==================== aes_round_sequencer_flat
$ cat config.mk
export PLATFORM = sky130hd
export DESIGN_NAME = aes_round_sequencer_flat
export DESIGN_NICKNAME = d
export VERILOG_FILES = /design/src/rtl/aes_ctrl_pkg.sv /design/src/rtl/aes_round_sequencer_if.sv /design/src/rtl/aes_timeout_cnt.sv /design/src/rtl/aes_round_sequencer.sv /design/src/flat_wrapper.sv
export SDC_FILE = /design/constraint.sdc
export NUM_CORES = 1
export LEC_CHECK = 0
export CAP_MARGIN = 20
export CORE_AREA = 10 10 293 295
export DETAILED_ROUTE_END_ITERATION = 12
export DIE_AREA = 0 0 303 305
export HOLD_SLACK_MARGIN = 0.1
export PLACE_DENSITY = 0.56
export RECOVER_POWER = 50
export SLEW_MARGIN = 30
export SYNTH_ARGS = -nofsm -noshare
export SYNTH_HDL_FRONTEND = slang
export SYNTH_SLANG_ARGS = --single-unit
$ cat constraint.sdc
create_clock -name clk -period 1.8 [get_ports clk]
set_clock_uncertainty 0.05 [all_clocks]
set_input_delay 0.36 -clock clk [delete_from_list [all_inputs] [get_ports clk]]
set_output_delay 0.36 -clock clk [all_outputs]
set_load 0.01 [all_outputs]
$ cat src/rtl/aes_ctrl_pkg.sv
// Shared types and constants for the iterative AES round sequencer.
package aes_ctrl_pkg;
  localparam int DATA_WIDTH = 128;
  localparam int RK_IDX_W   = 4;
  localparam int ROUND_LAT  = 1;

  localparam logic [RK_IDX_W-1:0] NR_128 = 4'd10;
  localparam logic [RK_IDX_W-1:0] NR_256 = 4'd14;

  typedef enum logic [1:0] {
    ST_IDLE  = 2'd0,
    ST_ISSUE = 2'd1,
    ST_WAIT  = 2'd2,
    ST_DONE  = 2'd3
  } seq_state_t;

  function automatic logic [RK_IDX_W-1:0] nr_of(input logic len);
    return len ? NR_256 : NR_128;
  endfunction
endpackage

$ cat src/rtl/aes_round_sequencer_if.sv
// Block-in, key-store, round-datapath and block-out signals of the AES sequencer.
interface aes_round_sequencer_if;
  import aes_ctrl_pkg::*;

  logic                  key_len;
  logic                  in_valid;
  logic                  in_ready;
  logic [DATA_WIDTH-1:0] in_data;
  logic [RK_IDX_W-1:0]   rk_idx;
  logic [DATA_WIDTH-1:0] rk_data;
  logic                  rnd_valid;
  logic [DATA_WIDTH-1:0] rnd_state;
  logic [DATA_WIDTH-1:0] rnd_key;
  logic                  rnd_final;
  logic                  rnd_valid_in;
  logic [DATA_WIDTH-1:0] rnd_state_in;
  logic                  out_valid;
  logic                  out_ready;
  logic [DATA_WIDTH-1:0] out_data;
  logic                  busy;
  logic                  err;

  modport master (
    input  key_len, in_valid, in_data, rk_data, rnd_valid_in, rnd_state_in, out_ready,
    output in_ready, rk_idx, rnd_valid, rnd_state, rnd_key, rnd_final, out_valid, out_data,
           busy, err
  );

  modport slave (
    output key_len, in_valid, in_data, rk_data, rnd_valid_in, rnd_state_in, out_ready,
    input  in_ready, rk_idx, rnd_valid, rnd_state, rnd_key, rnd_final, out_valid, out_data,
           busy, err
  );
endinterface

$ cat src/rtl/aes_timeout_cnt.sv
// Round-response watchdog: counts enabled cycles, flags expiry on the TIMEOUT-th one.
module aes_timeout_cnt #(
  parameter int TIMEOUT = 15
) (
  input  logic i_clk,
  input  logic i_rst,
  input  logic i_clr,
  input  logic i_en,
  output logic o_expire
);
  localparam int CW = $clog2(TIMEOUT + 1);

  logic [CW-1:0] r_cnt;

  assign o_expire = i_en && (r_cnt == CW'(TIMEOUT - 1));

  always_ff @(posedge i_clk) begin
    if (i_rst || i_clr) begin
      r_cnt <= '0;
    end else if (i_en) begin
      r_cnt <= r_cnt + CW'(1);
    end
  end
endmodule

$ cat src/rtl/aes_round_sequencer.sv
// Iterative AES encryption sequencer sharing one round datapath across rounds 1..Nr.
// States: IDLE accept + initial AddRoundKey | ISSUE strobe one round | WAIT await result | DONE hold ciphertext
module aes_round_sequencer
  import aes_ctrl_pkg::*;
#(
  parameter int TIMEOUT = 15
) (
  input logic                   clk,
  input logic                   rst,
  aes_round_sequencer_if.master bus
);
  seq_state_t            r_state;
  logic [RK_IDX_W-1:0]   r_round_cnt;
  logic [DATA_WIDTH-1:0] r_state_reg;
  logic [DATA_WIDTH-1:0] r_rnd_key;
  logic                  r_len;
  logic                  r_final;
  logic                  r_in_ready;
  logic                  r_busy;
  logic                  r_rnd_valid;
  logic                  r_out_valid;
  logic                  r_err;

  logic [RK_IDX_W-1:0]   w_nr;
  logic [RK_IDX_W-1:0]   w_next_cnt;
  logic                  w_tmo_clr;
  logic                  w_tmo_en;
  logic                  w_expire;

  assign w_nr       = nr_of(r_len);
  assign w_next_cnt = r_round_cnt + RK_IDX_W'(1);
  assign w_tmo_clr  = (r_state != ST_WAIT);
  assign w_tmo_en   = (r_state == ST_WAIT) && !bus.rnd_valid_in;

  aes_timeout_cnt #(.TIMEOUT(TIMEOUT)) u_tmo (
    .i_clk    (clk),
    .i_rst    (rst),
    .i_clr    (w_tmo_clr),
    .i_en     (w_tmo_en),
    .o_expire (w_expire)
  );

  assign bus.in_ready  = r_in_ready;
  assign bus.rk_idx    = r_round_cnt;
  assign bus.rnd_valid = r_rnd_valid;
  assign bus.rnd_state = r_state_reg;
  // Key store reads combinationally, so ISSUE passes it through; WAIT replays the captured copy.
  assign bus.rnd_key   = (r_state == ST_ISSUE) ? bus.rk_data : r_rnd_key;
  assign bus.rnd_final = r_final;
  assign bus.out_valid = r_out_valid;
  assign bus.out_data  = r_state_reg;
  assign bus.busy      = r_busy;
  assign bus.err       = r_err;

  always_ff @(posedge clk) begin
    if (rst) begin
      r_state     <= ST_IDLE;
      r_round_cnt <= '0;
      r_state_reg <= '0;
      r_rnd_key   <= '0;
      r_len       <= 1'b0;
      r_final     <= 1'b0;
      r_in_ready  <= 1'b1;
      r_busy      <= 1'b0;
      r_rnd_valid <= 1'b0;
      r_out_valid <= 1'b0;
      r_err       <= 1'b0;
    end else begin
      r_rnd_valid <= 1'b0;
      if (bus.rnd_valid_in && (r_state != ST_WAIT)) r_err <= 1'b1;
      case (r_state)
        ST_IDLE: if (bus.in_valid) begin
          r_state_reg <= bus.in_data ^ bus.rk_data;
          r_len       <= bus.key_len;
          r_round_cnt <= RK_IDX_W'(1);
          r_final     <= (RK_IDX_W'(1) == nr_of(bus.key_len));
          r_rnd_valid <= 1'b1;
          r_in_ready  <= 1'b0;
          r_busy      <= 1'b1;
          r_state     <= ST_ISSUE;
        end
        ST_ISSUE: begin
          r_rnd_key <= bus.rk_data;
          r_state   <= ST_WAIT;
        end
        ST_WAIT: if (bus.rnd_valid_in) begin
          r_state_reg <= bus.rnd_state_in;
          if (r_round_cnt == w_nr) begin
            r_out_valid <= 1'b1;
            r_state     <= ST_DONE;
          end else begin
            r_round_cnt <= w_next_cnt;
            r_final     <= (w_next_cnt == w_nr);
            r_rnd_valid <= 1'b1;
            r_state     <= ST_ISSUE;
          end
        end else if (w_expire) begin
          r_err       <= 1'b1;
          r_round_cnt <= '0;
          r_final     <= 1'b0;
          r_in_ready  <= 1'b1;
          r_busy      <= 1'b0;
          r_state     <= ST_IDLE;
        end
        ST_DONE: if (bus.out_ready) begin
          r_out_valid <= 1'b0;
          r_round_cnt <= '0;
          r_final     <= 1'b0;
          r_in_ready  <= 1'b1;
          r_busy      <= 1'b0;
          r_state     <= ST_IDLE;
        end
        default: r_state <= ST_IDLE;
      endcase
    end
  end
endmodule

$ cat src/flat_wrapper.sv
// flat-port wrapper written by rule: the top's interface ports become plain ports
module aes_round_sequencer_flat import aes_ctrl_pkg::*;
#(
  parameter int TIMEOUT = 15
)
  (clk, rst, bus_key_len, bus_in_valid, bus_in_data, bus_rk_data, bus_rnd_valid_in, bus_rnd_state_in, bus_out_ready, bus_in_ready, bus_rk_idx, bus_rnd_valid, bus_rnd_state, bus_rnd_key, bus_rnd_final, bus_out_valid, bus_out_data, bus_busy, bus_err);
  aes_round_sequencer_if bus_i ();
  input logic clk;
  input logic rst;
  input wire logic [$bits(bus_i.key_len)-1:0] bus_key_len;
  input wire logic [$bits(bus_i.in_valid)-1:0] bus_in_valid;
  input wire logic [$bits(bus_i.in_data)-1:0] bus_in_data;
  input wire logic [$bits(bus_i.rk_data)-1:0] bus_rk_data;
  input wire logic [$bits(bus_i.rnd_valid_in)-1:0] bus_rnd_valid_in;
  input wire logic [$bits(bus_i.rnd_state_in)-1:0] bus_rnd_state_in;
  input wire logic [$bits(bus_i.out_ready)-1:0] bus_out_ready;
  output wire logic [$bits(bus_i.in_ready)-1:0] bus_in_ready;
  output wire logic [$bits(bus_i.rk_idx)-1:0] bus_rk_idx;
  output wire logic [$bits(bus_i.rnd_valid)-1:0] bus_rnd_valid;
  output wire logic [$bits(bus_i.rnd_state)-1:0] bus_rnd_state;
  output wire logic [$bits(bus_i.rnd_key)-1:0] bus_rnd_key;
  output wire logic [$bits(bus_i.rnd_final)-1:0] bus_rnd_final;
  output wire logic [$bits(bus_i.out_valid)-1:0] bus_out_valid;
  output wire logic [$bits(bus_i.out_data)-1:0] bus_out_data;
  output wire logic [$bits(bus_i.busy)-1:0] bus_busy;
  output wire logic [$bits(bus_i.err)-1:0] bus_err;
  assign bus_i.key_len = bus_key_len;
  assign bus_i.in_valid = bus_in_valid;
  assign bus_i.in_data = bus_in_data;
  assign bus_i.rk_data = bus_rk_data;
  assign bus_i.rnd_valid_in = bus_rnd_valid_in;
  assign bus_i.rnd_state_in = bus_rnd_state_in;
  assign bus_i.out_ready = bus_out_ready;
  assign bus_in_ready = bus_i.in_ready;
  assign bus_rk_idx = bus_i.rk_idx;
  assign bus_rnd_valid = bus_i.rnd_valid;
  assign bus_rnd_state = bus_i.rnd_state;
  assign bus_rnd_key = bus_i.rnd_key;
  assign bus_rnd_final = bus_i.rnd_final;
  assign bus_out_valid = bus_i.out_valid;
  assign bus_out_data = bus_i.out_data;
  assign bus_busy = bus_i.busy;
  assign bus_err = bus_i.err;
  aes_round_sequencer #(.TIMEOUT(TIMEOUT)) u_core (.clk(clk), .rst(rst), .bus(bus_i));
endmodule
==> flow_metrics.rpt <==
IMPLEMENTATION SUMMARY REPORT
----------------------------------------------------
[Global route]
  GR peak layer ........................ met2
  GR met3 Demand/Resource ........................ 4.01%
  GR Util met2 ........................ 26.8%
  Pin count of the biggest net entering global routing ........................ 55

[STA]
  Final number of hold-violating endpoints ........................ 0
  Worst Tran Pin Value ........................ 0.551 ns
  Setup TNS ........................ -86.83 ns
  PnR worst setup slack ........................ -0.701 ns
  Final setup fails ........................ 256
  Headroom to the max-slew limit ........................ 63.3%
  Final max-slew violation count ........................ 0
  Worst slack on hold paths ........................ 0.182 ns

[Critical path]
  Critical path data arrival time ........................ 2.09 ns
  Critical Path, Cell by Cell ........................ nor2b_4 > buf_6 > clkbuf_16 > buf_12 > buf_12 > mux2_4 > buf_6
  WP buf/inv ........................ 5
  Category of cells accounting for the largest share of critical-path delay ........................ buffers and inverters
  Register-to-Register Setup Slack ........................ -0.18 ns
  Number of stages on the worst setup path ........................ 7
  Kind of critical path ........................ flip-flop to output pin
  Reg2Reg Depth ........................ 7
  Slowest-stage cell, CP ........................ sky130_fd_sc_hd__dfxtp_2
  Last element of the critical path ........................ bus_rnd_key[109]

[Layout]
  Cell area after layout ........................ 26600 µm²
  Fraction of area in registers ........................ 20.7%
  Multi-input comb cells ........................ 972
  Leading cell kind ........................ buffers
  Filler cells ........................ 8296
  Area taken by flip-flops and latches ........................ 5490 µm²
  Nets ........................ 2747
  Layout buffering overhead excluding clock cells ........................ 39.7%
  Relative area of clock buffers and inverters in the final design ........................ 4.70%

[Yosys]
  Most frequent cell after synthesis ........................ sky130_fd_sc_hd__dfxtp_1
  Area fraction in and, or, nand and nor cells after synthesis ........................ 13.6%
  Flop and latch count out of synthesis ........................ 273
  Syn Inst Count ........................ 1481
  Count of unique library cells instantiated by Yosys ........................ 47
  Net Count, Synth ........................ 1876
  Xor/xnor cell area share of the yosys netlist ........................ 8.05%
  Commonest flop ........................ sky130_fd_sc_hd__dfxtp_1
  Combinational family with the most area after synthesis ........................ AND-OR/OR-AND gates

[Placement]
  Number of I/O port buffers ........................ 783
  DPL Wire Length ........................ 58.3 mm
  Post-Place Setup Slack ........................ -0.452 ns
  Number of placed instances, taps included ........................ 3310

[Die]
  Top-Level Pins ........................ 784
  Well-tap cell count ........................ 1060

[Power and ir drop]
  Total power ........................ 22.6 mW
  Maximum vdd ir drop ........................ 0.658 mV
  Combinational power ........................ 7.95 mW
  Power drawn by the sequential cells ........................ 7.07 mW
  Proportion of power drawn by flip-flops and latches ........................ 31.2%
  Relative contribution of combinational cells to total power ........................ 35.1%
  Leakage power summed over all cells ........................ 11.6 nW
  Switching power summed over all nets ........................ 7.02 mW
  Switching part of the total power ........................ 31.0%
  Share of total power in the clock network ........................ 33.6%

[Route]
  Mean routed wirelength per cell ........................ 21.5 µm
  First drt pass iteration count ........................ 5
  Number of DRC markers after the initial detailed-route iteration ........................ 543
  Via/cell ratio ........................ 3.99
  Wire length on met3 ........................ 4.75 mm

[Clock network]
  Number of clock sinks ........................ 273
  CTS tree ........................ done
  Clock slew seen by the registers of the worst setup and hold paths ........................ 0.05 ns
  Insertion delay to the later sink of the worst-skew pair ........................ 0.54 ns

[Status]
  Run status ........................ finished with violations
  Violated checks ........................ negative setup slack

[Job]
  Max-capacitance violation count ........................ 0

[Hold path]
  Min-Delay Startpoint ........................ rst

----------------------------------------------------
Fig. 1: aes_round_sequencer_flat, signal wires by layer
(1 px per µm) Two of the layers only.
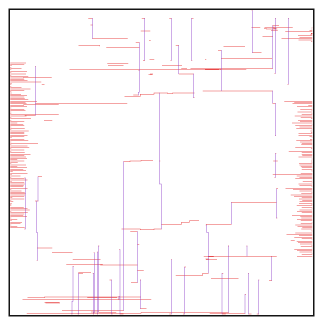
| layer | colour | wire length |
|---|---|---|
| M3 | red | 4750 µm |
| M4 | purple | 1980 µm |

Fig. 2: aes_round_sequencer_flat, I/O pins on the die edge
(1 px per µm) Pins as bars across the die edge, other pins in grey.
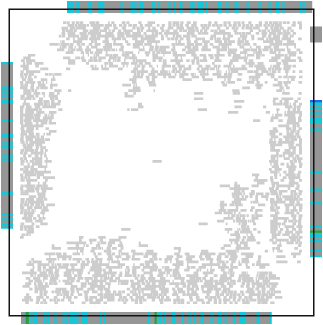
| port | colour | pins | direction | edge |
|---|---|---|---|---|
| `bus_in_data` | cyan | 128 | input | 45 top, 45 bottom, 21 left, 17 right |
| `bus_err` | blue | 1 | output | right |
| `bus_rk_idx` | green | 4 | output | 3 bottom, 1 right |
all pins by edge: 271 bottom, 265 top, 126 right, 122 left
Die Span Y: 305 µm
floorplan die width: 303 µm


==================== load_queue_flat
### src/rtl/load_queue_if.sv
// load_queue_if: bundle between the load queue and the load RS, store queue, dcache and CDB.
interface load_queue_if #(
  parameter int SQ_IDX_BITS = 3,
  parameter int TAG_BITS    = 6
);
  logic                   rs_valid;
  logic                   rs_ready;
  logic [31:0]            rs_base;
  logic [11:0]            rs_offset;
  logic [1:0]             rs_size;
  logic                   rs_unsigned;
  logic [TAG_BITS-1:0]    rs_tag;
  logic [SQ_IDX_BITS-1:0] rs_store_range;
  logic [SQ_IDX_BITS-1:0] sq_head;
  logic [SQ_IDX_BITS-1:0] sq_tail_ready;
  logic [31:0]            sq_addr;
  logic [SQ_IDX_BITS-1:0] sq_store_range;
  logic [1:0]             sq_byte_info;
  logic [31:0]            sq_value;
  logic                   sq_fwd_valid;
  logic                   dc_req_valid;
  logic [31:0]            dc_req_addr;
  logic                   dc_req_accept;
  logic                   dc_resp_valid;
  logic [31:0]            dc_resp_data;
  logic                   cdb_valid;
  logic [TAG_BITS-1:0]    cdb_tag;
  logic [31:0]            cdb_data;
  logic                   cdb_accept;
  logic                   squash;
  modport master (
    output rs_valid, rs_base, rs_offset, rs_size, rs_unsigned, rs_tag, rs_store_range,
           sq_head, sq_tail_ready, sq_value, sq_fwd_valid, dc_req_accept, dc_resp_valid,
           dc_resp_data, cdb_accept, squash,
    input  rs_ready, sq_addr, sq_store_range, sq_byte_info, dc_req_valid, dc_req_addr,
           cdb_valid, cdb_tag, cdb_data
  );
  modport slave (
    input  rs_valid, rs_base, rs_offset, rs_size, rs_unsigned, rs_tag, rs_store_range,
           sq_head, sq_tail_ready, sq_value, sq_fwd_valid, dc_req_accept, dc_resp_valid,
           dc_resp_data, cdb_accept, squash,
    output rs_ready, sq_addr, sq_store_range, sq_byte_info, dc_req_valid, dc_req_addr,
           cdb_valid, cdb_tag, cdb_data
  );
endinterface

### src/rtl/load_queue.sv
// load_queue: holds issued loads until older stores resolve, forwards from the SQ or reads
// the dcache, and returns extended results on the CDB out of order.
module load_queue #(
  parameter int LQ_LEN      = 4,
  parameter int SQ_IDX_BITS = 3,
  parameter int TAG_BITS    = 6
) (
  input logic        clock,
  input logic        reset,
  load_queue_if.slave lq
);
  localparam int IW = $clog2(LQ_LEN);
  typedef enum logic [2:0] {EMPTY, WAIT_ST, READY, MISS, WAIT_MEM, DONE} state_e;
  state_e                 st_q    [LQ_LEN];
  logic [31:0]            addr_q  [LQ_LEN];
  logic [31:0]            data_q  [LQ_LEN];
  logic [1:0]             size_q  [LQ_LEN];
  logic                   uns_q   [LQ_LEN];
  logic [TAG_BITS-1:0]    tag_q   [LQ_LEN];
  logic [SQ_IDX_BITS-1:0] range_q [LQ_LEN];
  logic                   drop_q, drop_d, req_lock_q, cdb_lock_q;
  logic [IW-1:0]          req_idx_q, cdb_idx_q;
  logic                   any_free, any_rdy, any_miss, any_wm, any_done;
  logic [IW-1:0]          free_idx, rdy_idx, miss_idx, done_idx, req_idx, out_idx;
  logic [LQ_LEN-1:0]      st_ok;
  logic                   alloc, req_fire, cdb_fire, resp_take;
  logic [31:0]            od, sh;
  logic [1:0]             oa, osz;
  logic [15:0]            oh;
  logic                   ou;
  always_comb begin
    {any_free, any_rdy, any_miss, any_wm, any_done} = '0;
    {free_idx, rdy_idx, miss_idx, done_idx} = '0;
    st_ok = '0;
    for (int i = LQ_LEN - 1; i >= 0; i--) begin
      st_ok[i] = (range_q[i] - lq.sq_head) <= (lq.sq_tail_ready - lq.sq_head);
      if (st_q[i] == EMPTY) begin any_free = 1'b1; free_idx = IW'(i); end
      if (st_q[i] == READY) begin any_rdy = 1'b1; rdy_idx = IW'(i); end
      if (st_q[i] == MISS) begin any_miss = 1'b1; miss_idx = IW'(i); end
      if (st_q[i] == DONE) begin any_done = 1'b1; done_idx = IW'(i); end
      if (st_q[i] == WAIT_MEM) any_wm = 1'b1;
    end
  end
  // a presented request or result keeps its entry until taken, even if a lower index catches up
  assign req_idx   = req_lock_q ? req_idx_q : miss_idx;
  assign out_idx   = cdb_lock_q ? cdb_idx_q : done_idx;
  assign alloc     = lq.rs_valid && any_free && !lq.squash;
  assign req_fire  = lq.dc_req_valid && lq.dc_req_accept;
  assign cdb_fire  = any_done && lq.cdb_accept;
  assign resp_take = lq.dc_resp_valid && !drop_q;
  assign drop_d    = ((drop_q || (lq.squash && any_wm)) && !lq.dc_resp_valid) || (lq.squash && req_fire);
  assign lq.rs_ready       = any_free;
  assign lq.sq_addr        = any_rdy ? addr_q[rdy_idx] : '0;
  assign lq.sq_store_range = any_rdy ? range_q[rdy_idx] : '0;
  assign lq.sq_byte_info   = any_rdy ? size_q[rdy_idx] : '0;
  assign lq.dc_req_valid   = any_miss && !any_wm && !drop_q;
  assign lq.dc_req_addr    = lq.dc_req_valid ? {addr_q[req_idx][31:2], 2'b00} : '0;
  assign od  = data_q[out_idx];
  assign oa  = addr_q[out_idx][1:0];
  assign osz = size_q[out_idx];
  assign ou  = uns_q[out_idx];
  assign sh  = od >> {oa, 3'b000};
  assign oh  = oa[1] ? od[31:16] : od[15:0];
  assign lq.cdb_valid = any_done;
  assign lq.cdb_tag   = any_done ? tag_q[out_idx] : '0;
  assign lq.cdb_data  = !any_done ? '0 :
                        osz == 2'd0 ? {{24{!ou && sh[7]}}, sh[7:0]} :
                        osz == 2'd1 ? {{16{!ou && oh[15]}}, oh} : od;
  always_ff @(posedge clock) begin
    drop_q    <= reset ? 1'b0 : drop_d;
    req_idx_q <= req_idx;
    cdb_idx_q <= out_idx;
    if (reset || lq.squash) begin
      req_lock_q <= 1'b0;
      cdb_lock_q <= 1'b0;
      for (int i = 0; i < LQ_LEN; i++) st_q[i] <= EMPTY;
    end else begin
      req_lock_q <= lq.dc_req_valid && !lq.dc_req_accept;
      cdb_lock_q <= any_done && !lq.cdb_accept;
      for (int i = 0; i < LQ_LEN; i++) begin
        if (alloc && free_idx == IW'(i)) begin
          st_q[i]    <= WAIT_ST;
          addr_q[i]  <= lq.rs_base + {{20{lq.rs_offset[11]}}, lq.rs_offset};
          size_q[i]  <= lq.rs_size;
          uns_q[i]   <= lq.rs_unsigned;
          tag_q[i]   <= lq.rs_tag;
          range_q[i] <= lq.rs_store_range;
        end
        if (st_q[i] == WAIT_ST && st_ok[i]) st_q[i] <= READY;
        if (any_rdy && rdy_idx == IW'(i)) begin
          st_q[i] <= lq.sq_fwd_valid ? DONE : MISS;
          if (lq.sq_fwd_valid) data_q[i] <= lq.sq_value;
        end
        if (req_fire && req_idx == IW'(i)) st_q[i] <= WAIT_MEM;
        if (st_q[i] == WAIT_MEM && resp_take) begin
          st_q[i]   <= DONE;
          data_q[i] <= lq.dc_resp_data;
        end
        if (cdb_fire && out_idx == IW'(i)) st_q[i] <= EMPTY;
      end
    end
  end
endmodule

### src/flat_wrapper.sv
// flat-port wrapper written by rule: the top's interface ports become plain ports
module load_queue_flat 
#(
  parameter int LQ_LEN      = 4,
  parameter int SQ_IDX_BITS = 3,
  parameter int TAG_BITS    = 6
)
  (clock, reset, lq_rs_valid, lq_rs_base, lq_rs_offset, lq_rs_size, lq_rs_unsigned, lq_rs_tag, lq_rs_store_range, lq_sq_head, lq_sq_tail_ready, lq_sq_value, lq_sq_fwd_valid, lq_dc_req_accept, lq_dc_resp_valid, lq_dc_resp_data, lq_cdb_accept, lq_squash, lq_rs_ready, lq_sq_addr, lq_sq_store_range, lq_sq_byte_info, lq_dc_req_valid, lq_dc_req_addr, lq_cdb_valid, lq_cdb_tag, lq_cdb_data);
  load_queue_if #(.SQ_IDX_BITS(SQ_IDX_BITS), .TAG_BITS(TAG_BITS)) lq_i ();
  input logic clock;
  input logic reset;
  input wire logic [$bits(lq_i.rs_valid)-1:0] lq_rs_valid;
  input wire logic [$bits(lq_i.rs_base)-1:0] lq_rs_base;
  input wire logic [$bits(lq_i.rs_offset)-1:0] lq_rs_offset;
  input wire logic [$bits(lq_i.rs_size)-1:0] lq_rs_size;
  input wire logic [$bits(lq_i.rs_unsigned)-1:0] lq_rs_unsigned;
  input wire logic [$bits(lq_i.rs_tag)-1:0] lq_rs_tag;
  input wire logic [$bits(lq_i.rs_store_range)-1:0] lq_rs_store_range;
  input wire logic [$bits(lq_i.sq_head)-1:0] lq_sq_head;
  input wire logic [$bits(lq_i.sq_tail_ready)-1:0] lq_sq_tail_ready;
  input wire logic [$bits(lq_i.sq_value)-1:0] lq_sq_value;
  input wire logic [$bits(lq_i.sq_fwd_valid)-1:0] lq_sq_fwd_valid;
  input wire logic [$bits(lq_i.dc_req_accept)-1:0] lq_dc_req_accept;
  input wire logic [$bits(lq_i.dc_resp_valid)-1:0] lq_dc_resp_valid;
  input wire logic [$bits(lq_i.dc_resp_data)-1:0] lq_dc_resp_data;
  input wire logic [$bits(lq_i.cdb_accept)-1:0] lq_cdb_accept;
  input wire logic [$bits(lq_i.squash)-1:0] lq_squash;
  output wire logic [$bits(lq_i.rs_ready)-1:0] lq_rs_ready;
  output wire logic [$bits(lq_i.sq_addr)-1:0] lq_sq_addr;
  output wire logic [$bits(lq_i.sq_store_range)-1:0] lq_sq_store_range;
  output wire logic [$bits(lq_i.sq_byte_info)-1:0] lq_sq_byte_info;
  output wire logic [$bits(lq_i.dc_req_valid)-1:0] lq_dc_req_valid;
  output wire logic [$bits(lq_i.dc_req_addr)-1:0] lq_dc_req_addr;
  output wire logic [$bits(lq_i.cdb_valid)-1:0] lq_cdb_valid;
  output wire logic [$bits(lq_i.cdb_tag)-1:0] lq_cdb_tag;
  output wire logic [$bits(lq_i.cdb_data)-1:0] lq_cdb_data;
  assign lq_i.rs_valid = lq_rs_valid;
  assign lq_i.rs_base = lq_rs_base;
  assign lq_i.rs_offset = lq_rs_offset;
  assign lq_i.rs_size = lq_rs_size;
  assign lq_i.rs_unsigned = lq_rs_unsigned;
  assign lq_i.rs_tag = lq_rs_tag;
  assign lq_i.rs_store_range = lq_rs_store_range;
  assign lq_i.sq_head = lq_sq_head;
  assign lq_i.sq_tail_ready = lq_sq_tail_ready;
  assign lq_i.sq_value = lq_sq_value;
  assign lq_i.sq_fwd_valid = lq_sq_fwd_valid;
  assign lq_i.dc_req_accept = lq_dc_req_accept;
  assign lq_i.dc_resp_valid = lq_dc_resp_valid;
  assign lq_i.dc_resp_data = lq_dc_resp_data;
  assign lq_i.cdb_accept = lq_cdb_accept;
  assign lq_i.squash = lq_squash;
  assign lq_rs_ready = lq_i.rs_ready;
  assign lq_sq_addr = lq_i.sq_addr;
  assign lq_sq_store_range = lq_i.sq_store_range;
  assign lq_sq_byte_info = lq_i.sq_byte_info;
  assign lq_dc_req_valid = lq_i.dc_req_valid;
  assign lq_dc_req_addr = lq_i.dc_req_addr;
  assign lq_cdb_valid = lq_i.cdb_valid;
  assign lq_cdb_tag = lq_i.cdb_tag;
  assign lq_cdb_data = lq_i.cdb_data;
  load_queue #(.LQ_LEN(LQ_LEN), .SQ_IDX_BITS(SQ_IDX_BITS), .TAG_BITS(TAG_BITS)) u_core (.clock(clock), .reset(reset), .lq(lq_i));
endmodule
### config.mk
export PLATFORM = sky130hd
export DESIGN_NAME = load_queue_flat
export DESIGN_NICKNAME = d
export VERILOG_FILES = /design/src/rtl/load_queue_if.sv /design/src/rtl/load_queue.sv /design/src/flat_wrapper.sv
export SDC_FILE = /design/constraint.sdc
export NUM_CORES = 1
export LEC_CHECK = 0
export CORE_UTILIZATION = 25
export CTS_BUF_LIST = sky130_fd_sc_hd__clkbuf_16
export CTS_CLUSTER_DIAMETER = 80
export DETAILED_ROUTE_END_ITERATION = 8
export SLEW_MARGIN = 0
export SYNTH_ARGS = -nofsm -noshare
export SYNTH_HDL_FRONTEND = slang
export SYNTH_SLANG_ARGS = --single-unit
### constraint.sdc
create_clock -name clock -period 10.1 [get_ports clock]
set_clock_uncertainty 0.1 [all_clocks]
set_input_delay 2.525 -clock clock [delete_from_list [all_inputs] [get_ports clock]]
set_output_delay 2.525 -clock clock [all_outputs]
set_load 0.05 [all_outputs]
==> flow_metrics.rpt <==
IMPLEMENTATION SUMMARY REPORT
----------------------------------------------------
[STA]
  Min Tclk post-route ........................ 8.10 ns
  Final number of hold-violating endpoints ........................ 0
  Period utilization ........................ 80.2%
  Worst Tran Pin Value ........................ 0.946 ns

[Global route]
  Global-route wire length before repair ........................ 93.5 mm
  Via count of the first global-routing pass ........................ 14600

[Critical path]
  Kind of launch point of the worst setup path ........................ flip-flop
  Reg2Reg Depth ........................ 7
  Type of destination of the critical path ........................ output pin
  Critical path origin ........................ u_core.st_q[2][1]
  Kind of critical path ........................ flip-flop to output pin
  Last element of the critical path ........................ lq_cdb_data[15]
  Largest driver fanout on the critical path ........................ 26
  Worst reg2reg path startpoint ........................ u_core.st_q[2][1]
  Critical path data arrival time ........................ 5.48 ns

[Placement]
  Number of placed instances, taps included ........................ 2781
  Post-Place Setup Slack ........................ 2.61 ns
  DPL Wire Length ........................ 43.8 mm

[Layout]
  Share of final-layout standard cells stronger than drive strength 1 ........................ 14.3%
  Synth-to-layout area growth ........................ 26.1%
  Number of ordinary and repair buffers in the finished layout ........................ 278
  Cell area after layout ........................ 23600 µm²
  Registers with the most flip-flops ........................ u_core.addr_q x128, u_core.data_q x128, u_core.tag_q x24
  Share of cell area taken by multi-input logic gates ........................ 36.1%
  Nets ........................ 2049
  Count of non-filler cells in the finished layout ........................ 2853
  Comb. cell area ........................ 8530 µm²

[Power and ir drop]
  Maximum vdd ir drop ........................ 0.0991 mV
  Ratio of total power to cell area ........................ 179 nW/µm²
  Power drawn by the sequential cells ........................ 1.57 mW
  Total power ........................ 4.22 mW
  Relative contribution of combinational cells to total power ........................ 26.9%
  Proportion of power drawn by flip-flops and latches ........................ 37.1%

[Yosys]
  Cell type with the largest total area ........................ sky130_fd_sc_hd__edfxtp_1
  Mean instance size in the synthesized netlist ........................ 11.4 µm²
  Syn Inst Count ........................ 1644
  Area fraction in and, or, nand and nor cells after synthesis ........................ 13.9%
  Most frequent cell after synthesis ........................ sky130_fd_sc_hd__edfxtp_1
  Flop and latch count out of synthesis ........................ 323

[Route]
  Mean routed wirelength per cell ........................ 22.4 µm
  Residual DRC count ........................ 0
  DR WL met2 ........................ 31.0 mm

[Die]
  Number of placement rows ........................ 99
  Top-Level Pins ........................ 244

[Clock network]
  Number of clock sinks ........................ 323
  Insertion delay to the later sink of the worst-skew pair ........................ 0.56 ns
  Buffer cell driving the clock tree root ........................ sky130_fd_sc_hd__clkbuf_16
  Clock slew seen by the registers of the worst setup and hold paths ........................ 0.06 ns
  Number of resized instances in the post-cts repair step ........................ 0

[Hold path]
  Hold-critical path depth ........................ 4
  Min-Delay Startpoint ........................ u_core.drop_q

[Job]
  Max-capacitance violation count ........................ 0

[Status]
  Run status ........................ finished, final reports clean

----------------------------------------------------
Fig. 3: load_queue_flat, I/O pins on the die edge
(1.5 px per µm) Pins as bars across the die edge, other pins in grey.
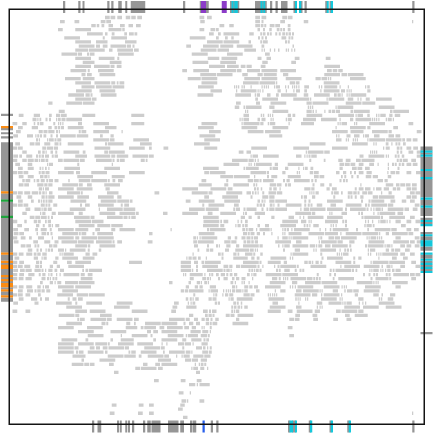
| port | colour | pins | direction | edge |
|---|---|---|---|---|
| `lq_rs_offset` | orange | 12 | input | left |
| `lq_sq_value` | cyan | 32 | input | 17 right, 9 top, 6 bottom |
| `lq_sq_byte_info` | green | 2 | output | left |
| `lq_sq_fwd_valid` | blue | 1 | input | bottom |
| `lq_cdb_tag` | purple | 6 | output | top |
all pins by edge: 83 left, 58 right, 58 top, 45 bottom

Fig. 4: load_queue_flat, signal wires by layer
(1 px per µm) Two of the layers only.
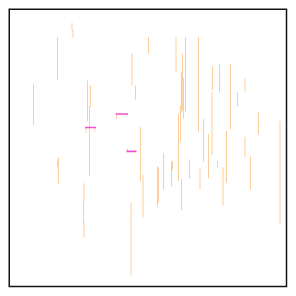
| layer | colour | wire length |
|---|---|---|
| M5 | magenta | 28.5 µm |
| M4 | orange | 1790 µm |
vias after detailed routing: 14700
total detailed-routing wirelength: 64.0 mm

Fig. 5: load_queue_flat, gate families picked out
(1.5 px per µm)
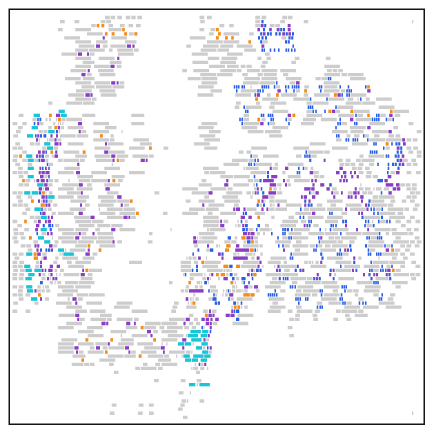
| family | colour | cells |
|---|---|---|
| aoi and oai cells | purple | 307 |
| fa/ha/maj cells | cyan | 50 |
| and/or cells | orange | 80 |
| nand cells | blue | 391 |


==================== tile_config_mem_dbuf
<file path="src/rtl/tile_cfg_pkg.sv">
// Shared types and sizing helpers for the double-buffered tile configuration memory.
package tile_cfg_pkg;

    typedef enum logic {
        RB_IDLE = 1'b0,
        RB_RESP = 1'b1
    } rbState_t;

    // Width of a frame index; never narrower than one bit.
    function automatic int unsigned frameIdxWidth(input int unsigned maxFrames);
        return (maxFrames > 1) ? 32'($clog2(maxFrames)) : 32'd1;
    endfunction

    // Frames that hold at least one stored config bit.
    function automatic int unsigned usedFrames(input int unsigned noBits,
                                               input int unsigned frameBits);
        return (noBits + frameBits - 1) / frameBits;
    endfunction

endpackage

</file>
<file path="src/rtl/cfg_readback_fsm.sv">
// Readback channel: snapshots one active or shadow frame on request and holds it
// behind a valid/ready handshake until the consumer accepts it.
module cfg_readback_fsm
    import tile_cfg_pkg::*;
#(
    parameter int unsigned MaxFramesPerCol = 20,
    parameter int unsigned FrameBitsPerRow = 32,
    parameter int unsigned NoConfigBits    = 640,
    localparam int unsigned IdxW           = frameIdxWidth(MaxFramesPerCol),
    localparam int unsigned TotalBits      = MaxFramesPerCol * FrameBitsPerRow
) (
    input  logic                       clk,
    input  logic                       rstN,
    input  logic [TotalBits-1:0]       activeBits,
    input  logic [TotalBits-1:0]       shadowBits,
    input  logic                       rbReq,
    input  logic [IdxW-1:0]            rbFrame,
    input  logic                       rbSel,
    input  logic                       rbReady,
    output logic                       rbValid,
    output logic [FrameBitsPerRow-1:0] rbData,
    output logic                       rbErr
);

    localparam int unsigned UsedFrames = usedFrames(NoConfigBits, FrameBitsPerRow);

    rbState_t                   state;
    rbState_t                   stateNext;
    logic                       inRange_c;
    logic [FrameBitsPerRow-1:0] frameSel_c;
    logic [FrameBitsPerRow-1:0] dataNext;
    logic                       errNext;

    always_ff @(posedge clk or negedge rstN) begin
        if (!rstN) state <= RB_IDLE;
        else       state <= stateNext;
    end

    always_comb begin
        stateNext = state;
        case (state)
            RB_IDLE: if (rbReq)   stateNext = RB_RESP;
            RB_RESP: if (rbReady) stateNext = RB_IDLE;
            default:              stateNext = RB_IDLE;
        endcase
    end

    // Unused frames and indices past the column both report an error with zero data.
    always_comb begin
        inRange_c  = 32'(rbFrame) < UsedFrames;
        frameSel_c = '0;
        for (int unsigned f = 0; f < UsedFrames; f++) begin
            if (32'(rbFrame) == f) begin
                frameSel_c = rbSel ? shadowBits[f*FrameBitsPerRow +: FrameBitsPerRow]
                                   : activeBits[f*FrameBitsPerRow +: FrameBitsPerRow];
            end
        end
    end

    always_comb begin
        dataNext = rbData;
        errNext  = rbErr;
        case (state)
            RB_IDLE: begin
                if (rbReq) begin
                    dataNext = inRange_c ? frameSel_c : '0;
                    errNext  = !inRange_c;
                end
            end
            RB_RESP: begin
                if (rbReady) errNext = 1'b0;
            end
            default: begin
                dataNext = '0;
                errNext  = 1'b0;
            end
        endcase
    end

    always_ff @(posedge clk or negedge rstN) begin
        if (!rstN) begin
            rbData <= '0;
            rbErr  <= 1'b0;
        end else begin
            rbData <= dataNext;
            rbErr  <= errNext;
        end
    end

    assign rbValid = (state == RB_RESP);

endmodule

</file>
<file path="src/rtl/tile_config_mem_dbuf.sv">
// Double-buffered tile configuration memory: strobed shadow store, atomic commit to
// the active store, optional frame readback (built only when CFG_READBACK_EN is defined).
module tile_config_mem_dbuf
    import tile_cfg_pkg::*;
#(
    parameter int unsigned MaxFramesPerCol = 20,
    parameter int unsigned FrameBitsPerRow = 32,
    parameter int unsigned NoConfigBits    = 640,
    localparam int unsigned IdxW           = frameIdxWidth(MaxFramesPerCol)
) (
    input  logic                       CLK,
    input  logic                       resetn,
    input  logic [FrameBitsPerRow-1:0] FrameData,
    input  logic [MaxFramesPerCol-1:0] FrameStrobe,
    input  logic                       commit,
    output logic                       pending,
    output logic [NoConfigBits-1:0]    ConfigBits,
    output logic [NoConfigBits-1:0]    ConfigBits_N,
    input  logic                       rb_req,
    input  logic [IdxW-1:0]            rb_frame,
    input  logic                       rb_sel,
    output logic                       rb_valid,
    input  logic                       rb_ready,
    output logic [FrameBitsPerRow-1:0] rb_data,
    output logic                       rb_err
);

    localparam int unsigned UsedFrames = usedFrames(NoConfigBits, FrameBitsPerRow);

    logic [NoConfigBits-1:0]    shadowBits;
    logic [NoConfigBits-1:0]    activeBits;
    logic                       shadowWrite_c;
    logic [MaxFramesPerCol-1:0] unusedStrobe;
    logic [FrameBitsPerRow-1:0] unusedData;

    assign unusedStrobe  = FrameStrobe;
    assign unusedData    = FrameData;
    assign shadowWrite_c = |FrameStrobe[UsedFrames-1:0];

    // One shadow register per used frame; the last frame may be partially stored.
    for (genvar f = 0; f < UsedFrames; f++) begin : gFrame
        localparam int unsigned Lo = f * FrameBitsPerRow;
        localparam int unsigned Wd = (NoConfigBits - Lo < FrameBitsPerRow)
                                     ? NoConfigBits - Lo : FrameBitsPerRow;
        logic [Wd-1:0] frameQ;

        always_ff @(posedge CLK or negedge resetn) begin
            if (!resetn)             frameQ <= '0;
            else if (FrameStrobe[f]) frameQ <= FrameData[Wd-1:0];
        end

        assign shadowBits[Lo +: Wd] = frameQ;
    end

    always_ff @(posedge CLK or negedge resetn) begin
        if (!resetn)     activeBits <= '0;
        else if (commit) activeBits <= shadowBits;
    end

    // A write in the commit cycle lands after the copy, so the shadow stays dirty.
    always_ff @(posedge CLK or negedge resetn) begin
        if (!resetn)            pending <= 1'b0;
        else if (shadowWrite_c) pending <= 1'b1;
        else if (commit)        pending <= 1'b0;
    end

    assign ConfigBits   = activeBits;
    assign ConfigBits_N = ~activeBits;

`ifdef CFG_READBACK_EN
    localparam int unsigned TotalBits = MaxFramesPerCol * FrameBitsPerRow;

    logic [TotalBits-1:0] activePad;
    logic [TotalBits-1:0] shadowPad;

    always_comb begin
        activePad                  = '0;
        shadowPad                  = '0;
        activePad[NoConfigBits-1:0] = activeBits;
        shadowPad[NoConfigBits-1:0] = shadowBits;
    end

    cfg_readback_fsm #(
        .MaxFramesPerCol (MaxFramesPerCol),
        .FrameBitsPerRow (FrameBitsPerRow),
        .NoConfigBits    (NoConfigBits)
    ) uReadback (
        .clk        (CLK),
        .rstN       (resetn),
        .activeBits (activePad),
        .shadowBits (shadowPad),
        .rbReq      (rb_req),
        .rbFrame    (rb_frame),
        .rbSel      (rb_sel),
        .rbReady    (rb_ready),
        .rbValid    (rb_valid),
        .rbData     (rb_data),
        .rbErr      (rb_err)
    );
`else
    logic unusedRb;

    assign unusedRb = ^{rb_req, rb_frame, rb_sel, rb_ready};
    assign rb_valid = 1'b0;
    assign rb_data  = '0;
    assign rb_err   = 1'b0;
`endif

endmodule

</file>
<file path="config.mk">
export PLATFORM = sky130hd
export DESIGN_NAME = tile_config_mem_dbuf
export DESIGN_NICKNAME = d
export VERILOG_FILES = /design/src/rtl/tile_cfg_pkg.sv /design/src/rtl/cfg_readback_fsm.sv /design/src/rtl/tile_config_mem_dbuf.sv
export SDC_FILE = /design/constraint.sdc
export NUM_CORES = 2
export LEC_CHECK = 0
export CORE_AREA = 4 4 532 534
export DETAILED_ROUTE_END_ITERATION = 10
export DIE_AREA = 0 0 536 538
export PLACE_DENSITY = 0.35
export RECOVER_POWER = 25
export SYNTH_ARGS = -nofsm -noshare
export SYNTH_HDL_FRONTEND = slang
export SYNTH_SLANG_ARGS = --single-unit
</file>
<file path="constraint.sdc">
create_clock -name CLK -period 0.8 [get_ports CLK]
set_input_delay 0.24 -clock CLK [delete_from_list [all_inputs] [get_ports CLK]]
set_output_delay 0.24 -clock CLK [all_outputs]
set_load 0.1 [all_outputs]
</file>
Fig. 6: tile_config_mem_dbuf, I/O pins on the die edge
Pins as bars across the die edge, other pins in grey.
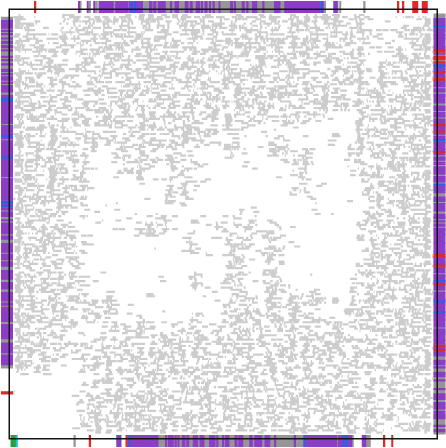
| port | colour | pins | direction | edge |
|---|---|---|---|---|
| `ConfigBits_N` | purple | 640 | output | 207 right, 183 left, 129 bottom, 121 top |
| `rb_sel` | cyan | 1 | input | bottom |
| `rb_frame` | green | 5 | input | bottom |
| `FrameStrobe` | blue | 20 | input | 7 right, 6 left, 4 bottom, 3 top |
| `rb_data` | red | 32 | output | 17 right, 9 top, 4 bottom, 2 left |
all pins by edge: 388 right, 336 bottom, 328 top, 326 left

Fig. 7: tile_config_mem_dbuf, signal wires by layer
(1 px per µm) Two of the layers only.
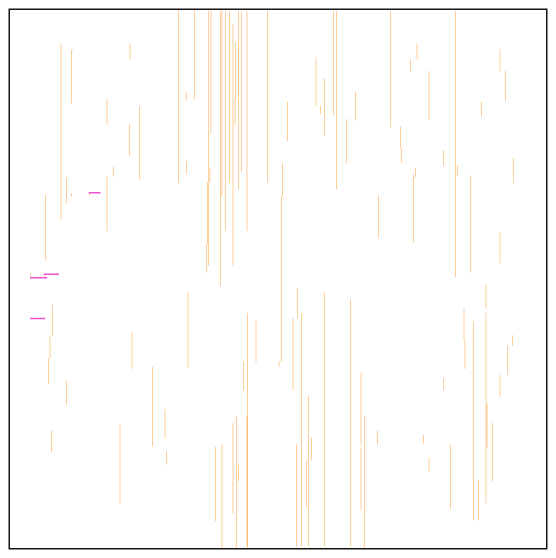
| layer | colour | wire length |
|---|---|---|
| M5 | magenta | 53.4 µm |
| M4 | orange | 8280 µm |

Fig. 8: tile_config_mem_dbuf, the clock network
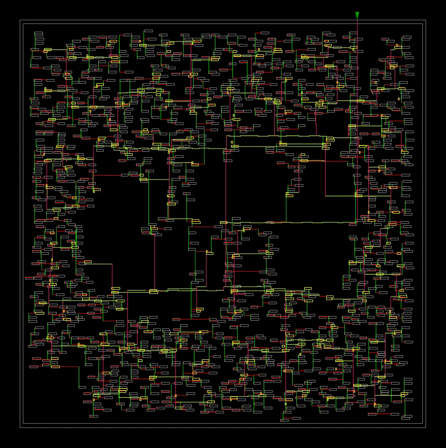
Clock Buffer Count: 257
Clk power: 79.2 mW
total number of sequential cells: 1281
Num CTS Buffers: 164

==> flow_metrics.rpt <==
IMPLEMENTATION SUMMARY REPORT
----------------------------------------------------
[Layout]
  Nets ........................ 7171
  Relative area of clock buffers and inverters in the final design ........................ 5.52%

[STA]
  PnR worst setup slack ........................ -1.19 ns
  Final number of hold-violating endpoints ........................ 8
  Worst slack on hold paths ........................ -0.0595 ns
  Final setup fails ........................ 3375
  Headroom to the max-slew limit ........................ 31.3%
  Min Tclk post-route ........................ 1.99 ns

[Clock network]
  Max H-tree Level ........................ 4
  CTS tree ........................ done

[Global route]
  Pin count of the biggest net entering global routing ........................ 82
  GR Overflow Total ........................ 0
  GR met3 Demand/Resource ........................ 7.53%
  Global Route Usage Sum ........................ 19.2%

[Status]
  Violated checks ........................ negative hold slack, negative setup slack
  Run status ........................ finished with violations

[Power and ir drop]
  Maximum vdd ir drop ........................ 2.07 mV
  Switching part of the total power ........................ 42.3%

[Yosys]
  Post-synthesis async set-or-reset flop share ........................ 100%
  Post-Synthesis Cell Area ........................ 49100 µm²

[Critical path]
  Last element of the critical path ........................ ConfigBits[112]
  Reg2Reg Depth ........................ 5

[Route]
  DR WL met2 ........................ 135 mm
  Number of nets with antenna violations after detailed routing ........................ 0

----------------------------------------------------

==================== mem_port_arbiter
Fig. 9: mem_port_arbiter, the clock network
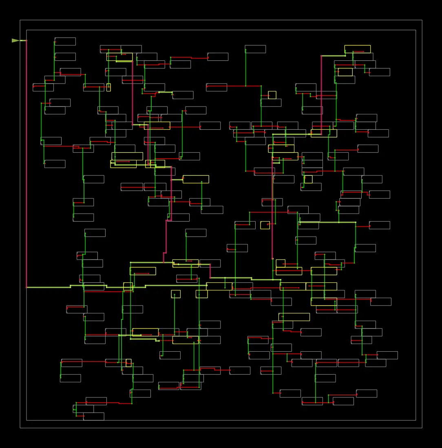
Fig. 10: mem_port_arbiter, signal wires by layer
(2 px per µm) Two of the layers only.
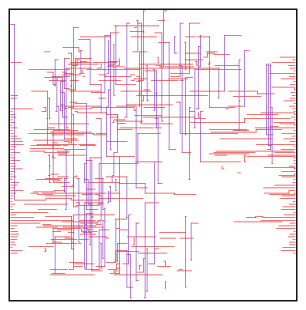
Fig. 11: mem_port_arbiter, gate families picked out
(2 px per µm)
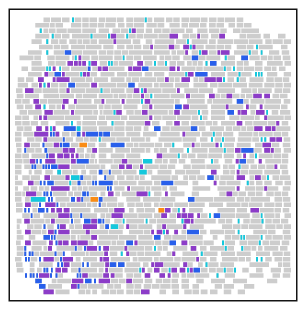
--- config.mk ---
export PLATFORM = sky130hd
export DESIGN_NAME = mem_port_arbiter
export DESIGN_NICKNAME = d
export VERILOG_FILES = /design/src/rtl/mem_port_arbiter.sv
export SDC_FILE = /design/constraint.sdc
export NUM_CORES = 1
export LEC_CHECK = 0
export CORE_AREA = 2 2 141 143
export DETAILED_ROUTE_END_ITERATION = 10
export DIE_AREA = 0 0 143 145
export PLACE_DENSITY = 0.77
export SETUP_SLACK_MARGIN = 0.5
export SLEW_MARGIN = 20
export SYNTH_ARGS = -nofsm -noshare
export SYNTH_HDL_FRONTEND = slang
export SYNTH_SLANG_ARGS = --single-unit
--- constraint.sdc ---
create_clock -name clk -period 2.3 [get_ports clk]
set_clock_uncertainty 0.2 [all_clocks]
set_input_delay 0.46 -clock clk [delete_from_list [all_inputs] [get_ports clk]]
set_output_delay 0.46 -clock clk [all_outputs]
set_load 0.02 [all_outputs]
--- src/rtl/mem_port_arbiter.sv ---
// Round-robin arbiter sharing one block-RAM port between two masters.
// Byte-enabled partial writes are turned into a two-cycle read-modify-write.
module mem_port_arbiter #(
    parameter int DATA = 32,
    parameter int ADDR = 10,
    parameter int BE   = DATA / 8
) (
    input  logic            clk,
    input  logic            rst,
    input  logic            m0_req,
    input  logic            m0_we,
    input  logic [BE-1:0]   m0_be,
    input  logic [ADDR-1:0] m0_addr,
    input  logic [DATA-1:0] m0_wdata,
    output logic            m0_gnt,
    output logic            m0_rvalid,
    output logic [DATA-1:0] m0_rdata,
    input  logic            m1_req,
    input  logic            m1_we,
    input  logic [BE-1:0]   m1_be,
    input  logic [ADDR-1:0] m1_addr,
    input  logic [DATA-1:0] m1_wdata,
    output logic            m1_gnt,
    output logic            m1_rvalid,
    output logic [DATA-1:0] m1_rdata,
    output logic            ram_wr,
    output logic [ADDR-1:0] ram_addr,
    output logic [DATA-1:0] ram_din,
    input  logic [DATA-1:0] ram_dout
);

    typedef enum logic {IDLE, MERGE} state_t;

    state_t          r_state, w_state_nxt;
    logic            r_last;
    logic [ADDR-1:0] r_addr, r_maddr;
    logic [DATA-1:0] r_din, r_mwdata, r_rdata0, r_rdata1;
    logic [BE-1:0]   r_mbe;
    logic            r_pend0, r_pend1;

    logic            w_gnt0, w_gnt1, w_any;
    logic            w_we, w_full, w_partial;
    logic [BE-1:0]   w_be;
    logic [ADDR-1:0] w_req_addr, w_addr;
    logic [DATA-1:0] w_req_wdata, w_din, w_merged;
    logic            w_wr, w_rd0, w_rd1;

    // r_last names the master granted most recently; a tie goes to the other one
    always_comb begin
        w_gnt0 = 1'b0;
        w_gnt1 = 1'b0;
        if (!rst && r_state == IDLE) begin
            if (m0_req && m1_req) begin
                w_gnt0 = r_last;
                w_gnt1 = !r_last;
            end else begin
                w_gnt0 = m0_req;
                w_gnt1 = m1_req;
            end
        end
    end

    assign w_any       = w_gnt0 | w_gnt1;
    assign w_we        = w_gnt1 ? m1_we    : m0_we;
    assign w_be        = w_gnt1 ? m1_be    : m0_be;
    assign w_req_addr  = w_gnt1 ? m1_addr  : m0_addr;
    assign w_req_wdata = w_gnt1 ? m1_wdata : m0_wdata;
    assign w_full      = (w_be == '1);
    assign w_partial   = (w_be != '1) && (w_be != '0);

    always_comb begin
        w_merged = ram_dout;
        for (int unsigned k = 0; k < BE; k++) begin
            if (r_mbe[k]) begin
                w_merged[8*k +: 8] = r_mwdata[8*k +: 8];
            end
        end
    end

    always_comb begin
        w_state_nxt = r_state;
        w_wr        = 1'b0;
        w_addr      = r_addr;
        w_din       = r_din;
        w_rd0       = 1'b0;
        w_rd1       = 1'b0;
        case (r_state)
            IDLE: begin
                if (w_any) begin
                    if (!w_we) begin
                        w_addr = w_req_addr;
                        w_din  = w_req_wdata;
                        w_rd0  = w_gnt0;
                        w_rd1  = w_gnt1;
                    end else if (w_full) begin
                        w_wr   = 1'b1;
                        w_addr = w_req_addr;
                        w_din  = w_req_wdata;
                    end else if (w_partial) begin
                        w_addr      = w_req_addr;
                        w_din       = w_req_wdata;
                        w_state_nxt = MERGE;
                    end
                end
            end
            MERGE: begin
                w_wr        = 1'b1;
                w_addr      = r_maddr;
                w_din       = w_merged;
                w_state_nxt = IDLE;
            end
            default: w_state_nxt = IDLE;
        endcase
        // reset abandons any pending merge write and suppresses read issue
        if (rst) begin
            w_wr        = 1'b0;
            w_addr      = r_addr;
            w_din       = r_din;
            w_rd0       = 1'b0;
            w_rd1       = 1'b0;
            w_state_nxt = IDLE;
        end
    end

    always_ff @(posedge clk) begin
        if (rst) begin
            r_state  <= IDLE;
            r_last   <= 1'b1;
            r_addr   <= '0;
            r_din    <= '0;
            r_maddr  <= '0;
            r_mwdata <= '0;
            r_mbe    <= '0;
            r_pend0  <= 1'b0;
            r_pend1  <= 1'b0;
            r_rdata0 <= '0;
            r_rdata1 <= '0;
        end else begin
            r_state <= w_state_nxt;
            r_addr  <= w_addr;
            r_din   <= w_din;
            r_pend0 <= w_rd0;
            r_pend1 <= w_rd1;
            if (w_any) begin
                r_last <= w_gnt1;
            end
            if (r_pend0) begin
                r_rdata0 <= ram_dout;
            end
            if (r_pend1) begin
                r_rdata1 <= ram_dout;
            end
            if (r_state == IDLE && w_state_nxt == MERGE) begin
                r_maddr  <= w_req_addr;
                r_mwdata <= w_req_wdata;
                r_mbe    <= w_be;
            end
        end
    end

    assign m0_gnt    = w_gnt0;
    assign m1_gnt    = w_gnt1;
    assign m0_rvalid = r_pend0 & ~rst;
    assign m1_rvalid = r_pend1 & ~rst;
    // read data comes straight from the registered RAM output in the valid cycle
    assign m0_rdata  = m0_rvalid ? ram_dout : r_rdata0;
    assign m1_rdata  = m1_rvalid ? ram_dout : r_rdata1;
    assign ram_wr    = w_wr;
    assign ram_addr  = w_addr;
    assign ram_din   = w_din;

endmodule

==> flow_metrics.rpt <==
IMPLEMENTATION SUMMARY REPORT
----------------------------------------------------
[STA]
  PnR worst setup slack ........................ -0.865 ns
  Final setup fails ........................ 160

[Critical path]
  Reg2Reg Depth ........................ 16
  Type of destination of the critical path ........................ output pin
  R2r endpoint ........................ r_mwdata[16]
  Register-to-Register Setup Slack ........................ -0.57 ns
  Number of stages on the worst setup path ........................ 10

[Route]
  Total detailed-routing wirelength ........................ 42.0 mm
  DR WL met2 ........................ 20.3 mm
  Residual DRC count ........................ 0
  First drt pass iteration count ........................ 7

[Yosys]
  Post-Synthesis Cell Area ........................ 8330 µm²
  Flop and latch count out of synthesis ........................ 156
  Area fraction in and, or, nand and nor cells after synthesis ........................ 11.9%
  Net Count, Synth ........................ 1081
  Multiplexer share of the synthesized area ........................ 29.7%
  Synthesized-area fraction occupied by adder cells ........................ 0%

[Status]
  Violated checks ........................ negative setup slack
  Run status ........................ finished with violations

[Die]
  Die Span Y ........................ 145 µm

[Global route]
  Global-route track usage on met1 ........................ 40.5%
  GR peak layer ........................ met2

[Power and ir drop]
  Ratio of total power to cell area ........................ 564 nW/µm²
  Switching power summed over all nets ........................ 2.92 mW
  Switching part of the total power ........................ 31.5%
  Group with the largest share of power ........................ combinational cells
  Leakage power summed over all cells ........................ 6.64 nW

[Hold path]
  Hold-critical path depth ........................ 4

[Layout]
  Commonest cells after routing, fill and taps aside ........................ sky130_fd_sc_hd__buf_6, sky130_fd_sc_hd__dfxtp_1, sky130_fd_sc_hd__buf_4
  Relative area of clock buffers and inverters in the final design ........................ 3.76%

[Job]
  Max-capacitance violation count ........................ 0

[Clock network]
  Number of resized instances in the post-cts repair step ........................ 803

----------------------------------------------------
Notes on Fig. 9 above:
total number of sequential cells: 156
Clock Buffer Count: 20
number of clock sinks: 156
Clk power: 3.02 mW
Num CTS Buffers: 17

Notes on Fig. 10 above:
| layer | colour | wire length |
|---|---|---|
| M3 | red | 3470 µm |
| M4 | purple | 2710 µm |
Global Route Usage Sum: 33.6%
mean routed wirelength per cell: 25.0 µm

Notes on Fig. 11 above:
| family | colour | cells |
|---|---|---|
| nand cells | blue | 131 |
| aoi and oai cells | purple | 225 |
| and/or cells | orange | 3 |
| nor cells | cyan | 105 |
count of non-filler cells in the finished layout: 1684
share of cell area taken by multi-input logic gates: 38.9%
Top cell excl fill/tap: sky130_fd_sc_hd__buf_6


==================== hazard_ctrl
Fig. 12: hazard_ctrl, the clock network
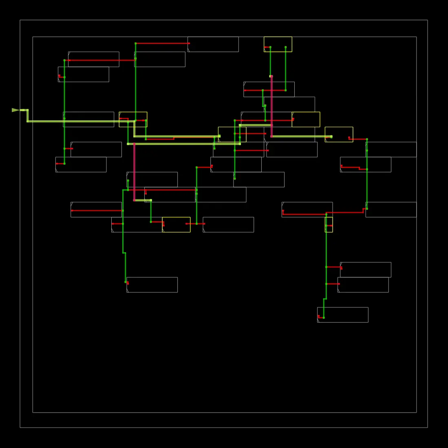
Fig. 13: hazard_ctrl, signal wires by layer
(4 px per µm) Two of the layers only.
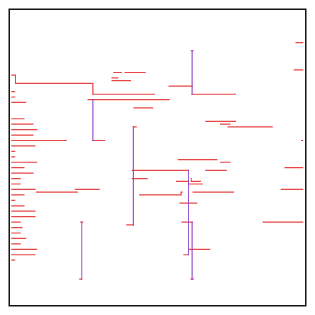
Fig. 14: hazard_ctrl, met4 routing
(4 px per µm)
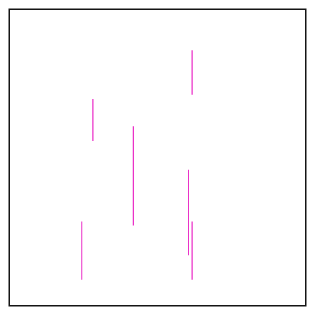
### src/rtl/hazard_ctrl.sv
// Hazard/sequencing controller: EX forwarding selects, load-use bubbles, branch flushes, dmem freezes, halt drain.
// Control outputs are Mealy (same cycle as the inputs); stall_all freezes the whole pipe while data memory is busy.
module hazard_ctrl #(
    parameter int DRAIN_CYC   = 3,
    parameter int MEM_TIMEOUT = 255,
    parameter int CNT_W       = 16
) (
    input  logic             clk,
    input  logic             rst_n,
    input  logic [3:0]       id_rs,
    input  logic [3:0]       id_rt,
    input  logic             id_uses_rs,
    input  logic             id_uses_rt,
    input  logic             id_hlt,
    input  logic [3:0]       ex_rs,
    input  logic [3:0]       ex_rt,
    input  logic [3:0]       ex_rd,
    input  logic             ex_regwrite,
    input  logic             ex_memrd,
    input  logic [3:0]       mem_rd,
    input  logic             mem_regwrite,
    input  logic [3:0]       wb_rd,
    input  logic             wb_regwrite,
    input  logic             branch_taken,
    input  logic             dmem_req,
    input  logic             dmem_ready,
    output logic [1:0]       fwd_a,
    output logic [1:0]       fwd_b,
    output logic             pc_stall,
    output logic             ifid_stall,
    output logic             idex_bubble,
    output logic             stall_all,
    output logic [4:0]       flush,
    output logic             halted,
    output logic             mem_err,
    output logic [CNT_W-1:0] stall_cnt
);
    localparam int WAIT_W = (MEM_TIMEOUT > 1) ? $clog2(MEM_TIMEOUT + 1) : 1;
    localparam int DRN_W  = (DRAIN_CYC > 2) ? $clog2(DRAIN_CYC) : 1;
    localparam logic [DRN_W-1:0]  DRN_INIT = DRN_W'((DRAIN_CYC > 0) ? DRAIN_CYC - 1 : 0);
    localparam logic [WAIT_W-1:0] WAIT_MAX = WAIT_W'(MEM_TIMEOUT);
    localparam logic [4:0] FLUSH_BR = 5'b10011;
    localparam logic [4:0] FLUSH_IF = 5'b00001;

    typedef enum logic [1:0] {RUN, MEMWAIT, DRAIN, HALTED} state_t;

    state_t            state, state_nxt;
    logic [WAIT_W-1:0] wait_cnt, wait_nxt;
    logic [DRN_W-1:0]  drn_cnt, drn_nxt;
    logic              err_set;
    logic              load_use;
    logic [1:0]        fwd_a_raw, fwd_b_raw;
    logic              pc_stall_raw, ifid_stall_raw, idex_bubble_raw, stall_all_raw;
    logic [4:0]        flush_raw;

    // EX/MEM result is younger than MEM/WB, so it wins when both match.
    assign fwd_a_raw = (mem_regwrite && mem_rd != 4'd0 && mem_rd == ex_rs) ? 2'b01 :
                       (wb_regwrite  && wb_rd  != 4'd0 && wb_rd  == ex_rs) ? 2'b10 : 2'b00;
    assign fwd_b_raw = (mem_regwrite && mem_rd != 4'd0 && mem_rd == ex_rt) ? 2'b01 :
                       (wb_regwrite  && wb_rd  != 4'd0 && wb_rd  == ex_rt) ? 2'b10 : 2'b00;

    assign load_use = ex_memrd && ex_regwrite && ex_rd != 4'd0 &&
                      ((id_uses_rs && id_rs == ex_rd) || (id_uses_rt && id_rt == ex_rd));

    always_comb begin
        state_nxt       = state;
        wait_nxt        = wait_cnt;
        drn_nxt         = drn_cnt;
        err_set         = 1'b0;
        pc_stall_raw    = 1'b0;
        ifid_stall_raw  = 1'b0;
        idex_bubble_raw = 1'b0;
        stall_all_raw   = 1'b0;
        flush_raw       = 5'b0;
        case (state)
            RUN, MEMWAIT: begin
                if (state == MEMWAIT && !dmem_ready) begin
                    stall_all_raw = 1'b1;
                    if (wait_cnt != WAIT_MAX)
                        wait_nxt = wait_cnt + WAIT_W'(1);
                    err_set = (wait_nxt == WAIT_MAX);
                end else if (dmem_req && !dmem_ready) begin
                    stall_all_raw = 1'b1;
                    state_nxt     = MEMWAIT;
                    wait_nxt      = WAIT_W'(1);
                    err_set       = (WAIT_MAX == WAIT_W'(1));
                end else begin
                    // Freeze released (or never taken): EX/ID decisions are evaluated normally.
                    state_nxt = RUN;
                    if (branch_taken) begin
                        flush_raw = FLUSH_BR;
                    end else if (load_use) begin
                        pc_stall_raw    = 1'b1;
                        ifid_stall_raw  = 1'b1;
                        idex_bubble_raw = 1'b1;
                    end else if (id_hlt) begin
                        pc_stall_raw = 1'b1;
                        flush_raw    = FLUSH_IF;
                        state_nxt    = DRAIN;
                        drn_nxt      = DRN_INIT;
                    end
                end
            end
            DRAIN: begin
                pc_stall_raw = 1'b1;
                flush_raw    = FLUSH_IF;
                if (dmem_req && !dmem_ready) begin
                    stall_all_raw = 1'b1;
                end else if (branch_taken) begin
                    // HLT was on the wrong path: redirect instead of draining.
                    pc_stall_raw = 1'b0;
                    flush_raw    = FLUSH_BR;
                    state_nxt    = RUN;
                end else if (drn_cnt == '0) begin
                    state_nxt = HALTED;
                end else begin
                    drn_nxt = drn_cnt - DRN_W'(1);
                end
            end
            HALTED: begin
                pc_stall_raw = 1'b1;
                flush_raw    = FLUSH_IF;
            end
            default: state_nxt = RUN;
        endcase
    end

    always_ff @(posedge clk or negedge rst_n) begin
        if (!rst_n) begin
            state     <= RUN;
            wait_cnt  <= '0;
            drn_cnt   <= '0;
            mem_err   <= 1'b0;
            stall_cnt <= '0;
        end else begin
            state    <= state_nxt;
            wait_cnt <= wait_nxt;
            drn_cnt  <= drn_nxt;
            if (err_set)
                mem_err <= 1'b1;
            if ((pc_stall_raw || stall_all_raw) && stall_cnt != {CNT_W{1'b1}})
                stall_cnt <= stall_cnt + CNT_W'(1);
        end
    end

    // Reset forces every combinational output low, independent of the inputs.
    assign fwd_a       = rst_n ? fwd_a_raw : 2'b00;
    assign fwd_b       = rst_n ? fwd_b_raw : 2'b00;
    assign pc_stall    = rst_n && pc_stall_raw;
    assign ifid_stall  = rst_n && ifid_stall_raw;
    assign idex_bubble = rst_n && idex_bubble_raw;
    assign stall_all   = rst_n && stall_all_raw;
    assign flush       = rst_n ? flush_raw : 5'b0;
    assign halted      = rst_n && (state == HALTED);
endmodule

### config.mk
export PLATFORM = sky130hd
export DESIGN_NAME = hazard_ctrl
export DESIGN_NICKNAME = d
export VERILOG_FILES = /design/src/rtl/hazard_ctrl.sv
export SDC_FILE = /design/constraint.sdc
export NUM_CORES = 1
export LEC_CHECK = 0
export CAP_MARGIN = 20
export CORE_MARGIN = 2
export CORE_UTILIZATION = 41
export DETAILED_ROUTE_END_ITERATION = 8
export GPL_ROUTABILITY_DRIVEN = 1
export PLACE_DENSITY = 0.88
export SYNTH_ARGS = -nofsm -noshare
export SYNTH_HDL_FRONTEND = slang
export SYNTH_SLANG_ARGS = --single-unit
### constraint.sdc
create_clock -name clk -period 1.93 [get_ports clk]
set_input_delay 0.386 -clock clk [delete_from_list [all_inputs] [get_ports clk]]
set_output_delay 0.386 -clock clk [all_outputs]
set_load 0.01 [all_outputs]
==> flow_metrics.rpt <==
IMPLEMENTATION SUMMARY REPORT
----------------------------------------------------
[Yosys]
  Ranking of synthesized cells by instance count ........................ sky130_fd_sc_hd__xnor2_1, sky130_fd_sc_hd__dfrtp_1, sky130_fd_sc_hd__nand2_1, sky130_fd_sc_hd__nor3_1
  Number of synthesized flops with an enable pin ........................ 0
  Yosys stat cell total ........................ 228
  Leading post-synthesis cells by cell area ........................ sky130_fd_sc_hd__dfrtp_1, sky130_fd_sc_hd__xnor2_1, sky130_fd_sc_hd__nand4_1
  Register share after synthesis ........................ 36.4%
  Combinational family with the most area after synthesis ........................ simple AND/OR/NAND/NOR gates
  Cell type with the largest total area ........................ sky130_fd_sc_hd__dfrtp_1

[Layout]
  Share of cell area taken by multi-input logic gates ........................ 40.9%
  Number of ordinary and repair buffers in the finished layout ........................ 121
  Registers with the most flip-flops ........................ stall_cnt x16, wait_cnt x8
  Relative area of clock buffers and inverters in the final design ........................ 2.61%
  Number of ordinary inverters in the final layout ........................ 7
  Fraction of area in registers ........................ 21.9%
  Multi-input comb cells ........................ 182

[Critical path]
  Number of stages on the worst setup path ........................ 8
  Kind of launch point of the worst setup path ........................ input port
  Type of destination of the critical path ........................ output pin
  Critical path origin ........................ ex_rd[1]

[Global route]
  GR Util met2 ........................ 38.2%
  Global Route Usage Sum ........................ 22.4%
  GR met3 Demand/Resource ........................ 6.04%

[STA]
  PnR worst setup slack ........................ -0.0958 ns
  Min Tclk post-route ........................ 2.03 ns
  Final setup fails ........................ 3
  Highest Clock Rate ........................ 494 MHz

[Route]
  First drt pass iteration count ........................ 4
  Metal-1 WL ........................ 2.50 mm
  Mean routed wirelength per cell ........................ 14.3 µm

[Die]
  Well-tap cell count ........................ 67
  Floorplan die width ........................ 73.8 µm
  Core Util at FP ........................ 42.3%

[Power and ir drop]
  Proportion of power drawn by flip-flops and latches ........................ 32.4%
  Cell-internal power ........................ 1.79 mW
  Maximum vdd ir drop ........................ 0.743 mV

[Clock network]
  Hold-fix buffers, CTS ........................ 0
  CTS tree ........................ done
  Num CTS Buffers ........................ 5
  Buffer cell driving the clock tree root ........................ sky130_fd_sc_hd__clkbuf_8
  Max H-tree Level ........................ 2
  Clock slew seen by the registers of the worst setup and hold paths ........................ 0.06 ns

[Status]
  Violated checks ........................ negative setup slack
  Run status ........................ finished with violations

[Placement]
  Post-Place Setup Slack ........................ -0.903 ns

----------------------------------------------------
Notes on Fig. 12 above:
Worst Clk Skew: 0.00545 ns
Clock Buffer Count: 7

Notes on Fig. 13 above:
| layer | colour | wire length |
|---|---|---|
| M3 | red | 353 µm |
| M4 | purple | 95.2 µm |

Notes on Fig. 14 above:
longest straight run: 24.5 µm
main direction: vertical


==================== bullcow_match_engine
Fig. 15: bullcow_match_engine, the clock network
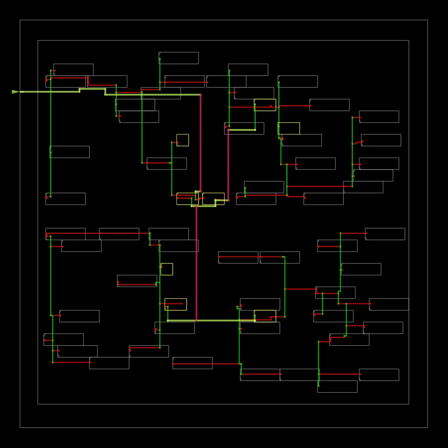
===== config.mk =====
export PLATFORM = sky130hd
export DESIGN_NAME = bullcow_match_engine
export DESIGN_NICKNAME = d
export VERILOG_FILES = /design/src/rtl/bullcow_pkg.sv /design/src/rtl/bullcow_code_check.sv /design/src/rtl/bullcow_match_engine.sv
export SDC_FILE = /design/constraint.sdc
export NUM_CORES = 1
export LEC_CHECK = 0
export CORE_MARGIN = 4
export CORE_UTILIZATION = 42
export DETAILED_ROUTE_END_ITERATION = 8
export RECOVER_POWER = 50
export SYNTH_ARGS = -nofsm -noshare
export SYNTH_HDL_FRONTEND = slang
export SYNTH_SLANG_ARGS = --single-unit
export TNS_END_PERCENT = 20

===== constraint.sdc =====
create_clock -name clock -period 2.8 [get_ports clock]
set_input_delay 0.42 -clock clock [delete_from_list [all_inputs] [get_ports clock]]
set_output_delay 0.42 -clock clock [all_outputs]
set_load 0.03 [all_outputs]

===== src/rtl/bullcow_pkg.sv =====
// bullcow_pkg
// Shared definitions for the Bulls-and-Cows match engine and the display
// block that consumes its outputs.
//   state_t        : FSM state encoding (3 bits, explicit values)
//   PHASE_*        : phase codes as seen on the engine's phase output
//   cnt_w()        : width needed to hold a count from 0..n inclusive
package bullcow_pkg;

    typedef enum logic [2:0] {
        S_SECRET = 3'd0,
        S_GUESS  = 3'd1,
        S_SCORE  = 3'd2,
        S_RESULT = 3'd3,
        S_WIN    = 3'd4,
        S_LOSE   = 3'd5
    } state_t;

    // The display block decodes these; they mirror the state encoding so
    // the engine can drive phase straight from its state register.
    localparam logic [2:0] PHASE_SECRET = 3'd0;
    localparam logic [2:0] PHASE_GUESS  = 3'd1;
    localparam logic [2:0] PHASE_SCORE  = 3'd2;
    localparam logic [2:0] PHASE_RESULT = 3'd3;
    localparam logic [2:0] PHASE_WIN    = 3'd4;
    localparam logic [2:0] PHASE_LOSE   = 3'd5;

    // Never returns zero so that a degenerate parameter cannot produce an
    // empty vector.
    function automatic int cnt_w(input int n);
        return (n < 1) ? 1 : $clog2(n + 1);
    endfunction

endpackage


===== src/rtl/bullcow_code_check.sv =====
// bullcow_code_check
// Purely combinational validity check for one N-digit code. Also used by the
// display block for live error indication while the player is dialling.
// Ports:
//   code      in  DIGITS*DIGIT_W  digit 0 at the LSBs
//   valid     out 1               every digit < BASE and all digits distinct
//   range_err out 1               at least one digit >= BASE
//   dup_err   out 1               at least two digits are equal
module bullcow_code_check #(
    parameter int DIGITS  = 4,
    parameter int DIGIT_W = 4,
    parameter int BASE    = 10
) (
    input  logic [DIGITS*DIGIT_W-1:0] code,
    output logic                      valid,
    output logic                      range_err,
    output logic                      dup_err
);

    // One extra bit so BASE == 2**DIGIT_W is representable and the range
    // check then correctly never fires.
    localparam logic [DIGIT_W:0] BASE_V = (DIGIT_W + 1)'(BASE);

    logic [DIGITS-1:0][DIGIT_W-1:0] digit;

    assign digit = code;

    always_comb begin
        range_err = 1'b0;
        dup_err   = 1'b0;
        for (int i = 0; i < DIGITS; i++) begin
            if ({1'b0, digit[i]} >= BASE_V) begin
                range_err = 1'b1;
            end
        end
        for (int i = 0; i < DIGITS; i++) begin
            for (int j = i + 1; j < DIGITS; j++) begin
                if (digit[i] == digit[j]) begin
                    dup_err = 1'b1;
                end
            end
        end
        valid = !range_err && !dup_err;
    end

endmodule


===== src/rtl/bullcow_match_engine.sv =====
// bullcow_match_engine
// Bulls-and-Cows game core: latches a secret, accepts guesses, scores each
// guess one digit per cycle and tracks tries until win (or lose).
// Optional feature macro: BULLCOW_ATTEMPT_LIMIT_EN
//   defined   -> lose after MAX_TRIES non-winning guesses (S_LOSE)
//   undefined -> unlimited guesses, lose tied low, tries saturates
// Ports:
//   clock        in  1              system clock
//   reset        in  1              asynchronous, active-low
//   enter        in  1              one-cycle debounced pulse
//   code_in      in  DIGITS*DIGIT_W digit 0 at the LSBs
//   bulls/cows   out cnt_w(DIGITS)  score of the last guess
//   result_valid out 1              one-cycle pulse when bulls/cows update
//   tries        out cnt_w(MAX_TRIES) valid guesses scored
//   code_err     out 1              rejected entry, held until next enter
//   phase        out 3              current state for the display
//   win / lose   out 1              sticky until reset
module bullcow_match_engine
    import bullcow_pkg::*;
#(
    parameter int DIGITS    = 4,
    parameter int DIGIT_W   = 4,
    parameter int BASE      = 10,
    parameter int MAX_TRIES = 10
) (
    input  logic                          clock,
    input  logic                          reset,
    input  logic                          enter,
    input  logic [DIGITS*DIGIT_W-1:0]     code_in,
    output logic [cnt_w(DIGITS)-1:0]      bulls,
    output logic [cnt_w(DIGITS)-1:0]      cows,
    output logic                          result_valid,
    output logic [cnt_w(MAX_TRIES)-1:0]   tries,
    output logic                          code_err,
    output logic [2:0]                    phase,
    output logic                          win,
    output logic                          lose
);

    localparam int CW = cnt_w(DIGITS);
    localparam int TW = cnt_w(MAX_TRIES);
    localparam int IW = (DIGITS > 1) ? $clog2(DIGITS) : 1;

    state_t state_q, state_d;

    logic [DIGITS-1:0][DIGIT_W-1:0] secret_q;
    logic [DIGITS-1:0][DIGIT_W-1:0] guess_q;
    logic [IW-1:0]                  idx_q;
    logic [CW-1:0]                  bull_acc;
    logic [CW-1:0]                  cow_acc;

    logic               chk_valid, chk_range, chk_dup;
    logic               code_ok;
    logic [DIGIT_W-1:0] cur_digit;
    logic               is_bull;
    logic               in_secret;
    logic               last_idx;
    logic               is_win;
    logic [TW-1:0]      tries_next;
    logic               limit_hit;

    bullcow_code_check #(
        .DIGITS  (DIGITS),
        .DIGIT_W (DIGIT_W),
        .BASE    (BASE)
    ) u_check (
        .code      (code_in),
        .valid     (chk_valid),
        .range_err (chk_range),
        .dup_err   (chk_dup)
    );

    // valid already implies both flags are clear; all three are folded in so
    // the checker's full interface is consumed here as it is by the display.
    assign code_ok = chk_valid && !chk_range && !chk_dup;

    assign phase = state_q;

    // Digit under scrutiny this cycle and whether it is a bull or a cow.
    // Codes are duplicate-free, so each guess digit matches at most one
    // secret digit and bulls+cows can never exceed DIGITS.
    always_comb begin
        cur_digit = guess_q[idx_q];
        is_bull   = (cur_digit == secret_q[idx_q]);
        in_secret = 1'b0;
        for (int j = 0; j < DIGITS; j++) begin
            if (secret_q[j] == cur_digit) begin
                in_secret = 1'b1;
            end
        end
    end

    assign last_idx   = (idx_q == IW'(DIGITS - 1));
    assign is_win     = (bull_acc == CW'(DIGITS));
    assign tries_next = (tries == {TW{1'b1}}) ? tries : tries + 1'b1;

`ifdef BULLCOW_ATTEMPT_LIMIT_EN
    assign limit_hit = (tries_next == TW'(MAX_TRIES));
`else
    assign limit_hit = 1'b0;
`endif

    // State register.
    always_ff @(posedge clock or negedge reset) begin
        if (!reset) begin
            state_q <= S_SECRET;
        end else begin
            state_q <= state_d;
        end
    end

    // Next-state logic. Enter is only honoured in S_SECRET and S_GUESS; in
    // every other state it is dropped rather than queued.
    always_comb begin
        state_d = state_q;
        case (state_q)
            S_SECRET: if (enter && code_ok) state_d = S_GUESS;
            S_GUESS:  if (enter && code_ok) state_d = S_SCORE;
            S_SCORE:  if (last_idx)         state_d = S_RESULT;
            S_RESULT: begin
                if (is_win) begin
                    state_d = S_WIN;
                end else if (limit_hit) begin
                    state_d = S_LOSE;
                end else begin
                    state_d = S_GUESS;
                end
            end
            S_WIN:    state_d = S_WIN;
            S_LOSE:   state_d = S_LOSE;
            default:  state_d = S_SECRET;
        endcase
    end

    // Datapath: code latching, the per-digit scorer and the registered
    // outputs. Outputs are written on the S_RESULT cycle, so they appear
    // together with the state that follows it.
    always_ff @(posedge clock or negedge reset) begin
        if (!reset) begin
            secret_q     <= '0;
            guess_q      <= '0;
            idx_q        <= '0;
            bull_acc     <= '0;
            cow_acc      <= '0;
            bulls        <= '0;
            cows         <= '0;
            result_valid <= 1'b0;
            tries        <= '0;
            code_err     <= 1'b0;
            win          <= 1'b0;
        end else begin
            result_valid <= 1'b0;
            case (state_q)
                S_SECRET: begin
                    if (enter) begin
                        code_err <= !code_ok;
                        if (code_ok) begin
                            secret_q <= code_in;
                        end
                    end
                end
                S_GUESS: begin
                    if (enter) begin
                        code_err <= !code_ok;
                        if (code_ok) begin
                            guess_q  <= code_in;
                            bull_acc <= '0;
                            cow_acc  <= '0;
                            idx_q    <= '0;
                        end
                    end
                end
                S_SCORE: begin
                    if (is_bull) begin
                        bull_acc <= bull_acc + 1'b1;
                    end else if (in_secret) begin
                        cow_acc <= cow_acc + 1'b1;
                    end
                    idx_q <= last_idx ? '0 : idx_q + 1'b1;
                end
                S_RESULT: begin
                    bulls        <= bull_acc;
                    cows         <= cow_acc;
                    result_valid <= 1'b1;
                    tries        <= tries_next;
                    if (is_win) begin
                        win <= 1'b1;
                    end
                end
                default: begin
                end
            endcase
        end
    end

`ifdef BULLCOW_ATTEMPT_LIMIT_EN
    // Sticky lose flag, raised on the final non-winning result.
    always_ff @(posedge clock or negedge reset) begin
        if (!reset) begin
            lose <= 1'b0;
        end else if (state_q == S_RESULT && !is_win && limit_hit) begin
            lose <= 1'b1;
        end
    end
`else
    assign lose = 1'b0;
`endif

endmodule


==> flow_metrics.rpt <==
IMPLEMENTATION SUMMARY REPORT
----------------------------------------------------
[Yosys]
  AO/OA Area Share ........................ 5.61%
  Post-Synthesis Cell Area ........................ 3140 µm²
  Commonest flop ........................ sky130_fd_sc_hd__dfrtp_1
  Ranking of synthesized cells by instance count ........................ sky130_fd_sc_hd__dfrtp_1, sky130_fd_sc_hd__xor2_1, sky130_fd_sc_hd__mux2_2, sky130_fd_sc_hd__nand2_1, sky130_fd_sc_hd__nor4_1
  Post-synth area from yosys stat ........................ 3140 µm²
  Syn Inst Count ........................ 267
  Combinational family with the most area after synthesis ........................ multiplexers
  Synthesized-area fraction occupied by adder cells ........................ 1.99%
  Multiplexer share of the synthesized area ........................ 19.9%
  Number of synthesized flops with an enable pin ........................ 0
  Register share after synthesis ........................ 44.6%
  Leading post-synthesis cells by cell area ........................ sky130_fd_sc_hd__dfrtp_1, sky130_fd_sc_hd__xor2_1, sky130_fd_sc_hd__mux2_2

[Layout]
  Leading cell kind ........................ combinational gates
  Filler cells ........................ 681
  Share of cell area taken by multi-input logic gates ........................ 42.8%
  Area taken by flip-flops and latches ........................ 1400 µm²
  Clock Buffer Count ........................ 6
  Fraction of area in registers ........................ 37.6%
  Synth-to-layout area growth ........................ 18.6%
  Commonest cells after routing, fill and taps aside ........................ sky130_fd_sc_hd__dfrtp_1, sky130_fd_sc_hd__xor2_1, sky130_fd_sc_hd__clkdlybuf4s50_1
  Nets ........................ 327
  Number of ordinary inverters in the final layout ........................ 7
  Count of non-filler cells in the finished layout ........................ 403
  Total number of sequential cells ........................ 56
  Layout buffering overhead excluding clock cells ........................ 13.0%
  Registers with the most flip-flops ........................ guess_q x16, secret_q x16, tries x4

[Critical path]
  Required arrival time at the worst endpoint ........................ 3.01 ns
  Last element of the critical path ........................ guess_q[11]
  Reg2Reg Depth ........................ 8
  R2r endpoint ........................ cow_acc[2]
  WP buf/inv ........................ 3
  Delay contributed by the slowest stage of the critical path ........................ 0.58 ns

[Job]
  Max-capacitance violation count ........................ 0
  Warning total across the stage logs ........................ 27

[Route]
  Metal-1 WL ........................ 3.13 mm
  Wire length on met3 ........................ 267 µm
  Number of DRC markers after the initial detailed-route iteration ........................ 83
  Residual DRC count ........................ 0
  Mean routed wirelength per cell ........................ 17.0 µm

[Placement]
  DPL Wire Length ........................ 5.13 mm
  Number of I/O port buffers ........................ 34

[Global route]
  Pin count of the biggest net entering global routing ........................ 28
  GR met3 Demand/Resource ........................ 2.79%
  Global-route track usage on met1 ........................ 23.1%
  GR Util met2 ........................ 27.8%

[Die]
  Die Span Y ........................ 94.5 µm
  Well-tap cell count ........................ 99

[Status]
  Run status ........................ finished, final reports clean

[Power and ir drop]
  Maximum vdd ir drop ........................ 0.401 mV
  Combinational power ........................ 1.90 mW
  Share of total power in the clock network ........................ 12.3%

[Clock network]
  Buffer cell driving the clock tree root ........................ sky130_fd_sc_hd__clkbuf_8
  Number of buffers added for setup after CTS ........................ 0

[STA]
  Setup repair after global routing missed its margin ........................ false
  Setup TNS ........................ 0 ns

----------------------------------------------------
About Fig. 15:
Clk power: 473 µW
Num CTS Buffers: 5
Worst Clk Skew: 0.0113 ns
insertion delay to the later sink of the worst-skew pair: 0.32 ns


==================== mem_wb_stage
Fig. 16: mem_wb_stage, met4 routing
(2 px per µm)
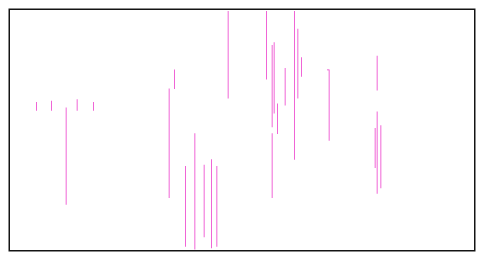
--- src/rtl/mips_pkg.sv ---
// ============================================================================
// Module  : mips_pkg
// Brief   : Shared load-type codes and register/link constants for the pipeline.
// Revision: 1.0
// ============================================================================
`default_nettype none

package mips_pkg;

    localparam logic [2:0] LOAD_W  = 3'd0;
    localparam logic [2:0] LOAD_H  = 3'd1;
    localparam logic [2:0] LOAD_HU = 3'd2;
    localparam logic [2:0] LOAD_B  = 3'd3;
    localparam logic [2:0] LOAD_BU = 3'd4;

    // Return address written by jal/jalr is next_pc plus this offset.
    localparam int unsigned LINK_OFFSET = 4;

    localparam logic [4:0] REG_ZERO = 5'd0;

endpackage

`default_nettype wire

--- src/rtl/load_extract.sv ---
// ============================================================================
// Module  : load_extract
// Brief   : Little-endian byte/half/word lane select with sign/zero extension.
// Revision: 1.0
// ============================================================================
`default_nettype none

module load_extract
    import mips_pkg::*;
#(
    parameter int DATA_WIDTH = 32
) (
    input  logic [DATA_WIDTH-1:0] i_word,
    input  logic [1:0]            i_offset,
    input  logic [2:0]            i_load_type,
    output logic [DATA_WIDTH-1:0] o_data
);

    logic [7:0]  w_byte;
    logic [15:0] w_half;

    always_comb begin
        w_byte = i_word[8*i_offset +: 8];
        w_half = i_offset[1] ? i_word[31:16] : i_word[15:0];
    end

    always_comb begin
        o_data = i_word;
        case (i_load_type)
            LOAD_H:  o_data = {{(DATA_WIDTH-16){w_half[15]}}, w_half};
            LOAD_HU: o_data = {{(DATA_WIDTH-16){1'b0}}, w_half};
            LOAD_B:  o_data = {{(DATA_WIDTH-8){w_byte[7]}}, w_byte};
            LOAD_BU: o_data = {{(DATA_WIDTH-8){1'b0}}, w_byte};
            default: o_data = i_word;
        endcase
    end

endmodule

`default_nettype wire

--- src/rtl/mem_wb_stage.sv ---
// ============================================================================
// Module  : mem_wb_stage
// Brief   : MEM/WB pipeline latch, write-back mux, committed-result register
//           and saturating retired-instruction counter.
// Revision: 1.0
// ============================================================================
`default_nettype none

module mem_wb_stage
    import mips_pkg::*;
#(
    parameter int DATA_WIDTH     = 32,
    parameter int REG_ADDR_WIDTH = 5
) (
    input  logic                      clk,
    input  logic                      reset,
    input  logic                      i_valid,
    input  logic                      i_stall,
    input  logic                      i_flush,
    input  logic                      i_reg_write,
    input  logic                      i_mem_to_reg,
    input  logic                      i_link,
    input  logic [2:0]                i_load_type,
    input  logic [1:0]                i_byte_offset,
    input  logic [DATA_WIDTH-1:0]     i_alu_result,
    input  logic [DATA_WIDTH-1:0]     i_mem_data,
    input  logic [DATA_WIDTH-1:0]     i_next_pc,
    input  logic [REG_ADDR_WIDTH-1:0] i_write_register,
    output logic                      o_reg_write,
    output logic [REG_ADDR_WIDTH-1:0] o_write_register,
    output logic [DATA_WIDTH-1:0]     o_write_data,
    output logic [DATA_WIDTH-1:0]     o_result,
    output logic [31:0]               o_retired_count
);

    logic                      r_valid;
    logic                      r_reg_write;
    logic                      r_mem_to_reg;
    logic                      r_link;
    logic [2:0]                r_load_type;
    logic [1:0]                r_byte_offset;
    logic [DATA_WIDTH-1:0]     r_alu_result;
    logic [DATA_WIDTH-1:0]     r_mem_data;
    logic [DATA_WIDTH-1:0]     r_next_pc;
    logic [REG_ADDR_WIDTH-1:0] r_write_register;
    logic [DATA_WIDTH-1:0]     r_result;
    logic [31:0]               r_retired_count;

    logic [DATA_WIDTH-1:0]     w_load_data;
    logic [DATA_WIDTH-1:0]     w_write_data;
    logic                      w_reg_write;
    logic                      w_capture;

    // Flush takes priority over stall: a held instruction is dropped on flush.
    always_ff @(posedge clk or posedge reset) begin
        if (reset) begin
            r_valid          <= 1'b0;
            r_reg_write      <= 1'b0;
            r_mem_to_reg     <= 1'b0;
            r_link           <= 1'b0;
            r_load_type      <= '0;
            r_byte_offset    <= '0;
            r_alu_result     <= '0;
            r_mem_data       <= '0;
            r_next_pc        <= '0;
            r_write_register <= '0;
        end else if (i_flush) begin
            r_valid          <= 1'b0;
            r_reg_write      <= 1'b0;
            r_mem_to_reg     <= 1'b0;
            r_link           <= 1'b0;
            r_load_type      <= '0;
            r_byte_offset    <= '0;
            r_alu_result     <= '0;
            r_mem_data       <= '0;
            r_next_pc        <= '0;
            r_write_register <= '0;
        end else if (!i_stall) begin
            r_valid          <= i_valid;
            r_reg_write      <= i_reg_write;
            r_mem_to_reg     <= i_mem_to_reg;
            r_link           <= i_link;
            r_load_type      <= i_load_type;
            r_byte_offset    <= i_byte_offset;
            r_alu_result     <= i_alu_result;
            r_mem_data       <= i_mem_data;
            r_next_pc        <= i_next_pc;
            r_write_register <= i_write_register;
        end
    end

    load_extract #(
        .DATA_WIDTH (DATA_WIDTH)
    ) u_load_extract (
        .i_word      (r_mem_data),
        .i_offset    (r_byte_offset),
        .i_load_type (r_load_type),
        .o_data      (w_load_data)
    );

    always_comb begin
        if (r_link) begin
            w_write_data = r_next_pc + DATA_WIDTH'(LINK_OFFSET);
        end else if (r_mem_to_reg) begin
            w_write_data = w_load_data;
        end else begin
            w_write_data = r_alu_result;
        end
        w_reg_write = r_valid && r_reg_write
                      && (r_write_register != REG_ADDR_WIDTH'(REG_ZERO));
        w_capture   = i_valid && !i_stall && !i_flush;
    end

    always_ff @(posedge clk or posedge reset) begin
        if (reset) begin
            r_result <= '0;
        end else if (w_reg_write) begin
            r_result <= w_write_data;
        end
    end

    always_ff @(posedge clk or posedge reset) begin
        if (reset) begin
            r_retired_count <= '0;
        end else if (w_capture && (r_retired_count != 32'hFFFF_FFFF)) begin
            r_retired_count <= r_retired_count + 32'd1;
        end
    end

    assign o_reg_write      = w_reg_write;
    assign o_write_register = r_write_register;
    assign o_write_data     = w_write_data;
    assign o_result         = r_result;
    assign o_retired_count  = r_retired_count;

endmodule

`default_nettype wire

--- config.mk ---
export PLATFORM = sky130hd
export DESIGN_NAME = mem_wb_stage
export DESIGN_NICKNAME = d
export VERILOG_FILES = /design/src/rtl/mips_pkg.sv /design/src/rtl/load_extract.sv /design/src/rtl/mem_wb_stage.sv
export SDC_FILE = /design/constraint.sdc
export NUM_CORES = 1
export LEC_CHECK = 0
export CELL_PAD_IN_SITES_DETAIL_PLACEMENT = 1
export CELL_PAD_IN_SITES_GLOBAL_PLACEMENT = 1
export CORE_ASPECT_RATIO = 0.5
export CORE_MARGIN = 4
export CORE_UTILIZATION = 36
export CTS_BUF_LIST = sky130_fd_sc_hd__clkbuf_8
export DETAILED_ROUTE_END_ITERATION = 16
export PLACE_DENSITY = 0.81
export SYNTH_ARGS = -nofsm -noshare
export SYNTH_HDL_FRONTEND = slang
export SYNTH_SLANG_ARGS = --single-unit
--- constraint.sdc ---
create_clock -name clk -period 5.3 [get_ports clk]
set_input_delay 0.53 -clock clk [delete_from_list [all_inputs] [get_ports clk]]
set_output_delay 0.53 -clock clk [all_outputs]
set_load 0.02 [all_outputs]
==> flow_metrics.rpt <==
IMPLEMENTATION SUMMARY REPORT
----------------------------------------------------
[Status]
  Run status ........................ finished, final reports clean

[Placement]
  Number of placed instances, taps included ........................ 1404
  Placer congestion estimate ........................ 0.914

[Yosys]
  Leading post-synthesis cells by cell area ........................ sky130_fd_sc_hd__dfrtp_1, sky130_fd_sc_hd__mux2i_1, sky130_fd_sc_hd__nor2_1
  Xor/xnor cell area share of the yosys netlist ........................ 5.63%
  Syn Inst Count ........................ 902
  AO/OA Area Share ........................ 9.87%
  Post-synthesis async set-or-reset flop share ........................ 100%
  Most frequent cell after synthesis ........................ sky130_fd_sc_hd__dfrtp_1
  Flop and latch count out of synthesis ........................ 174

[Global route]
  Global Route Usage Sum ........................ 23.0%
  Pin count of the biggest net entering global routing ........................ 103
  GR met3 Demand/Resource ........................ 5.31%
  GR Overflow Total ........................ 0

[Critical path]
  WP buf/inv ........................ 1
  Required arrival time at the worst endpoint ........................ 4.77 ns
  Worst reg2reg path startpoint ........................ r_byte_offset[1]
  Reg2Reg Depth ........................ 6
  Critical path data arrival time ........................ 3.61 ns
  Register-to-Register Setup Slack ........................ 2.47 ns
  Type of destination of the critical path ........................ output pin
  Largest driver fanout on the critical path ........................ 26

[Route]
  Number of DRC markers after the initial detailed-route iteration ........................ 502
  Uppermost layer routed ........................ met5
  Via/cell ratio ........................ 5.42

[Layout]
  Layout buffering overhead excluding clock cells ........................ 18.5%
  Fin util ........................ 49.0%
  Area taken by flip-flops and latches ........................ 4350 µm²
  Multi-input comb cells ........................ 665
  Number of ordinary and repair buffers in the finished layout ........................ 222

[Clock network]
  Number of buffers added for setup after CTS ........................ 0
  Buffer cell driving the clock tree root ........................ sky130_fd_sc_hd__clkbuf_8
  Clock slew seen by the registers of the worst setup and hold paths ........................ 0.10 ns

[Die]
  Die Span Y ........................ 120 µm
  Well-tap cell count ........................ 336
  Floorplan die width ........................ 232 µm

[Power and ir drop]
  Combinational power ........................ 846 µW
  Maximum vdd ir drop ........................ 0.131 mV

[STA]
  Setup TNS ........................ 0 ns
  Worst Clk Skew ........................ 0.0153 ns

[Hold path]
  Hold-critical path depth ........................ 2

----------------------------------------------------
Notes on Fig. 16 above:
share of all routed wire: 2.6%
nets with wire on the layer: 20
wire length on this layer: 831 µm
longest straight run: 74.1 µm
vias after detailed routing: 7810
total detailed-routing wirelength: 31.9 mm


==================== waveform_playback_sequencer
Fig. 17: waveform_playback_sequencer, the clock network
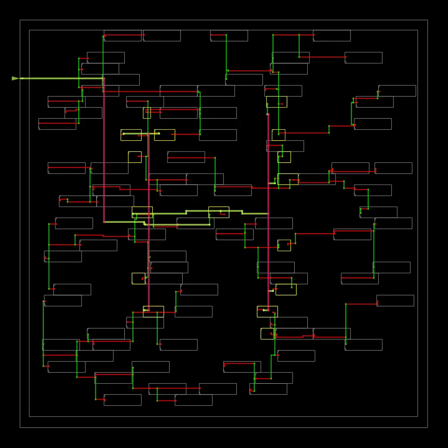
**config.mk**
```make
export PLATFORM = sky130hd
export DESIGN_NAME = waveform_playback_sequencer
export DESIGN_NICKNAME = d
export VERILOG_FILES = /design/src/rtl/waveform_playback_sequencer.sv
export SDC_FILE = /design/constraint.sdc
export NUM_CORES = 1
export LEC_CHECK = 0
export ABC_AREA = 1
export ABC_CLOCK_PERIOD_IN_PS = 2700
export CAP_MARGIN = 20
export CORE_MARGIN = 2
export CORE_UTILIZATION = 50
export CTS_CLUSTER_DIAMETER = 80
export DETAILED_ROUTE_END_ITERATION = 8
export PLACE_DENSITY = 0.76
export SLEW_MARGIN = 15
export SYNTH_ARGS = -nofsm -noshare
export SYNTH_HDL_FRONTEND = slang
export SYNTH_SLANG_ARGS = --single-unit
```
**constraint.sdc**
```tcl
create_clock -name clock -period 2.7 [get_ports clock]
set_input_delay 0.54 -clock clock [delete_from_list [all_inputs] [get_ports clock]]
set_output_delay 0.54 -clock clock [all_outputs]
set_load 0.05 [all_outputs]
```
**src/rtl/waveform_playback_sequencer.sv**
```systemverilog
// rtl/waveform_playback_sequencer.sv - armed, triggered, looped BRAM address sequencer for the OSERDES word path
// Plays the window start..end (inclusive, wrapping through 0) loop_count times; loop_count 0 plays forever.

module waveform_playback_sequencer #(
    parameter int         ADDRESS_WIDTH = 14,
    parameter int         COUNT_WIDTH   = 16,
    parameter logic [7:0] IDLE_WORD     = 8'h00
) (
    input  logic                     clock,
    input  logic                     reset,
    input  logic [ADDRESS_WIDTH-1:0] start_address,
    input  logic [ADDRESS_WIDTH-1:0] end_address,
    input  logic [COUNT_WIDTH-1:0]   loop_count,
    input  logic                     arm,
    input  logic                     software_trigger,
    input  logic                     external_trigger,
    input  logic                     trigger_select,
    input  logic                     abort,
    output logic [ADDRESS_WIDTH-1:0] read_address,
    input  logic [7:0]               word_in,
    output logic [7:0]               word_out,
    output logic                     armed,
    output logic                     busy,
    output logic                     done,
    output logic [COUNT_WIDTH-1:0]   loops_completed
);

    typedef enum logic [1:0] {IDLE, ARMED, PLAYING, FLUSH} state_t;

    state_t                   state;
    logic [ADDRESS_WIDTH-1:0] start_s;
    logic [ADDRESS_WIDTH-1:0] end_s;
    logic [COUNT_WIDTH-1:0]   loop_count_s;
    logic                     ext_meta;
    logic                     ext_sync;
    logic                     ext_sync_d;
    logic                     trigger_ext;
    logic                     trigger;
    logic                     fetch_valid;
    logic [COUNT_WIDTH-1:0]   loops_plus_one;
    logic [COUNT_WIDTH-1:0]   loops_next;
    logic                     last_pass;

    assign trigger_ext    = ext_sync & ~ext_sync_d;
    assign trigger        = trigger_select ? trigger_ext : software_trigger;
    assign loops_plus_one = loops_completed + COUNT_WIDTH'(1);
    assign loops_next     = (&loops_completed) ? loops_completed : loops_plus_one;
    assign last_pass      = (loop_count_s != '0) && (loops_plus_one == loop_count_s);

    // BRAM has one cycle of read latency, so fetch_valid lines word_in up with its address.
    assign word_out = fetch_valid ? word_in : IDLE_WORD;

    always_ff @(posedge clock or negedge reset) begin
        if (!reset) begin
            ext_meta   <= 1'b0;
            ext_sync   <= 1'b0;
            ext_sync_d <= 1'b0;
        end else begin
            ext_meta   <= external_trigger;
            ext_sync   <= ext_meta;
            ext_sync_d <= ext_sync;
        end
    end

    always_ff @(posedge clock or negedge reset) begin
        if (!reset) begin
            state           <= IDLE;
            read_address    <= '0;
            loops_completed <= '0;
            start_s         <= '0;
            end_s           <= '0;
            loop_count_s    <= '0;
            armed           <= 1'b0;
            busy            <= 1'b0;
            done            <= 1'b0;
            fetch_valid     <= 1'b0;
        end else begin
            done        <= 1'b0;
            fetch_valid <= (state == PLAYING) && !abort;
            if (abort) begin
                state <= IDLE;
                armed <= 1'b0;
                busy  <= 1'b0;
            end else begin
                case (state)
                    IDLE: begin
                        if (arm) begin
                            start_s         <= start_address;
                            end_s           <= end_address;
                            loop_count_s    <= loop_count;
                            loops_completed <= '0;
                            armed           <= 1'b1;
                            state           <= ARMED;
                        end
                    end
                    ARMED: begin
                        if (trigger) begin
                            read_address <= start_s;
                            armed        <= 1'b0;
                            busy         <= 1'b1;
                            state        <= PLAYING;
                        end else if (arm) begin
                            start_s         <= start_address;
                            end_s           <= end_address;
                            loop_count_s    <= loop_count;
                            loops_completed <= '0;
                        end
                    end
                    PLAYING: begin
                        if (read_address != end_s) begin
                            read_address <= read_address + ADDRESS_WIDTH'(1);
                        end else begin
                            loops_completed <= loops_next;
                            // The final pass holds the address so FLUSH re-reads nothing new.
                            if (last_pass) begin
                                state <= FLUSH;
                            end else begin
                                read_address <= start_s;
                            end
                        end
                    end
                    FLUSH: begin
                        busy  <= 1'b0;
                        done  <= 1'b1;
                        state <= IDLE;
                    end
                    default: state <= IDLE;
                endcase
            end
        end
    end

endmodule

```
==> flow_metrics.rpt <==
IMPLEMENTATION SUMMARY REPORT
----------------------------------------------------
[Power and ir drop]
  Maximum vdd ir drop ........................ 0.705 mV
  Group with the largest share of power ........................ combinational cells
  Leakage power summed over all cells ........................ 2.76 nW

[Clock network]
  Hold-fix buffers, CTS ........................ 0

[Critical path]
  Largest driver fanout on the critical path ........................ 23
  Required arrival time at the worst endpoint ........................ 2.99 ns
  WP buf/inv ........................ 0
  Type of destination of the critical path ........................ flip-flop

[Global route]
  Pin count of the biggest net entering global routing ........................ 41
  Global-route track usage on met1 ........................ 30.0%
  GR Overflow Total ........................ 0
  Via count of the first global-routing pass ........................ 4168

[Yosys]
  Area fraction in and, or, nand and nor cells after synthesis ........................ 28.0%
  Most frequent cell after synthesis ........................ sky130_fd_sc_hd__nand2_1

[Status]
  Run status ........................ finished, final reports clean

[Layout]
  Multi-input comb cells ........................ 415
  Count of non-filler cells in the finished layout ........................ 798
  Relative area of clock buffers and inverters in the final design ........................ 3.04%
  Cell area after layout ........................ 5960 µm²

[STA]
  Final number of hold-violating endpoints ........................ 0

[Placement]
  Number of placed instances, taps included ........................ 782

----------------------------------------------------
Notes on Fig. 17 above:
Clk power: 858 µW
total number of sequential cells: 83


==================== pc_fetch_ctrl
Fig. 18: pc_fetch_ctrl, gate families picked out
(4 px per µm)
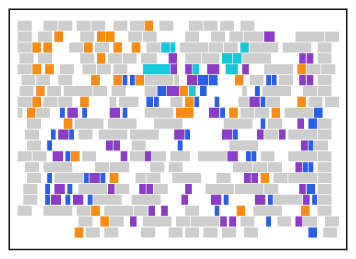
Fig. 19: pc_fetch_ctrl, the clock network
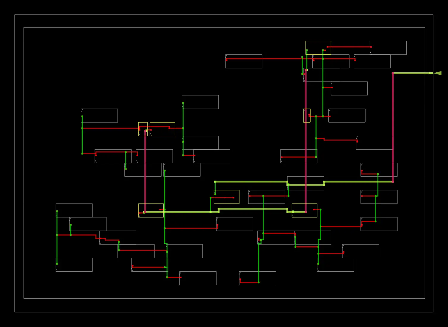
`config.mk`:
```
export PLATFORM = sky130hd
export DESIGN_NAME = pc_fetch_ctrl
export DESIGN_NICKNAME = d
export VERILOG_FILES = /design/src/rtl/pc_fetch_ctrl.sv
export SDC_FILE = /design/constraint.sdc
export NUM_CORES = 1
export LEC_CHECK = 0
export CAP_MARGIN = 30
export CORE_ASPECT_RATIO = 0.7
export CORE_MARGIN = 1.5
export CORE_UTILIZATION = 40
export DETAILED_ROUTE_END_ITERATION = 12
export MAX_ROUTING_LAYER = met4
export PLACE_DENSITY = 0.84
export SYNTH_ARGS = -nofsm -noshare
export SYNTH_HDL_FRONTEND = slang
export SYNTH_SLANG_ARGS = --single-unit
```
`constraint.sdc`:
```
create_clock -name clk -period 4.5 [get_ports clk]
set_clock_uncertainty 0.05 [all_clocks]
set_input_delay 0.9 -clock clk [delete_from_list [all_inputs] [get_ports clk]]
set_output_delay 0.9 -clock clk [all_outputs]
set_load 0.02 [all_outputs]
```
`src/rtl/pc_fetch_ctrl.sv`:
```
// pc_fetch_ctrl
//   Fetch/dispatch sequencer in front of program_counter. Fetches the
//   instruction at pc over a req/ack port. JMP and HALT are resolved locally.
//   Everything else goes to the execute unit, and the result then becomes a
//   single load_pc or incr_pc pulse.
//
//   Optional feature: define FETCH_TIMEOUT_EN to build a fetch watchdog. If
//   mem_ack is withheld for TIMEOUT cycles, the controller parks in FAULT.
//
// Ports
//   clk, reset_n          clock, synchronous active-low reset
//   run                   start/continue; sampled only in IDLE and UPDATE
//   pc                    current PC from program_counter
//   load_pc/incr_pc/pc_in PC update pulses and load value
//   mem_req/mem_addr      fetch request (level) and address
//   mem_rdata/mem_ack     fetched word and completion strobe
//   instr/instr_valid     instruction handed to the execute unit
//   exec_done             execute unit finished instr
//   branch_taken/target   qualify exec_done with a PC load
//   halted, fault         sticky terminal status
module pc_fetch_ctrl #(
    parameter int size    = 16,
    parameter int IW      = 16,
    parameter int TIMEOUT = 15
) (
    input  logic            clk,
    input  logic            reset_n,
    input  logic            run,
    input  logic [size-1:0] pc,
    output logic            load_pc,
    output logic            incr_pc,
    output logic [size-1:0] pc_in,
    output logic            mem_req,
    output logic [size-1:0] mem_addr,
    input  logic [IW-1:0]   mem_rdata,
    input  logic            mem_ack,
    output logic [IW-1:0]   instr,
    output logic            instr_valid,
    input  logic            exec_done,
    input  logic            branch_taken,
    input  logic [size-1:0] branch_target,
    output logic            halted,
    output logic            fault
);

    // Elaboration-time sanity checks on the configuration
    if (IW - 4 > size) begin : g_bad_iw
        $error("pc_fetch_ctrl: JMP immediate (IW-4 bits) wider than size");
    end
    if (TIMEOUT < 1) begin : g_bad_to
        $error("pc_fetch_ctrl: TIMEOUT must be at least 1");
    end

    localparam logic [2:0] S_IDLE   = 3'd0;
    localparam logic [2:0] S_FETCH  = 3'd1;
    localparam logic [2:0] S_DECODE = 3'd2;
    localparam logic [2:0] S_EXEC   = 3'd3;
    localparam logic [2:0] S_UPDATE = 3'd4;
    localparam logic [2:0] S_HALT   = 3'd5;
    localparam logic [2:0] S_FAULT  = 3'd6;

    localparam logic [3:0] OP_JMP  = 4'hC;
    localparam logic [3:0] OP_HALT = 4'hF;

    logic [2:0]      r_state;
    logic [IW-1:0]   r_ir;
    logic [size-1:0] r_pc_in;
    logic            r_sel;        // 1: load_pc, 0: incr_pc in UPDATE

    logic [3:0]      w_op;
    logic [size-1:0] w_jmp_tgt;
    logic            w_fetch_to;   // watchdog expiry in this FETCH cycle

    assign w_op = r_ir[IW-1:IW-4];

    // Zero-extend the JMP immediate. Building it bit-wise keeps the code
    // legal when IW-4 == size, where the pad would have no bits.
    always_comb begin
        w_jmp_tgt            = '0;
        w_jmp_tgt[IW-5:0]    = r_ir[IW-5:0];
    end

`ifdef FETCH_TIMEOUT_EN
    localparam int CW = $clog2(TIMEOUT + 1);
    logic [CW-1:0] r_to_cnt;

    // r_to_cnt holds the number of wait cycles already spent in this FETCH.
    // When the current cycle is the TIMEOUT-th wait, the state goes to FAULT.
    // An ack in that cycle takes priority in the state logic.
    assign w_fetch_to = (r_state == S_FETCH) && !mem_ack &&
                        (r_to_cnt == CW'(TIMEOUT - 1));

    always_ff @(posedge clk) begin
        if (!reset_n) begin
            r_to_cnt <= '0;
        end else if (((r_state == S_IDLE) || (r_state == S_UPDATE)) && run) begin
            r_to_cnt <= '0;
        end else if ((r_state == S_FETCH) && !mem_ack && !w_fetch_to) begin
            r_to_cnt <= r_to_cnt + 1'b1;
        end
    end

    assign fault = (r_state == S_FAULT);
`else
    assign w_fetch_to = 1'b0;
    assign fault      = 1'b0;
`endif

    always_ff @(posedge clk) begin
        if (!reset_n) begin
            r_state <= S_IDLE;
            r_ir    <= '0;
            r_pc_in <= '0;
            r_sel   <= 1'b0;
        end else begin
            case (r_state)
                S_IDLE: begin
                    if (run) r_state <= S_FETCH;
                end
                S_FETCH: begin
                    if (mem_ack) begin
                        r_ir    <= mem_rdata;
                        r_state <= S_DECODE;
                    end else if (w_fetch_to) begin
                        r_state <= S_FAULT;
                    end
                end
                S_DECODE: begin
                    if (w_op == OP_HALT) begin
                        r_state <= S_HALT;
                    end else if (w_op == OP_JMP) begin
                        r_pc_in <= w_jmp_tgt;
                        r_sel   <= 1'b1;
                        r_state <= S_UPDATE;
                    end else begin
                        r_state <= S_EXEC;
                    end
                end
                S_EXEC: begin
                    // branch_taken/branch_target are sampled only with exec_done
                    if (exec_done) begin
                        if (branch_taken) begin
                            r_pc_in <= branch_target;
                            r_sel   <= 1'b1;
                        end else begin
                            r_sel   <= 1'b0;
                        end
                        r_state <= S_UPDATE;
                    end
                end
                S_UPDATE: begin
                    r_state <= run ? S_FETCH : S_IDLE;
                end
                S_HALT:  r_state <= S_HALT;
                S_FAULT: r_state <= S_FAULT;
                default: r_state <= S_IDLE;
            endcase
        end
    end

    // All outputs are decoded from state and registers. mem_addr forwards pc,
    // which is itself the program_counter register. Forwarding it lets the
    // fetch after UPDATE use the freshly updated PC with no bubble.
    assign mem_req     = (r_state == S_FETCH);
    assign mem_addr    = mem_req ? pc : '0;
    assign instr_valid = (r_state == S_EXEC);
    assign instr       = instr_valid ? r_ir : '0;
    assign load_pc     = (r_state == S_UPDATE) &&  r_sel;
    assign incr_pc     = (r_state == S_UPDATE) && !r_sel;
    assign pc_in       = r_pc_in;
    assign halted      = (r_state == S_HALT);

endmodule
```
==> flow_metrics.rpt <==
IMPLEMENTATION SUMMARY REPORT
----------------------------------------------------
[Status]
  Run status ........................ finished, final reports clean

[Clock network]
  CTS tree ........................ done
  Buffer cell driving the clock tree root ........................ sky130_fd_sc_hd__clkbuf_8

[Yosys]
  Mean instance size in the synthesized netlist ........................ 8.39 µm²
  Total of warnings raised by yosys ........................ 0
  Most frequent cell after synthesis ........................ sky130_fd_sc_hd__nand2_1
  Post-Synthesis Cell Area ........................ 1840 µm²
  Net Count, Synth ........................ 273
  Combinational family with the most area after synthesis ........................ simple AND/OR/NAND/NOR gates

[Critical path]
  Worst reg2reg path startpoint ........................ r_state[0]
  WP buf/inv ........................ 1
  Category of cells accounting for the largest share of critical-path delay ........................ simple AND/OR/NAND/NOR gates
  Number of stages on the worst setup path ........................ 3
  Critical path origin ........................ r_state[0]
  Reg2Reg Depth ........................ 4
  Register-to-Register Setup Slack ........................ 2.25 ns
  Critical Path, Cell by Cell ........................ nor3b_4 > and2_1 > clkdlybuf4s50_1

[Power and ir drop]
  Leakage power summed over all cells ........................ 1.04 nW

[STA]
  Period utilization ........................ 73.0%
  Setup repair after global routing missed its margin ........................ false
  Worst Tran Pin Value ........................ 0.936 ns

[Layout]
  # diodes ........................ 0
  Number of ordinary inverters in the final layout ........................ 1
  Layout buffering overhead excluding clock cells ........................ 36.6%
  Clock Buffer Count ........................ 6

[Route]
  Number of nets with antenna violations after detailed routing ........................ 0
  Total detailed-routing wirelength ........................ 4.96 mm

[Global route]
  Global-route wire length before repair ........................ 7.81 mm

[Hold path]
  Hold path endpoint ........................ pc_in[15]

[Placement]
  Number of I/O port buffers ........................ 106
  Placer congestion estimate ........................ 0.802

----------------------------------------------------
Notes on Fig. 18 above:
| family | colour | cells |
|---|---|---|
| and/or cells | orange | 36 |
| nand cells | blue | 48 |
| nor cells | cyan | 9 |
| aoi and oai cells | purple | 51 |

Notes on Fig. 19 above:
Clk power: 215 µW
Num CTS Buffers: 5
number of clock sinks: 36
total number of sequential cells: 36


==================== exe_muldiv_seq
Fig. 20: exe_muldiv_seq, met4 routing
(2 px per µm)
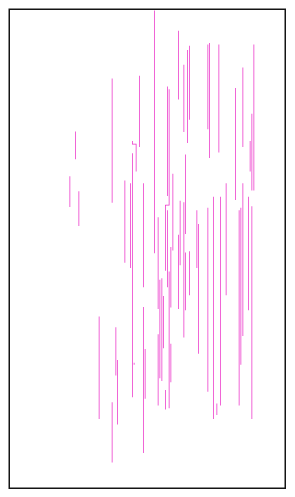
Fig. 21: exe_muldiv_seq, signal wires by layer
(1.5 px per µm) Two of the layers only.
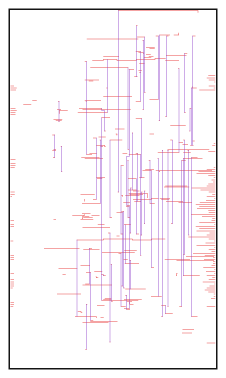
Fig. 22: exe_muldiv_seq, gate families picked out
(2 px per µm)
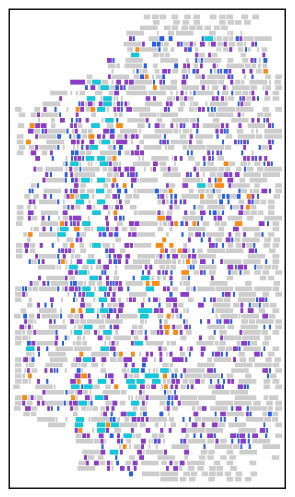
### src/rtl/exe_muldiv_seq_pkg.sv
// Shared definitions for the multiply/divide sequencer: op encodings,
// FSM states and default datapath widths.
package exe_muldiv_seq_pkg;

    localparam int WIDTH_DEF = 32;
    localparam int CNT_W_DEF = 6;

    typedef enum logic [1:0] {
        OP_MULT  = 2'b00,
        OP_MULTU = 2'b01,
        OP_DIV   = 2'b10,
        OP_DIVU  = 2'b11
    } op_e;

    typedef enum logic [1:0] {
        ST_IDLE = 2'b00,
        ST_RUN  = 2'b01,
        ST_FIX  = 2'b10
    } state_e;

    function automatic logic op_is_signed(input logic [1:0] op);
        return (op == OP_MULT) || (op == OP_DIV);
    endfunction

    function automatic logic op_is_div(input logic [1:0] op);
        return (op == OP_DIV) || (op == OP_DIVU);
    endfunction

endpackage

### src/rtl/exe_muldiv_seq_step.sv
// One radix-2 iteration: shift-add for multiply, restoring trial subtract
// for divide. Purely combinational; the sequencer owns all state.
module muldiv_step #(
    parameter int WIDTH = 32
) (
    input  logic             i_is_div,
    input  logic [WIDTH-1:0] i_acc,
    input  logic [WIDTH-1:0] i_mq,
    input  logic [WIDTH-1:0] i_m,
    output logic [WIDTH-1:0] o_acc,
    output logic [WIDTH-1:0] o_mq
);

    logic [WIDTH:0]   w_sum;
    logic [WIDTH:0]   w_shift;
    logic [WIDTH+1:0] w_diff;
    logic             w_unused_diff;

    assign w_sum   = {1'b0, i_acc} + (i_mq[0] ? {1'b0, i_m} : '0);
    assign w_shift = {i_acc, i_mq[WIDTH-1]};
    assign w_diff  = {1'b0, w_shift} - {2'b00, i_m};

    // A successful trial leaves a remainder below the divisor, so bit WIDTH is always 0
    assign w_unused_diff = w_diff[WIDTH];

    always_comb begin
        o_acc = i_acc;
        o_mq  = i_mq;
        if (i_is_div) begin
            if (w_diff[WIDTH+1]) begin
                o_acc = w_shift[WIDTH-1:0];
                o_mq  = {i_mq[WIDTH-2:0], 1'b0};
            end else begin
                o_acc = w_diff[WIDTH-1:0];
                o_mq  = {i_mq[WIDTH-2:0], 1'b1};
            end
        end else begin
            o_acc = w_sum[WIDTH:1];
            o_mq  = {w_sum[0], i_mq[WIDTH-1:1]};
        end
    end

endmodule

### src/rtl/exe_muldiv_seq.sv
// Multi-cycle MULT/MULTU/DIV/DIVU sequencer owning the HI/LO registers.
// Operates on magnitudes for WIDTH iterations, then applies sign fixup.
//
// state   | meaning
// --------+----------------------------------------------------------
// ST_IDLE | no op in flight; MTHI/MTLO honoured; start accepted
// ST_RUN  | one radix-2 iteration per cycle, counter 0..WIDTH-1
// ST_FIX  | sign correction, HI/LO written, done pulsed next cycle
module exe_muldiv_seq
    import exe_muldiv_seq_pkg::*;
#(
    parameter int WIDTH = WIDTH_DEF,
    parameter int CNT_W = CNT_W_DEF
) (
    input  logic             clk,
    input  logic             resetn,
    input  logic             start,
    input  logic [1:0]       op,
    input  logic [WIDTH-1:0] src1,
    input  logic [WIDTH-1:0] src2,
    input  logic             flush,
    input  logic             hi_we,
    input  logic             lo_we,
    input  logic [WIDTH-1:0] wdata,
    output logic             busy,
    output logic             done,
    output logic [WIDTH-1:0] hi,
    output logic [WIDTH-1:0] lo
);

    localparam logic [CNT_W-1:0] CNT_ONE  = CNT_W'(1);
    localparam logic [CNT_W-1:0] CNT_LAST = CNT_W'(WIDTH - 1);

    state_e             r_state;
    state_e             w_state_nxt;
    logic               r_busy;
    logic               r_done;
    logic [CNT_W-1:0]   r_cnt;
    logic [WIDTH-1:0]   r_acc;
    logic [WIDTH-1:0]   r_mq;
    logic [WIDTH-1:0]   r_m;
    logic               r_is_div;
    logic               r_neg_q;
    logic               r_neg_r;
    logic               r_dz;
    logic [WIDTH-1:0]   r_hi;
    logic [WIDTH-1:0]   r_lo;

    logic               w_accept;
    logic               w_signed;
    logic [WIDTH-1:0]   w_a_mag;
    logic [WIDTH-1:0]   w_b_mag;
    logic [WIDTH-1:0]   w_acc_nxt;
    logic [WIDTH-1:0]   w_mq_nxt;
    logic [2*WIDTH-1:0] w_prod;
    logic [2*WIDTH-1:0] w_prod_fix;
    logic [WIDTH-1:0]   w_res_hi;
    logic [WIDTH-1:0]   w_res_lo;

    assign w_accept = (r_state == ST_IDLE) && start && !flush;
    assign w_signed = op_is_signed(op);
    assign w_a_mag  = (w_signed && src1[WIDTH-1]) ? -src1 : src1;
    assign w_b_mag  = (w_signed && src2[WIDTH-1]) ? -src2 : src2;

    muldiv_step #(
        .WIDTH (WIDTH)
    ) u_step (
        .i_is_div (r_is_div),
        .i_acc    (r_acc),
        .i_mq     (r_mq),
        .i_m      (r_m),
        .o_acc    (w_acc_nxt),
        .o_mq     (w_mq_nxt)
    );

    always_comb begin
        w_state_nxt = r_state;
        case (r_state)
            ST_IDLE: if (start && !flush) w_state_nxt = ST_RUN;
            ST_RUN: begin
                if (flush)                  w_state_nxt = ST_IDLE;
                else if (r_cnt == CNT_LAST) w_state_nxt = ST_FIX;
            end
            ST_FIX:  w_state_nxt = ST_IDLE;
            default: w_state_nxt = ST_IDLE;
        endcase
    end

    always_ff @(posedge clk or negedge resetn) begin
        if (!resetn) begin
            r_state <= ST_IDLE;
            r_busy  <= 1'b0;
        end else begin
            r_state <= w_state_nxt;
            r_busy  <= (w_state_nxt != ST_IDLE);
        end
    end

    assign w_prod     = {r_acc, r_mq};
    assign w_prod_fix = r_neg_q ? -w_prod : w_prod;

    // Divide-by-zero leaves quotient all ones and remainder |src1|; restoring
    // the dividend sign on the remainder gives back the raw src1.
    always_comb begin
        w_res_hi = r_acc;
        w_res_lo = r_mq;
        if (!r_is_div) begin
            w_res_hi = w_prod_fix[2*WIDTH-1:WIDTH];
            w_res_lo = w_prod_fix[WIDTH-1:0];
        end else if (r_dz) begin
            w_res_hi = r_neg_r ? -r_acc : r_acc;
            w_res_lo = '1;
        end else begin
            w_res_hi = r_neg_r ? -r_acc : r_acc;
            w_res_lo = r_neg_q ? -r_mq : r_mq;
        end
    end

    always_ff @(posedge clk or negedge resetn) begin
        if (!resetn) begin
            r_done   <= 1'b0;
            r_cnt    <= '0;
            r_acc    <= '0;
            r_mq     <= '0;
            r_m      <= '0;
            r_is_div <= 1'b0;
            r_neg_q  <= 1'b0;
            r_neg_r  <= 1'b0;
            r_dz     <= 1'b0;
            r_hi     <= '0;
            r_lo     <= '0;
        end else begin
            r_done <= 1'b0;
            if (!r_busy && hi_we) r_hi <= wdata;
            if (!r_busy && lo_we) r_lo <= wdata;
            case (r_state)
                ST_IDLE: begin
                    if (w_accept) begin
                        r_cnt    <= '0;
                        r_acc    <= '0;
                        r_mq     <= w_a_mag;
                        r_m      <= w_b_mag;
                        r_is_div <= op_is_div(op);
                        r_neg_q  <= w_signed && (src1[WIDTH-1] ^ src2[WIDTH-1]);
                        r_neg_r  <= w_signed && src1[WIDTH-1];
                        r_dz     <= (src2 == '0);
                    end
                end
                ST_RUN: begin
                    if (!flush) begin
                        r_acc <= w_acc_nxt;
                        r_mq  <= w_mq_nxt;
                        r_cnt <= r_cnt + CNT_ONE;
                    end
                end
                ST_FIX: begin
                    if (!flush) begin
                        r_hi   <= w_res_hi;
                        r_lo   <= w_res_lo;
                        r_done <= 1'b1;
                    end
                end
                default: ;
            endcase
        end
    end

    assign busy = r_busy;
    assign done = r_done;
    assign hi   = r_hi;
    assign lo   = r_lo;

endmodule

### config.mk
export PLATFORM = sky130hd
export DESIGN_NAME = exe_muldiv_seq
export DESIGN_NICKNAME = d
export VERILOG_FILES = /design/src/rtl/exe_muldiv_seq_pkg.sv /design/src/rtl/exe_muldiv_seq_step.sv /design/src/rtl/exe_muldiv_seq.sv
export SDC_FILE = /design/constraint.sdc
export NUM_CORES = 1
export LEC_CHECK = 0
export CORE_ASPECT_RATIO = 1.75
export CORE_UTILIZATION = 45
export CTS_BUF_LIST = sky130_fd_sc_hd__clkbuf_16
export CTS_CLUSTER_DIAMETER = 200
export DETAILED_ROUTE_END_ITERATION = 8
export PLACE_DENSITY = 0.66
export SKIP_LAST_GASP = 1
export SLEW_MARGIN = 0
export SYNTH_ARGS = -nofsm -noshare
export SYNTH_HDL_FRONTEND = slang
export SYNTH_SLANG_ARGS = --single-unit
### constraint.sdc
create_clock -name clk -period 9.41 [get_ports clk]
set_input_delay 1.882 -clock clk [delete_from_list [all_inputs] [get_ports clk]]
set_output_delay 1.882 -clock clk [all_outputs]
set_load 0.05 [all_outputs]
==> flow_metrics.rpt <==
IMPLEMENTATION SUMMARY REPORT
----------------------------------------------------
[STA]
  Worst Tran Pin Value ........................ 1.02 ns
  Worst slack on hold paths ........................ 0.477 ns
  Final number of hold-violating endpoints ........................ 0
  Final max-slew violation count ........................ 0
  Headroom to the max-slew limit ........................ 32.1%
  Highest Clock Rate ........................ 227 MHz

[Yosys]
  Post-synthesis async set-or-reset flop share ........................ 100%
  Register share after synthesis ........................ 30.2%
  Commonest flop ........................ sky130_fd_sc_hd__dfrtp_1
  Area fraction in and, or, nand and nor cells after synthesis ........................ 19.7%
  Leading post-synthesis cells by cell area ........................ sky130_fd_sc_hd__dfrtp_1, sky130_fd_sc_hd__nand2_1, sky130_fd_sc_hd__o21ai_0
  Post-Synthesis Cell Area ........................ 14400 µm²
  Ranking of synthesized cells by instance count ........................ sky130_fd_sc_hd__nand2_1, sky130_fd_sc_hd__o21ai_0, sky130_fd_sc_hd__dfrtp_1, sky130_fd_sc_hd__nor2_1, sky130_fd_sc_hd__a21oi_1
  Post-synth area from yosys stat ........................ 14400 µm²
  AO/OA Area Share ........................ 23.9%
  Mean instance size in the synthesized netlist ........................ 7.92 µm²
  Combinational family with the most area after synthesis ........................ AND-OR/OR-AND gates
  Flop and latch count out of synthesis ........................ 174
  Yosys stat cell total ........................ 1819

[Placement]
  DPL Wire Length ........................ 35.5 mm
  Number of I/O port buffers ........................ 169
  Instance area at placement ........................ 16400 µm²
  Number of placed instances, taps included ........................ 2299

[Power and ir drop]
  Combinational power ........................ 2.68 mW
  Group with the largest share of power ........................ combinational cells
  Ratio of total power to cell area ........................ 275 nW/µm²
  Switching part of the total power ........................ 48.9%
  Proportion of power drawn by flip-flops and latches ........................ 26.7%
  Leakage power summed over all cells ........................ 7.20 nW

[Job]
  Max-capacitance violation count ........................ 0

[Clock network]
  Hold-fix buffers, CTS ........................ 0
  Number of buffers added for setup after CTS ........................ 0
  Number of clock sinks ........................ 174
  Num CTS Buffers ........................ 17

[Die]
  Core Util at FP ........................ 45.7%
  Die Span Y ........................ 239 µm
  Top-Level Pins ........................ 170
  Total core area ........................ 31500 µm²
  Number of placement rows ........................ 86

[Critical path]
  Critical Path, Cell by Cell ........................ clkdlybuf4s50_1 > or4_1 > nor2_1 > nand2_1 > nor4_1 > nand2_1 > o41ai_1 > xor2_1 > o21ai_1
  Register-to-Register Setup Slack ........................ 5.42 ns
  Worst path most repeated cell ........................ sky130_fd_sc_hd__nand2_1
  Last element of the critical path ........................ r_m[30]
  Delay contributed by the slowest stage of the critical path ........................ 0.63 ns
  Worst reg2reg path startpoint ........................ r_mq[0]
  Kind of critical path ........................ input port to flip-flop
  Number of stages on the worst setup path ........................ 9
  Reg2Reg Depth ........................ 13

[Layout]
  Relative area of clock buffers and inverters in the final design ........................ 3.53%
  Commonest cells after routing, fill and taps aside ........................ sky130_fd_sc_hd__nand2_1, sky130_fd_sc_hd__o21ai_0, sky130_fd_sc_hd__dfrtp_1
  Nets ........................ 2097
  Area taken by flip-flops and latches ........................ 4360 µm²
  Number of ordinary inverters in the final layout ........................ 72
  Multi-input comb cells ........................ 1471
  Share of final-layout standard cells stronger than drive strength 1 ........................ 4.55%
  Synth-to-layout area growth ........................ 17.7%
  # diodes ........................ 0

[Hold path]
  Hold-critical path depth ........................ 2

[Global route]
  GR Overflow Total ........................ 0
  Global-route wire length before repair ........................ 72.2 mm
  Antenna violations before repair ........................ 0
  Via count of the first global-routing pass ........................ 13700
  GR peak layer ........................ met2
  Pin count of the biggest net entering global routing ........................ 104
  Global Route Usage Sum ........................ 29.0%

[Route]
  Vias after detailed routing ........................ 13800
  Residual DRC count ........................ 0
  Total detailed-routing wirelength ........................ 46.3 mm

[Status]
  Run status ........................ finished, final reports clean

----------------------------------------------------
Notes on Fig. 20 above:
share of all routed wire: 6.4%
longest straight run: 122 µm
main direction: vertical
nets with wire on the layer: 51
wire length on this layer: 2950 µm

Notes on Fig. 21 above:
| layer | colour | wire length |
|---|---|---|
| M3 | red | 1840 µm |
| M4 | purple | 2950 µm |

Notes on Fig. 22 above:
| family | colour | cells |
|---|---|---|
| and/or cells | orange | 60 |
| aoi and oai cells | purple | 490 |
| fa/ha/maj cells | cyan | 71 |
| nand cells | blue | 324 |
share of cell area taken by multi-input logic gates: 55.5%
count of non-filler cells in the finished layout: 2331
Top cell excl fill/tap: sky130_fd_sc_hd__nand2_1



==> layout pictures side by side <==
Signal wires by layer.
image #1
(1.5 px per µm) Two of the layers only.
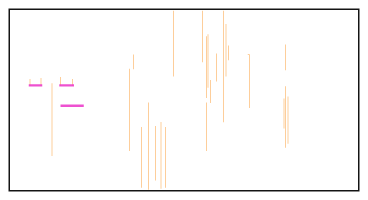
image #2
(3 px per µm) Two of the layers only.
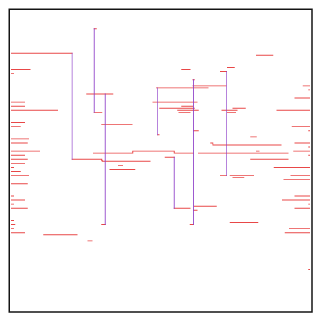
image #3
(3 px per µm) Two of the layers only.
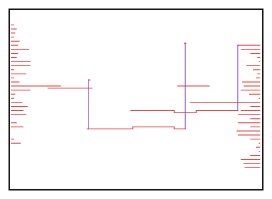
image #4
(3 px per µm) Two of the layers only.
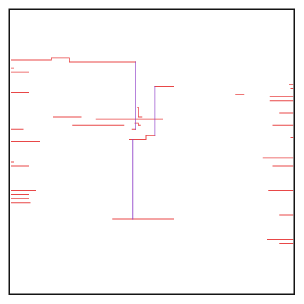
Of these, least wire: image #3
Of these, smallest die: image #3
image #1 -> mem_wb_stage
image #4 -> bullcow_match_engine
image #2 -> waveform_playback_sequencer
image #3 -> pc_fetch_ctrl


## Gallery

The clock network.
(a)
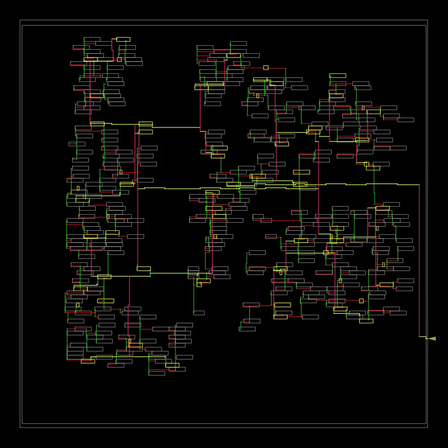
(b)
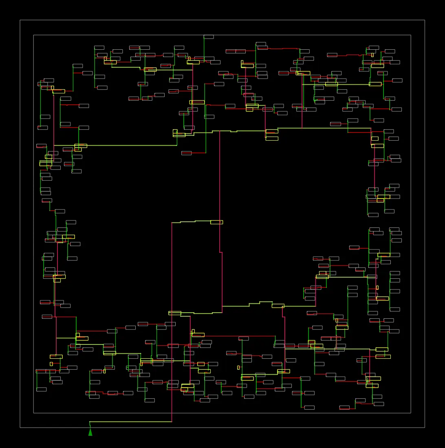
(c)
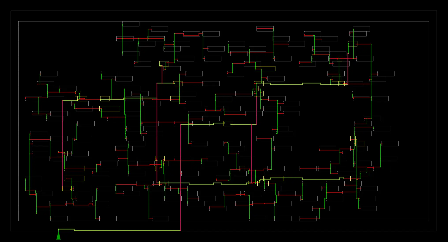
(d)
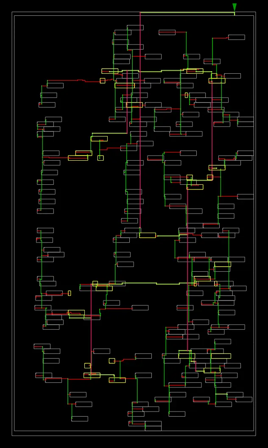
- mem_wb_stage = (c)
- aes_round_sequencer_flat = (b)
- load_queue_flat = (a)
- exe_muldiv_seq = (d)
- most sequential cells: (a)
- most clock buffers: (b)

Power figures rest on the tool's default switching activity, not on a simulated workload.
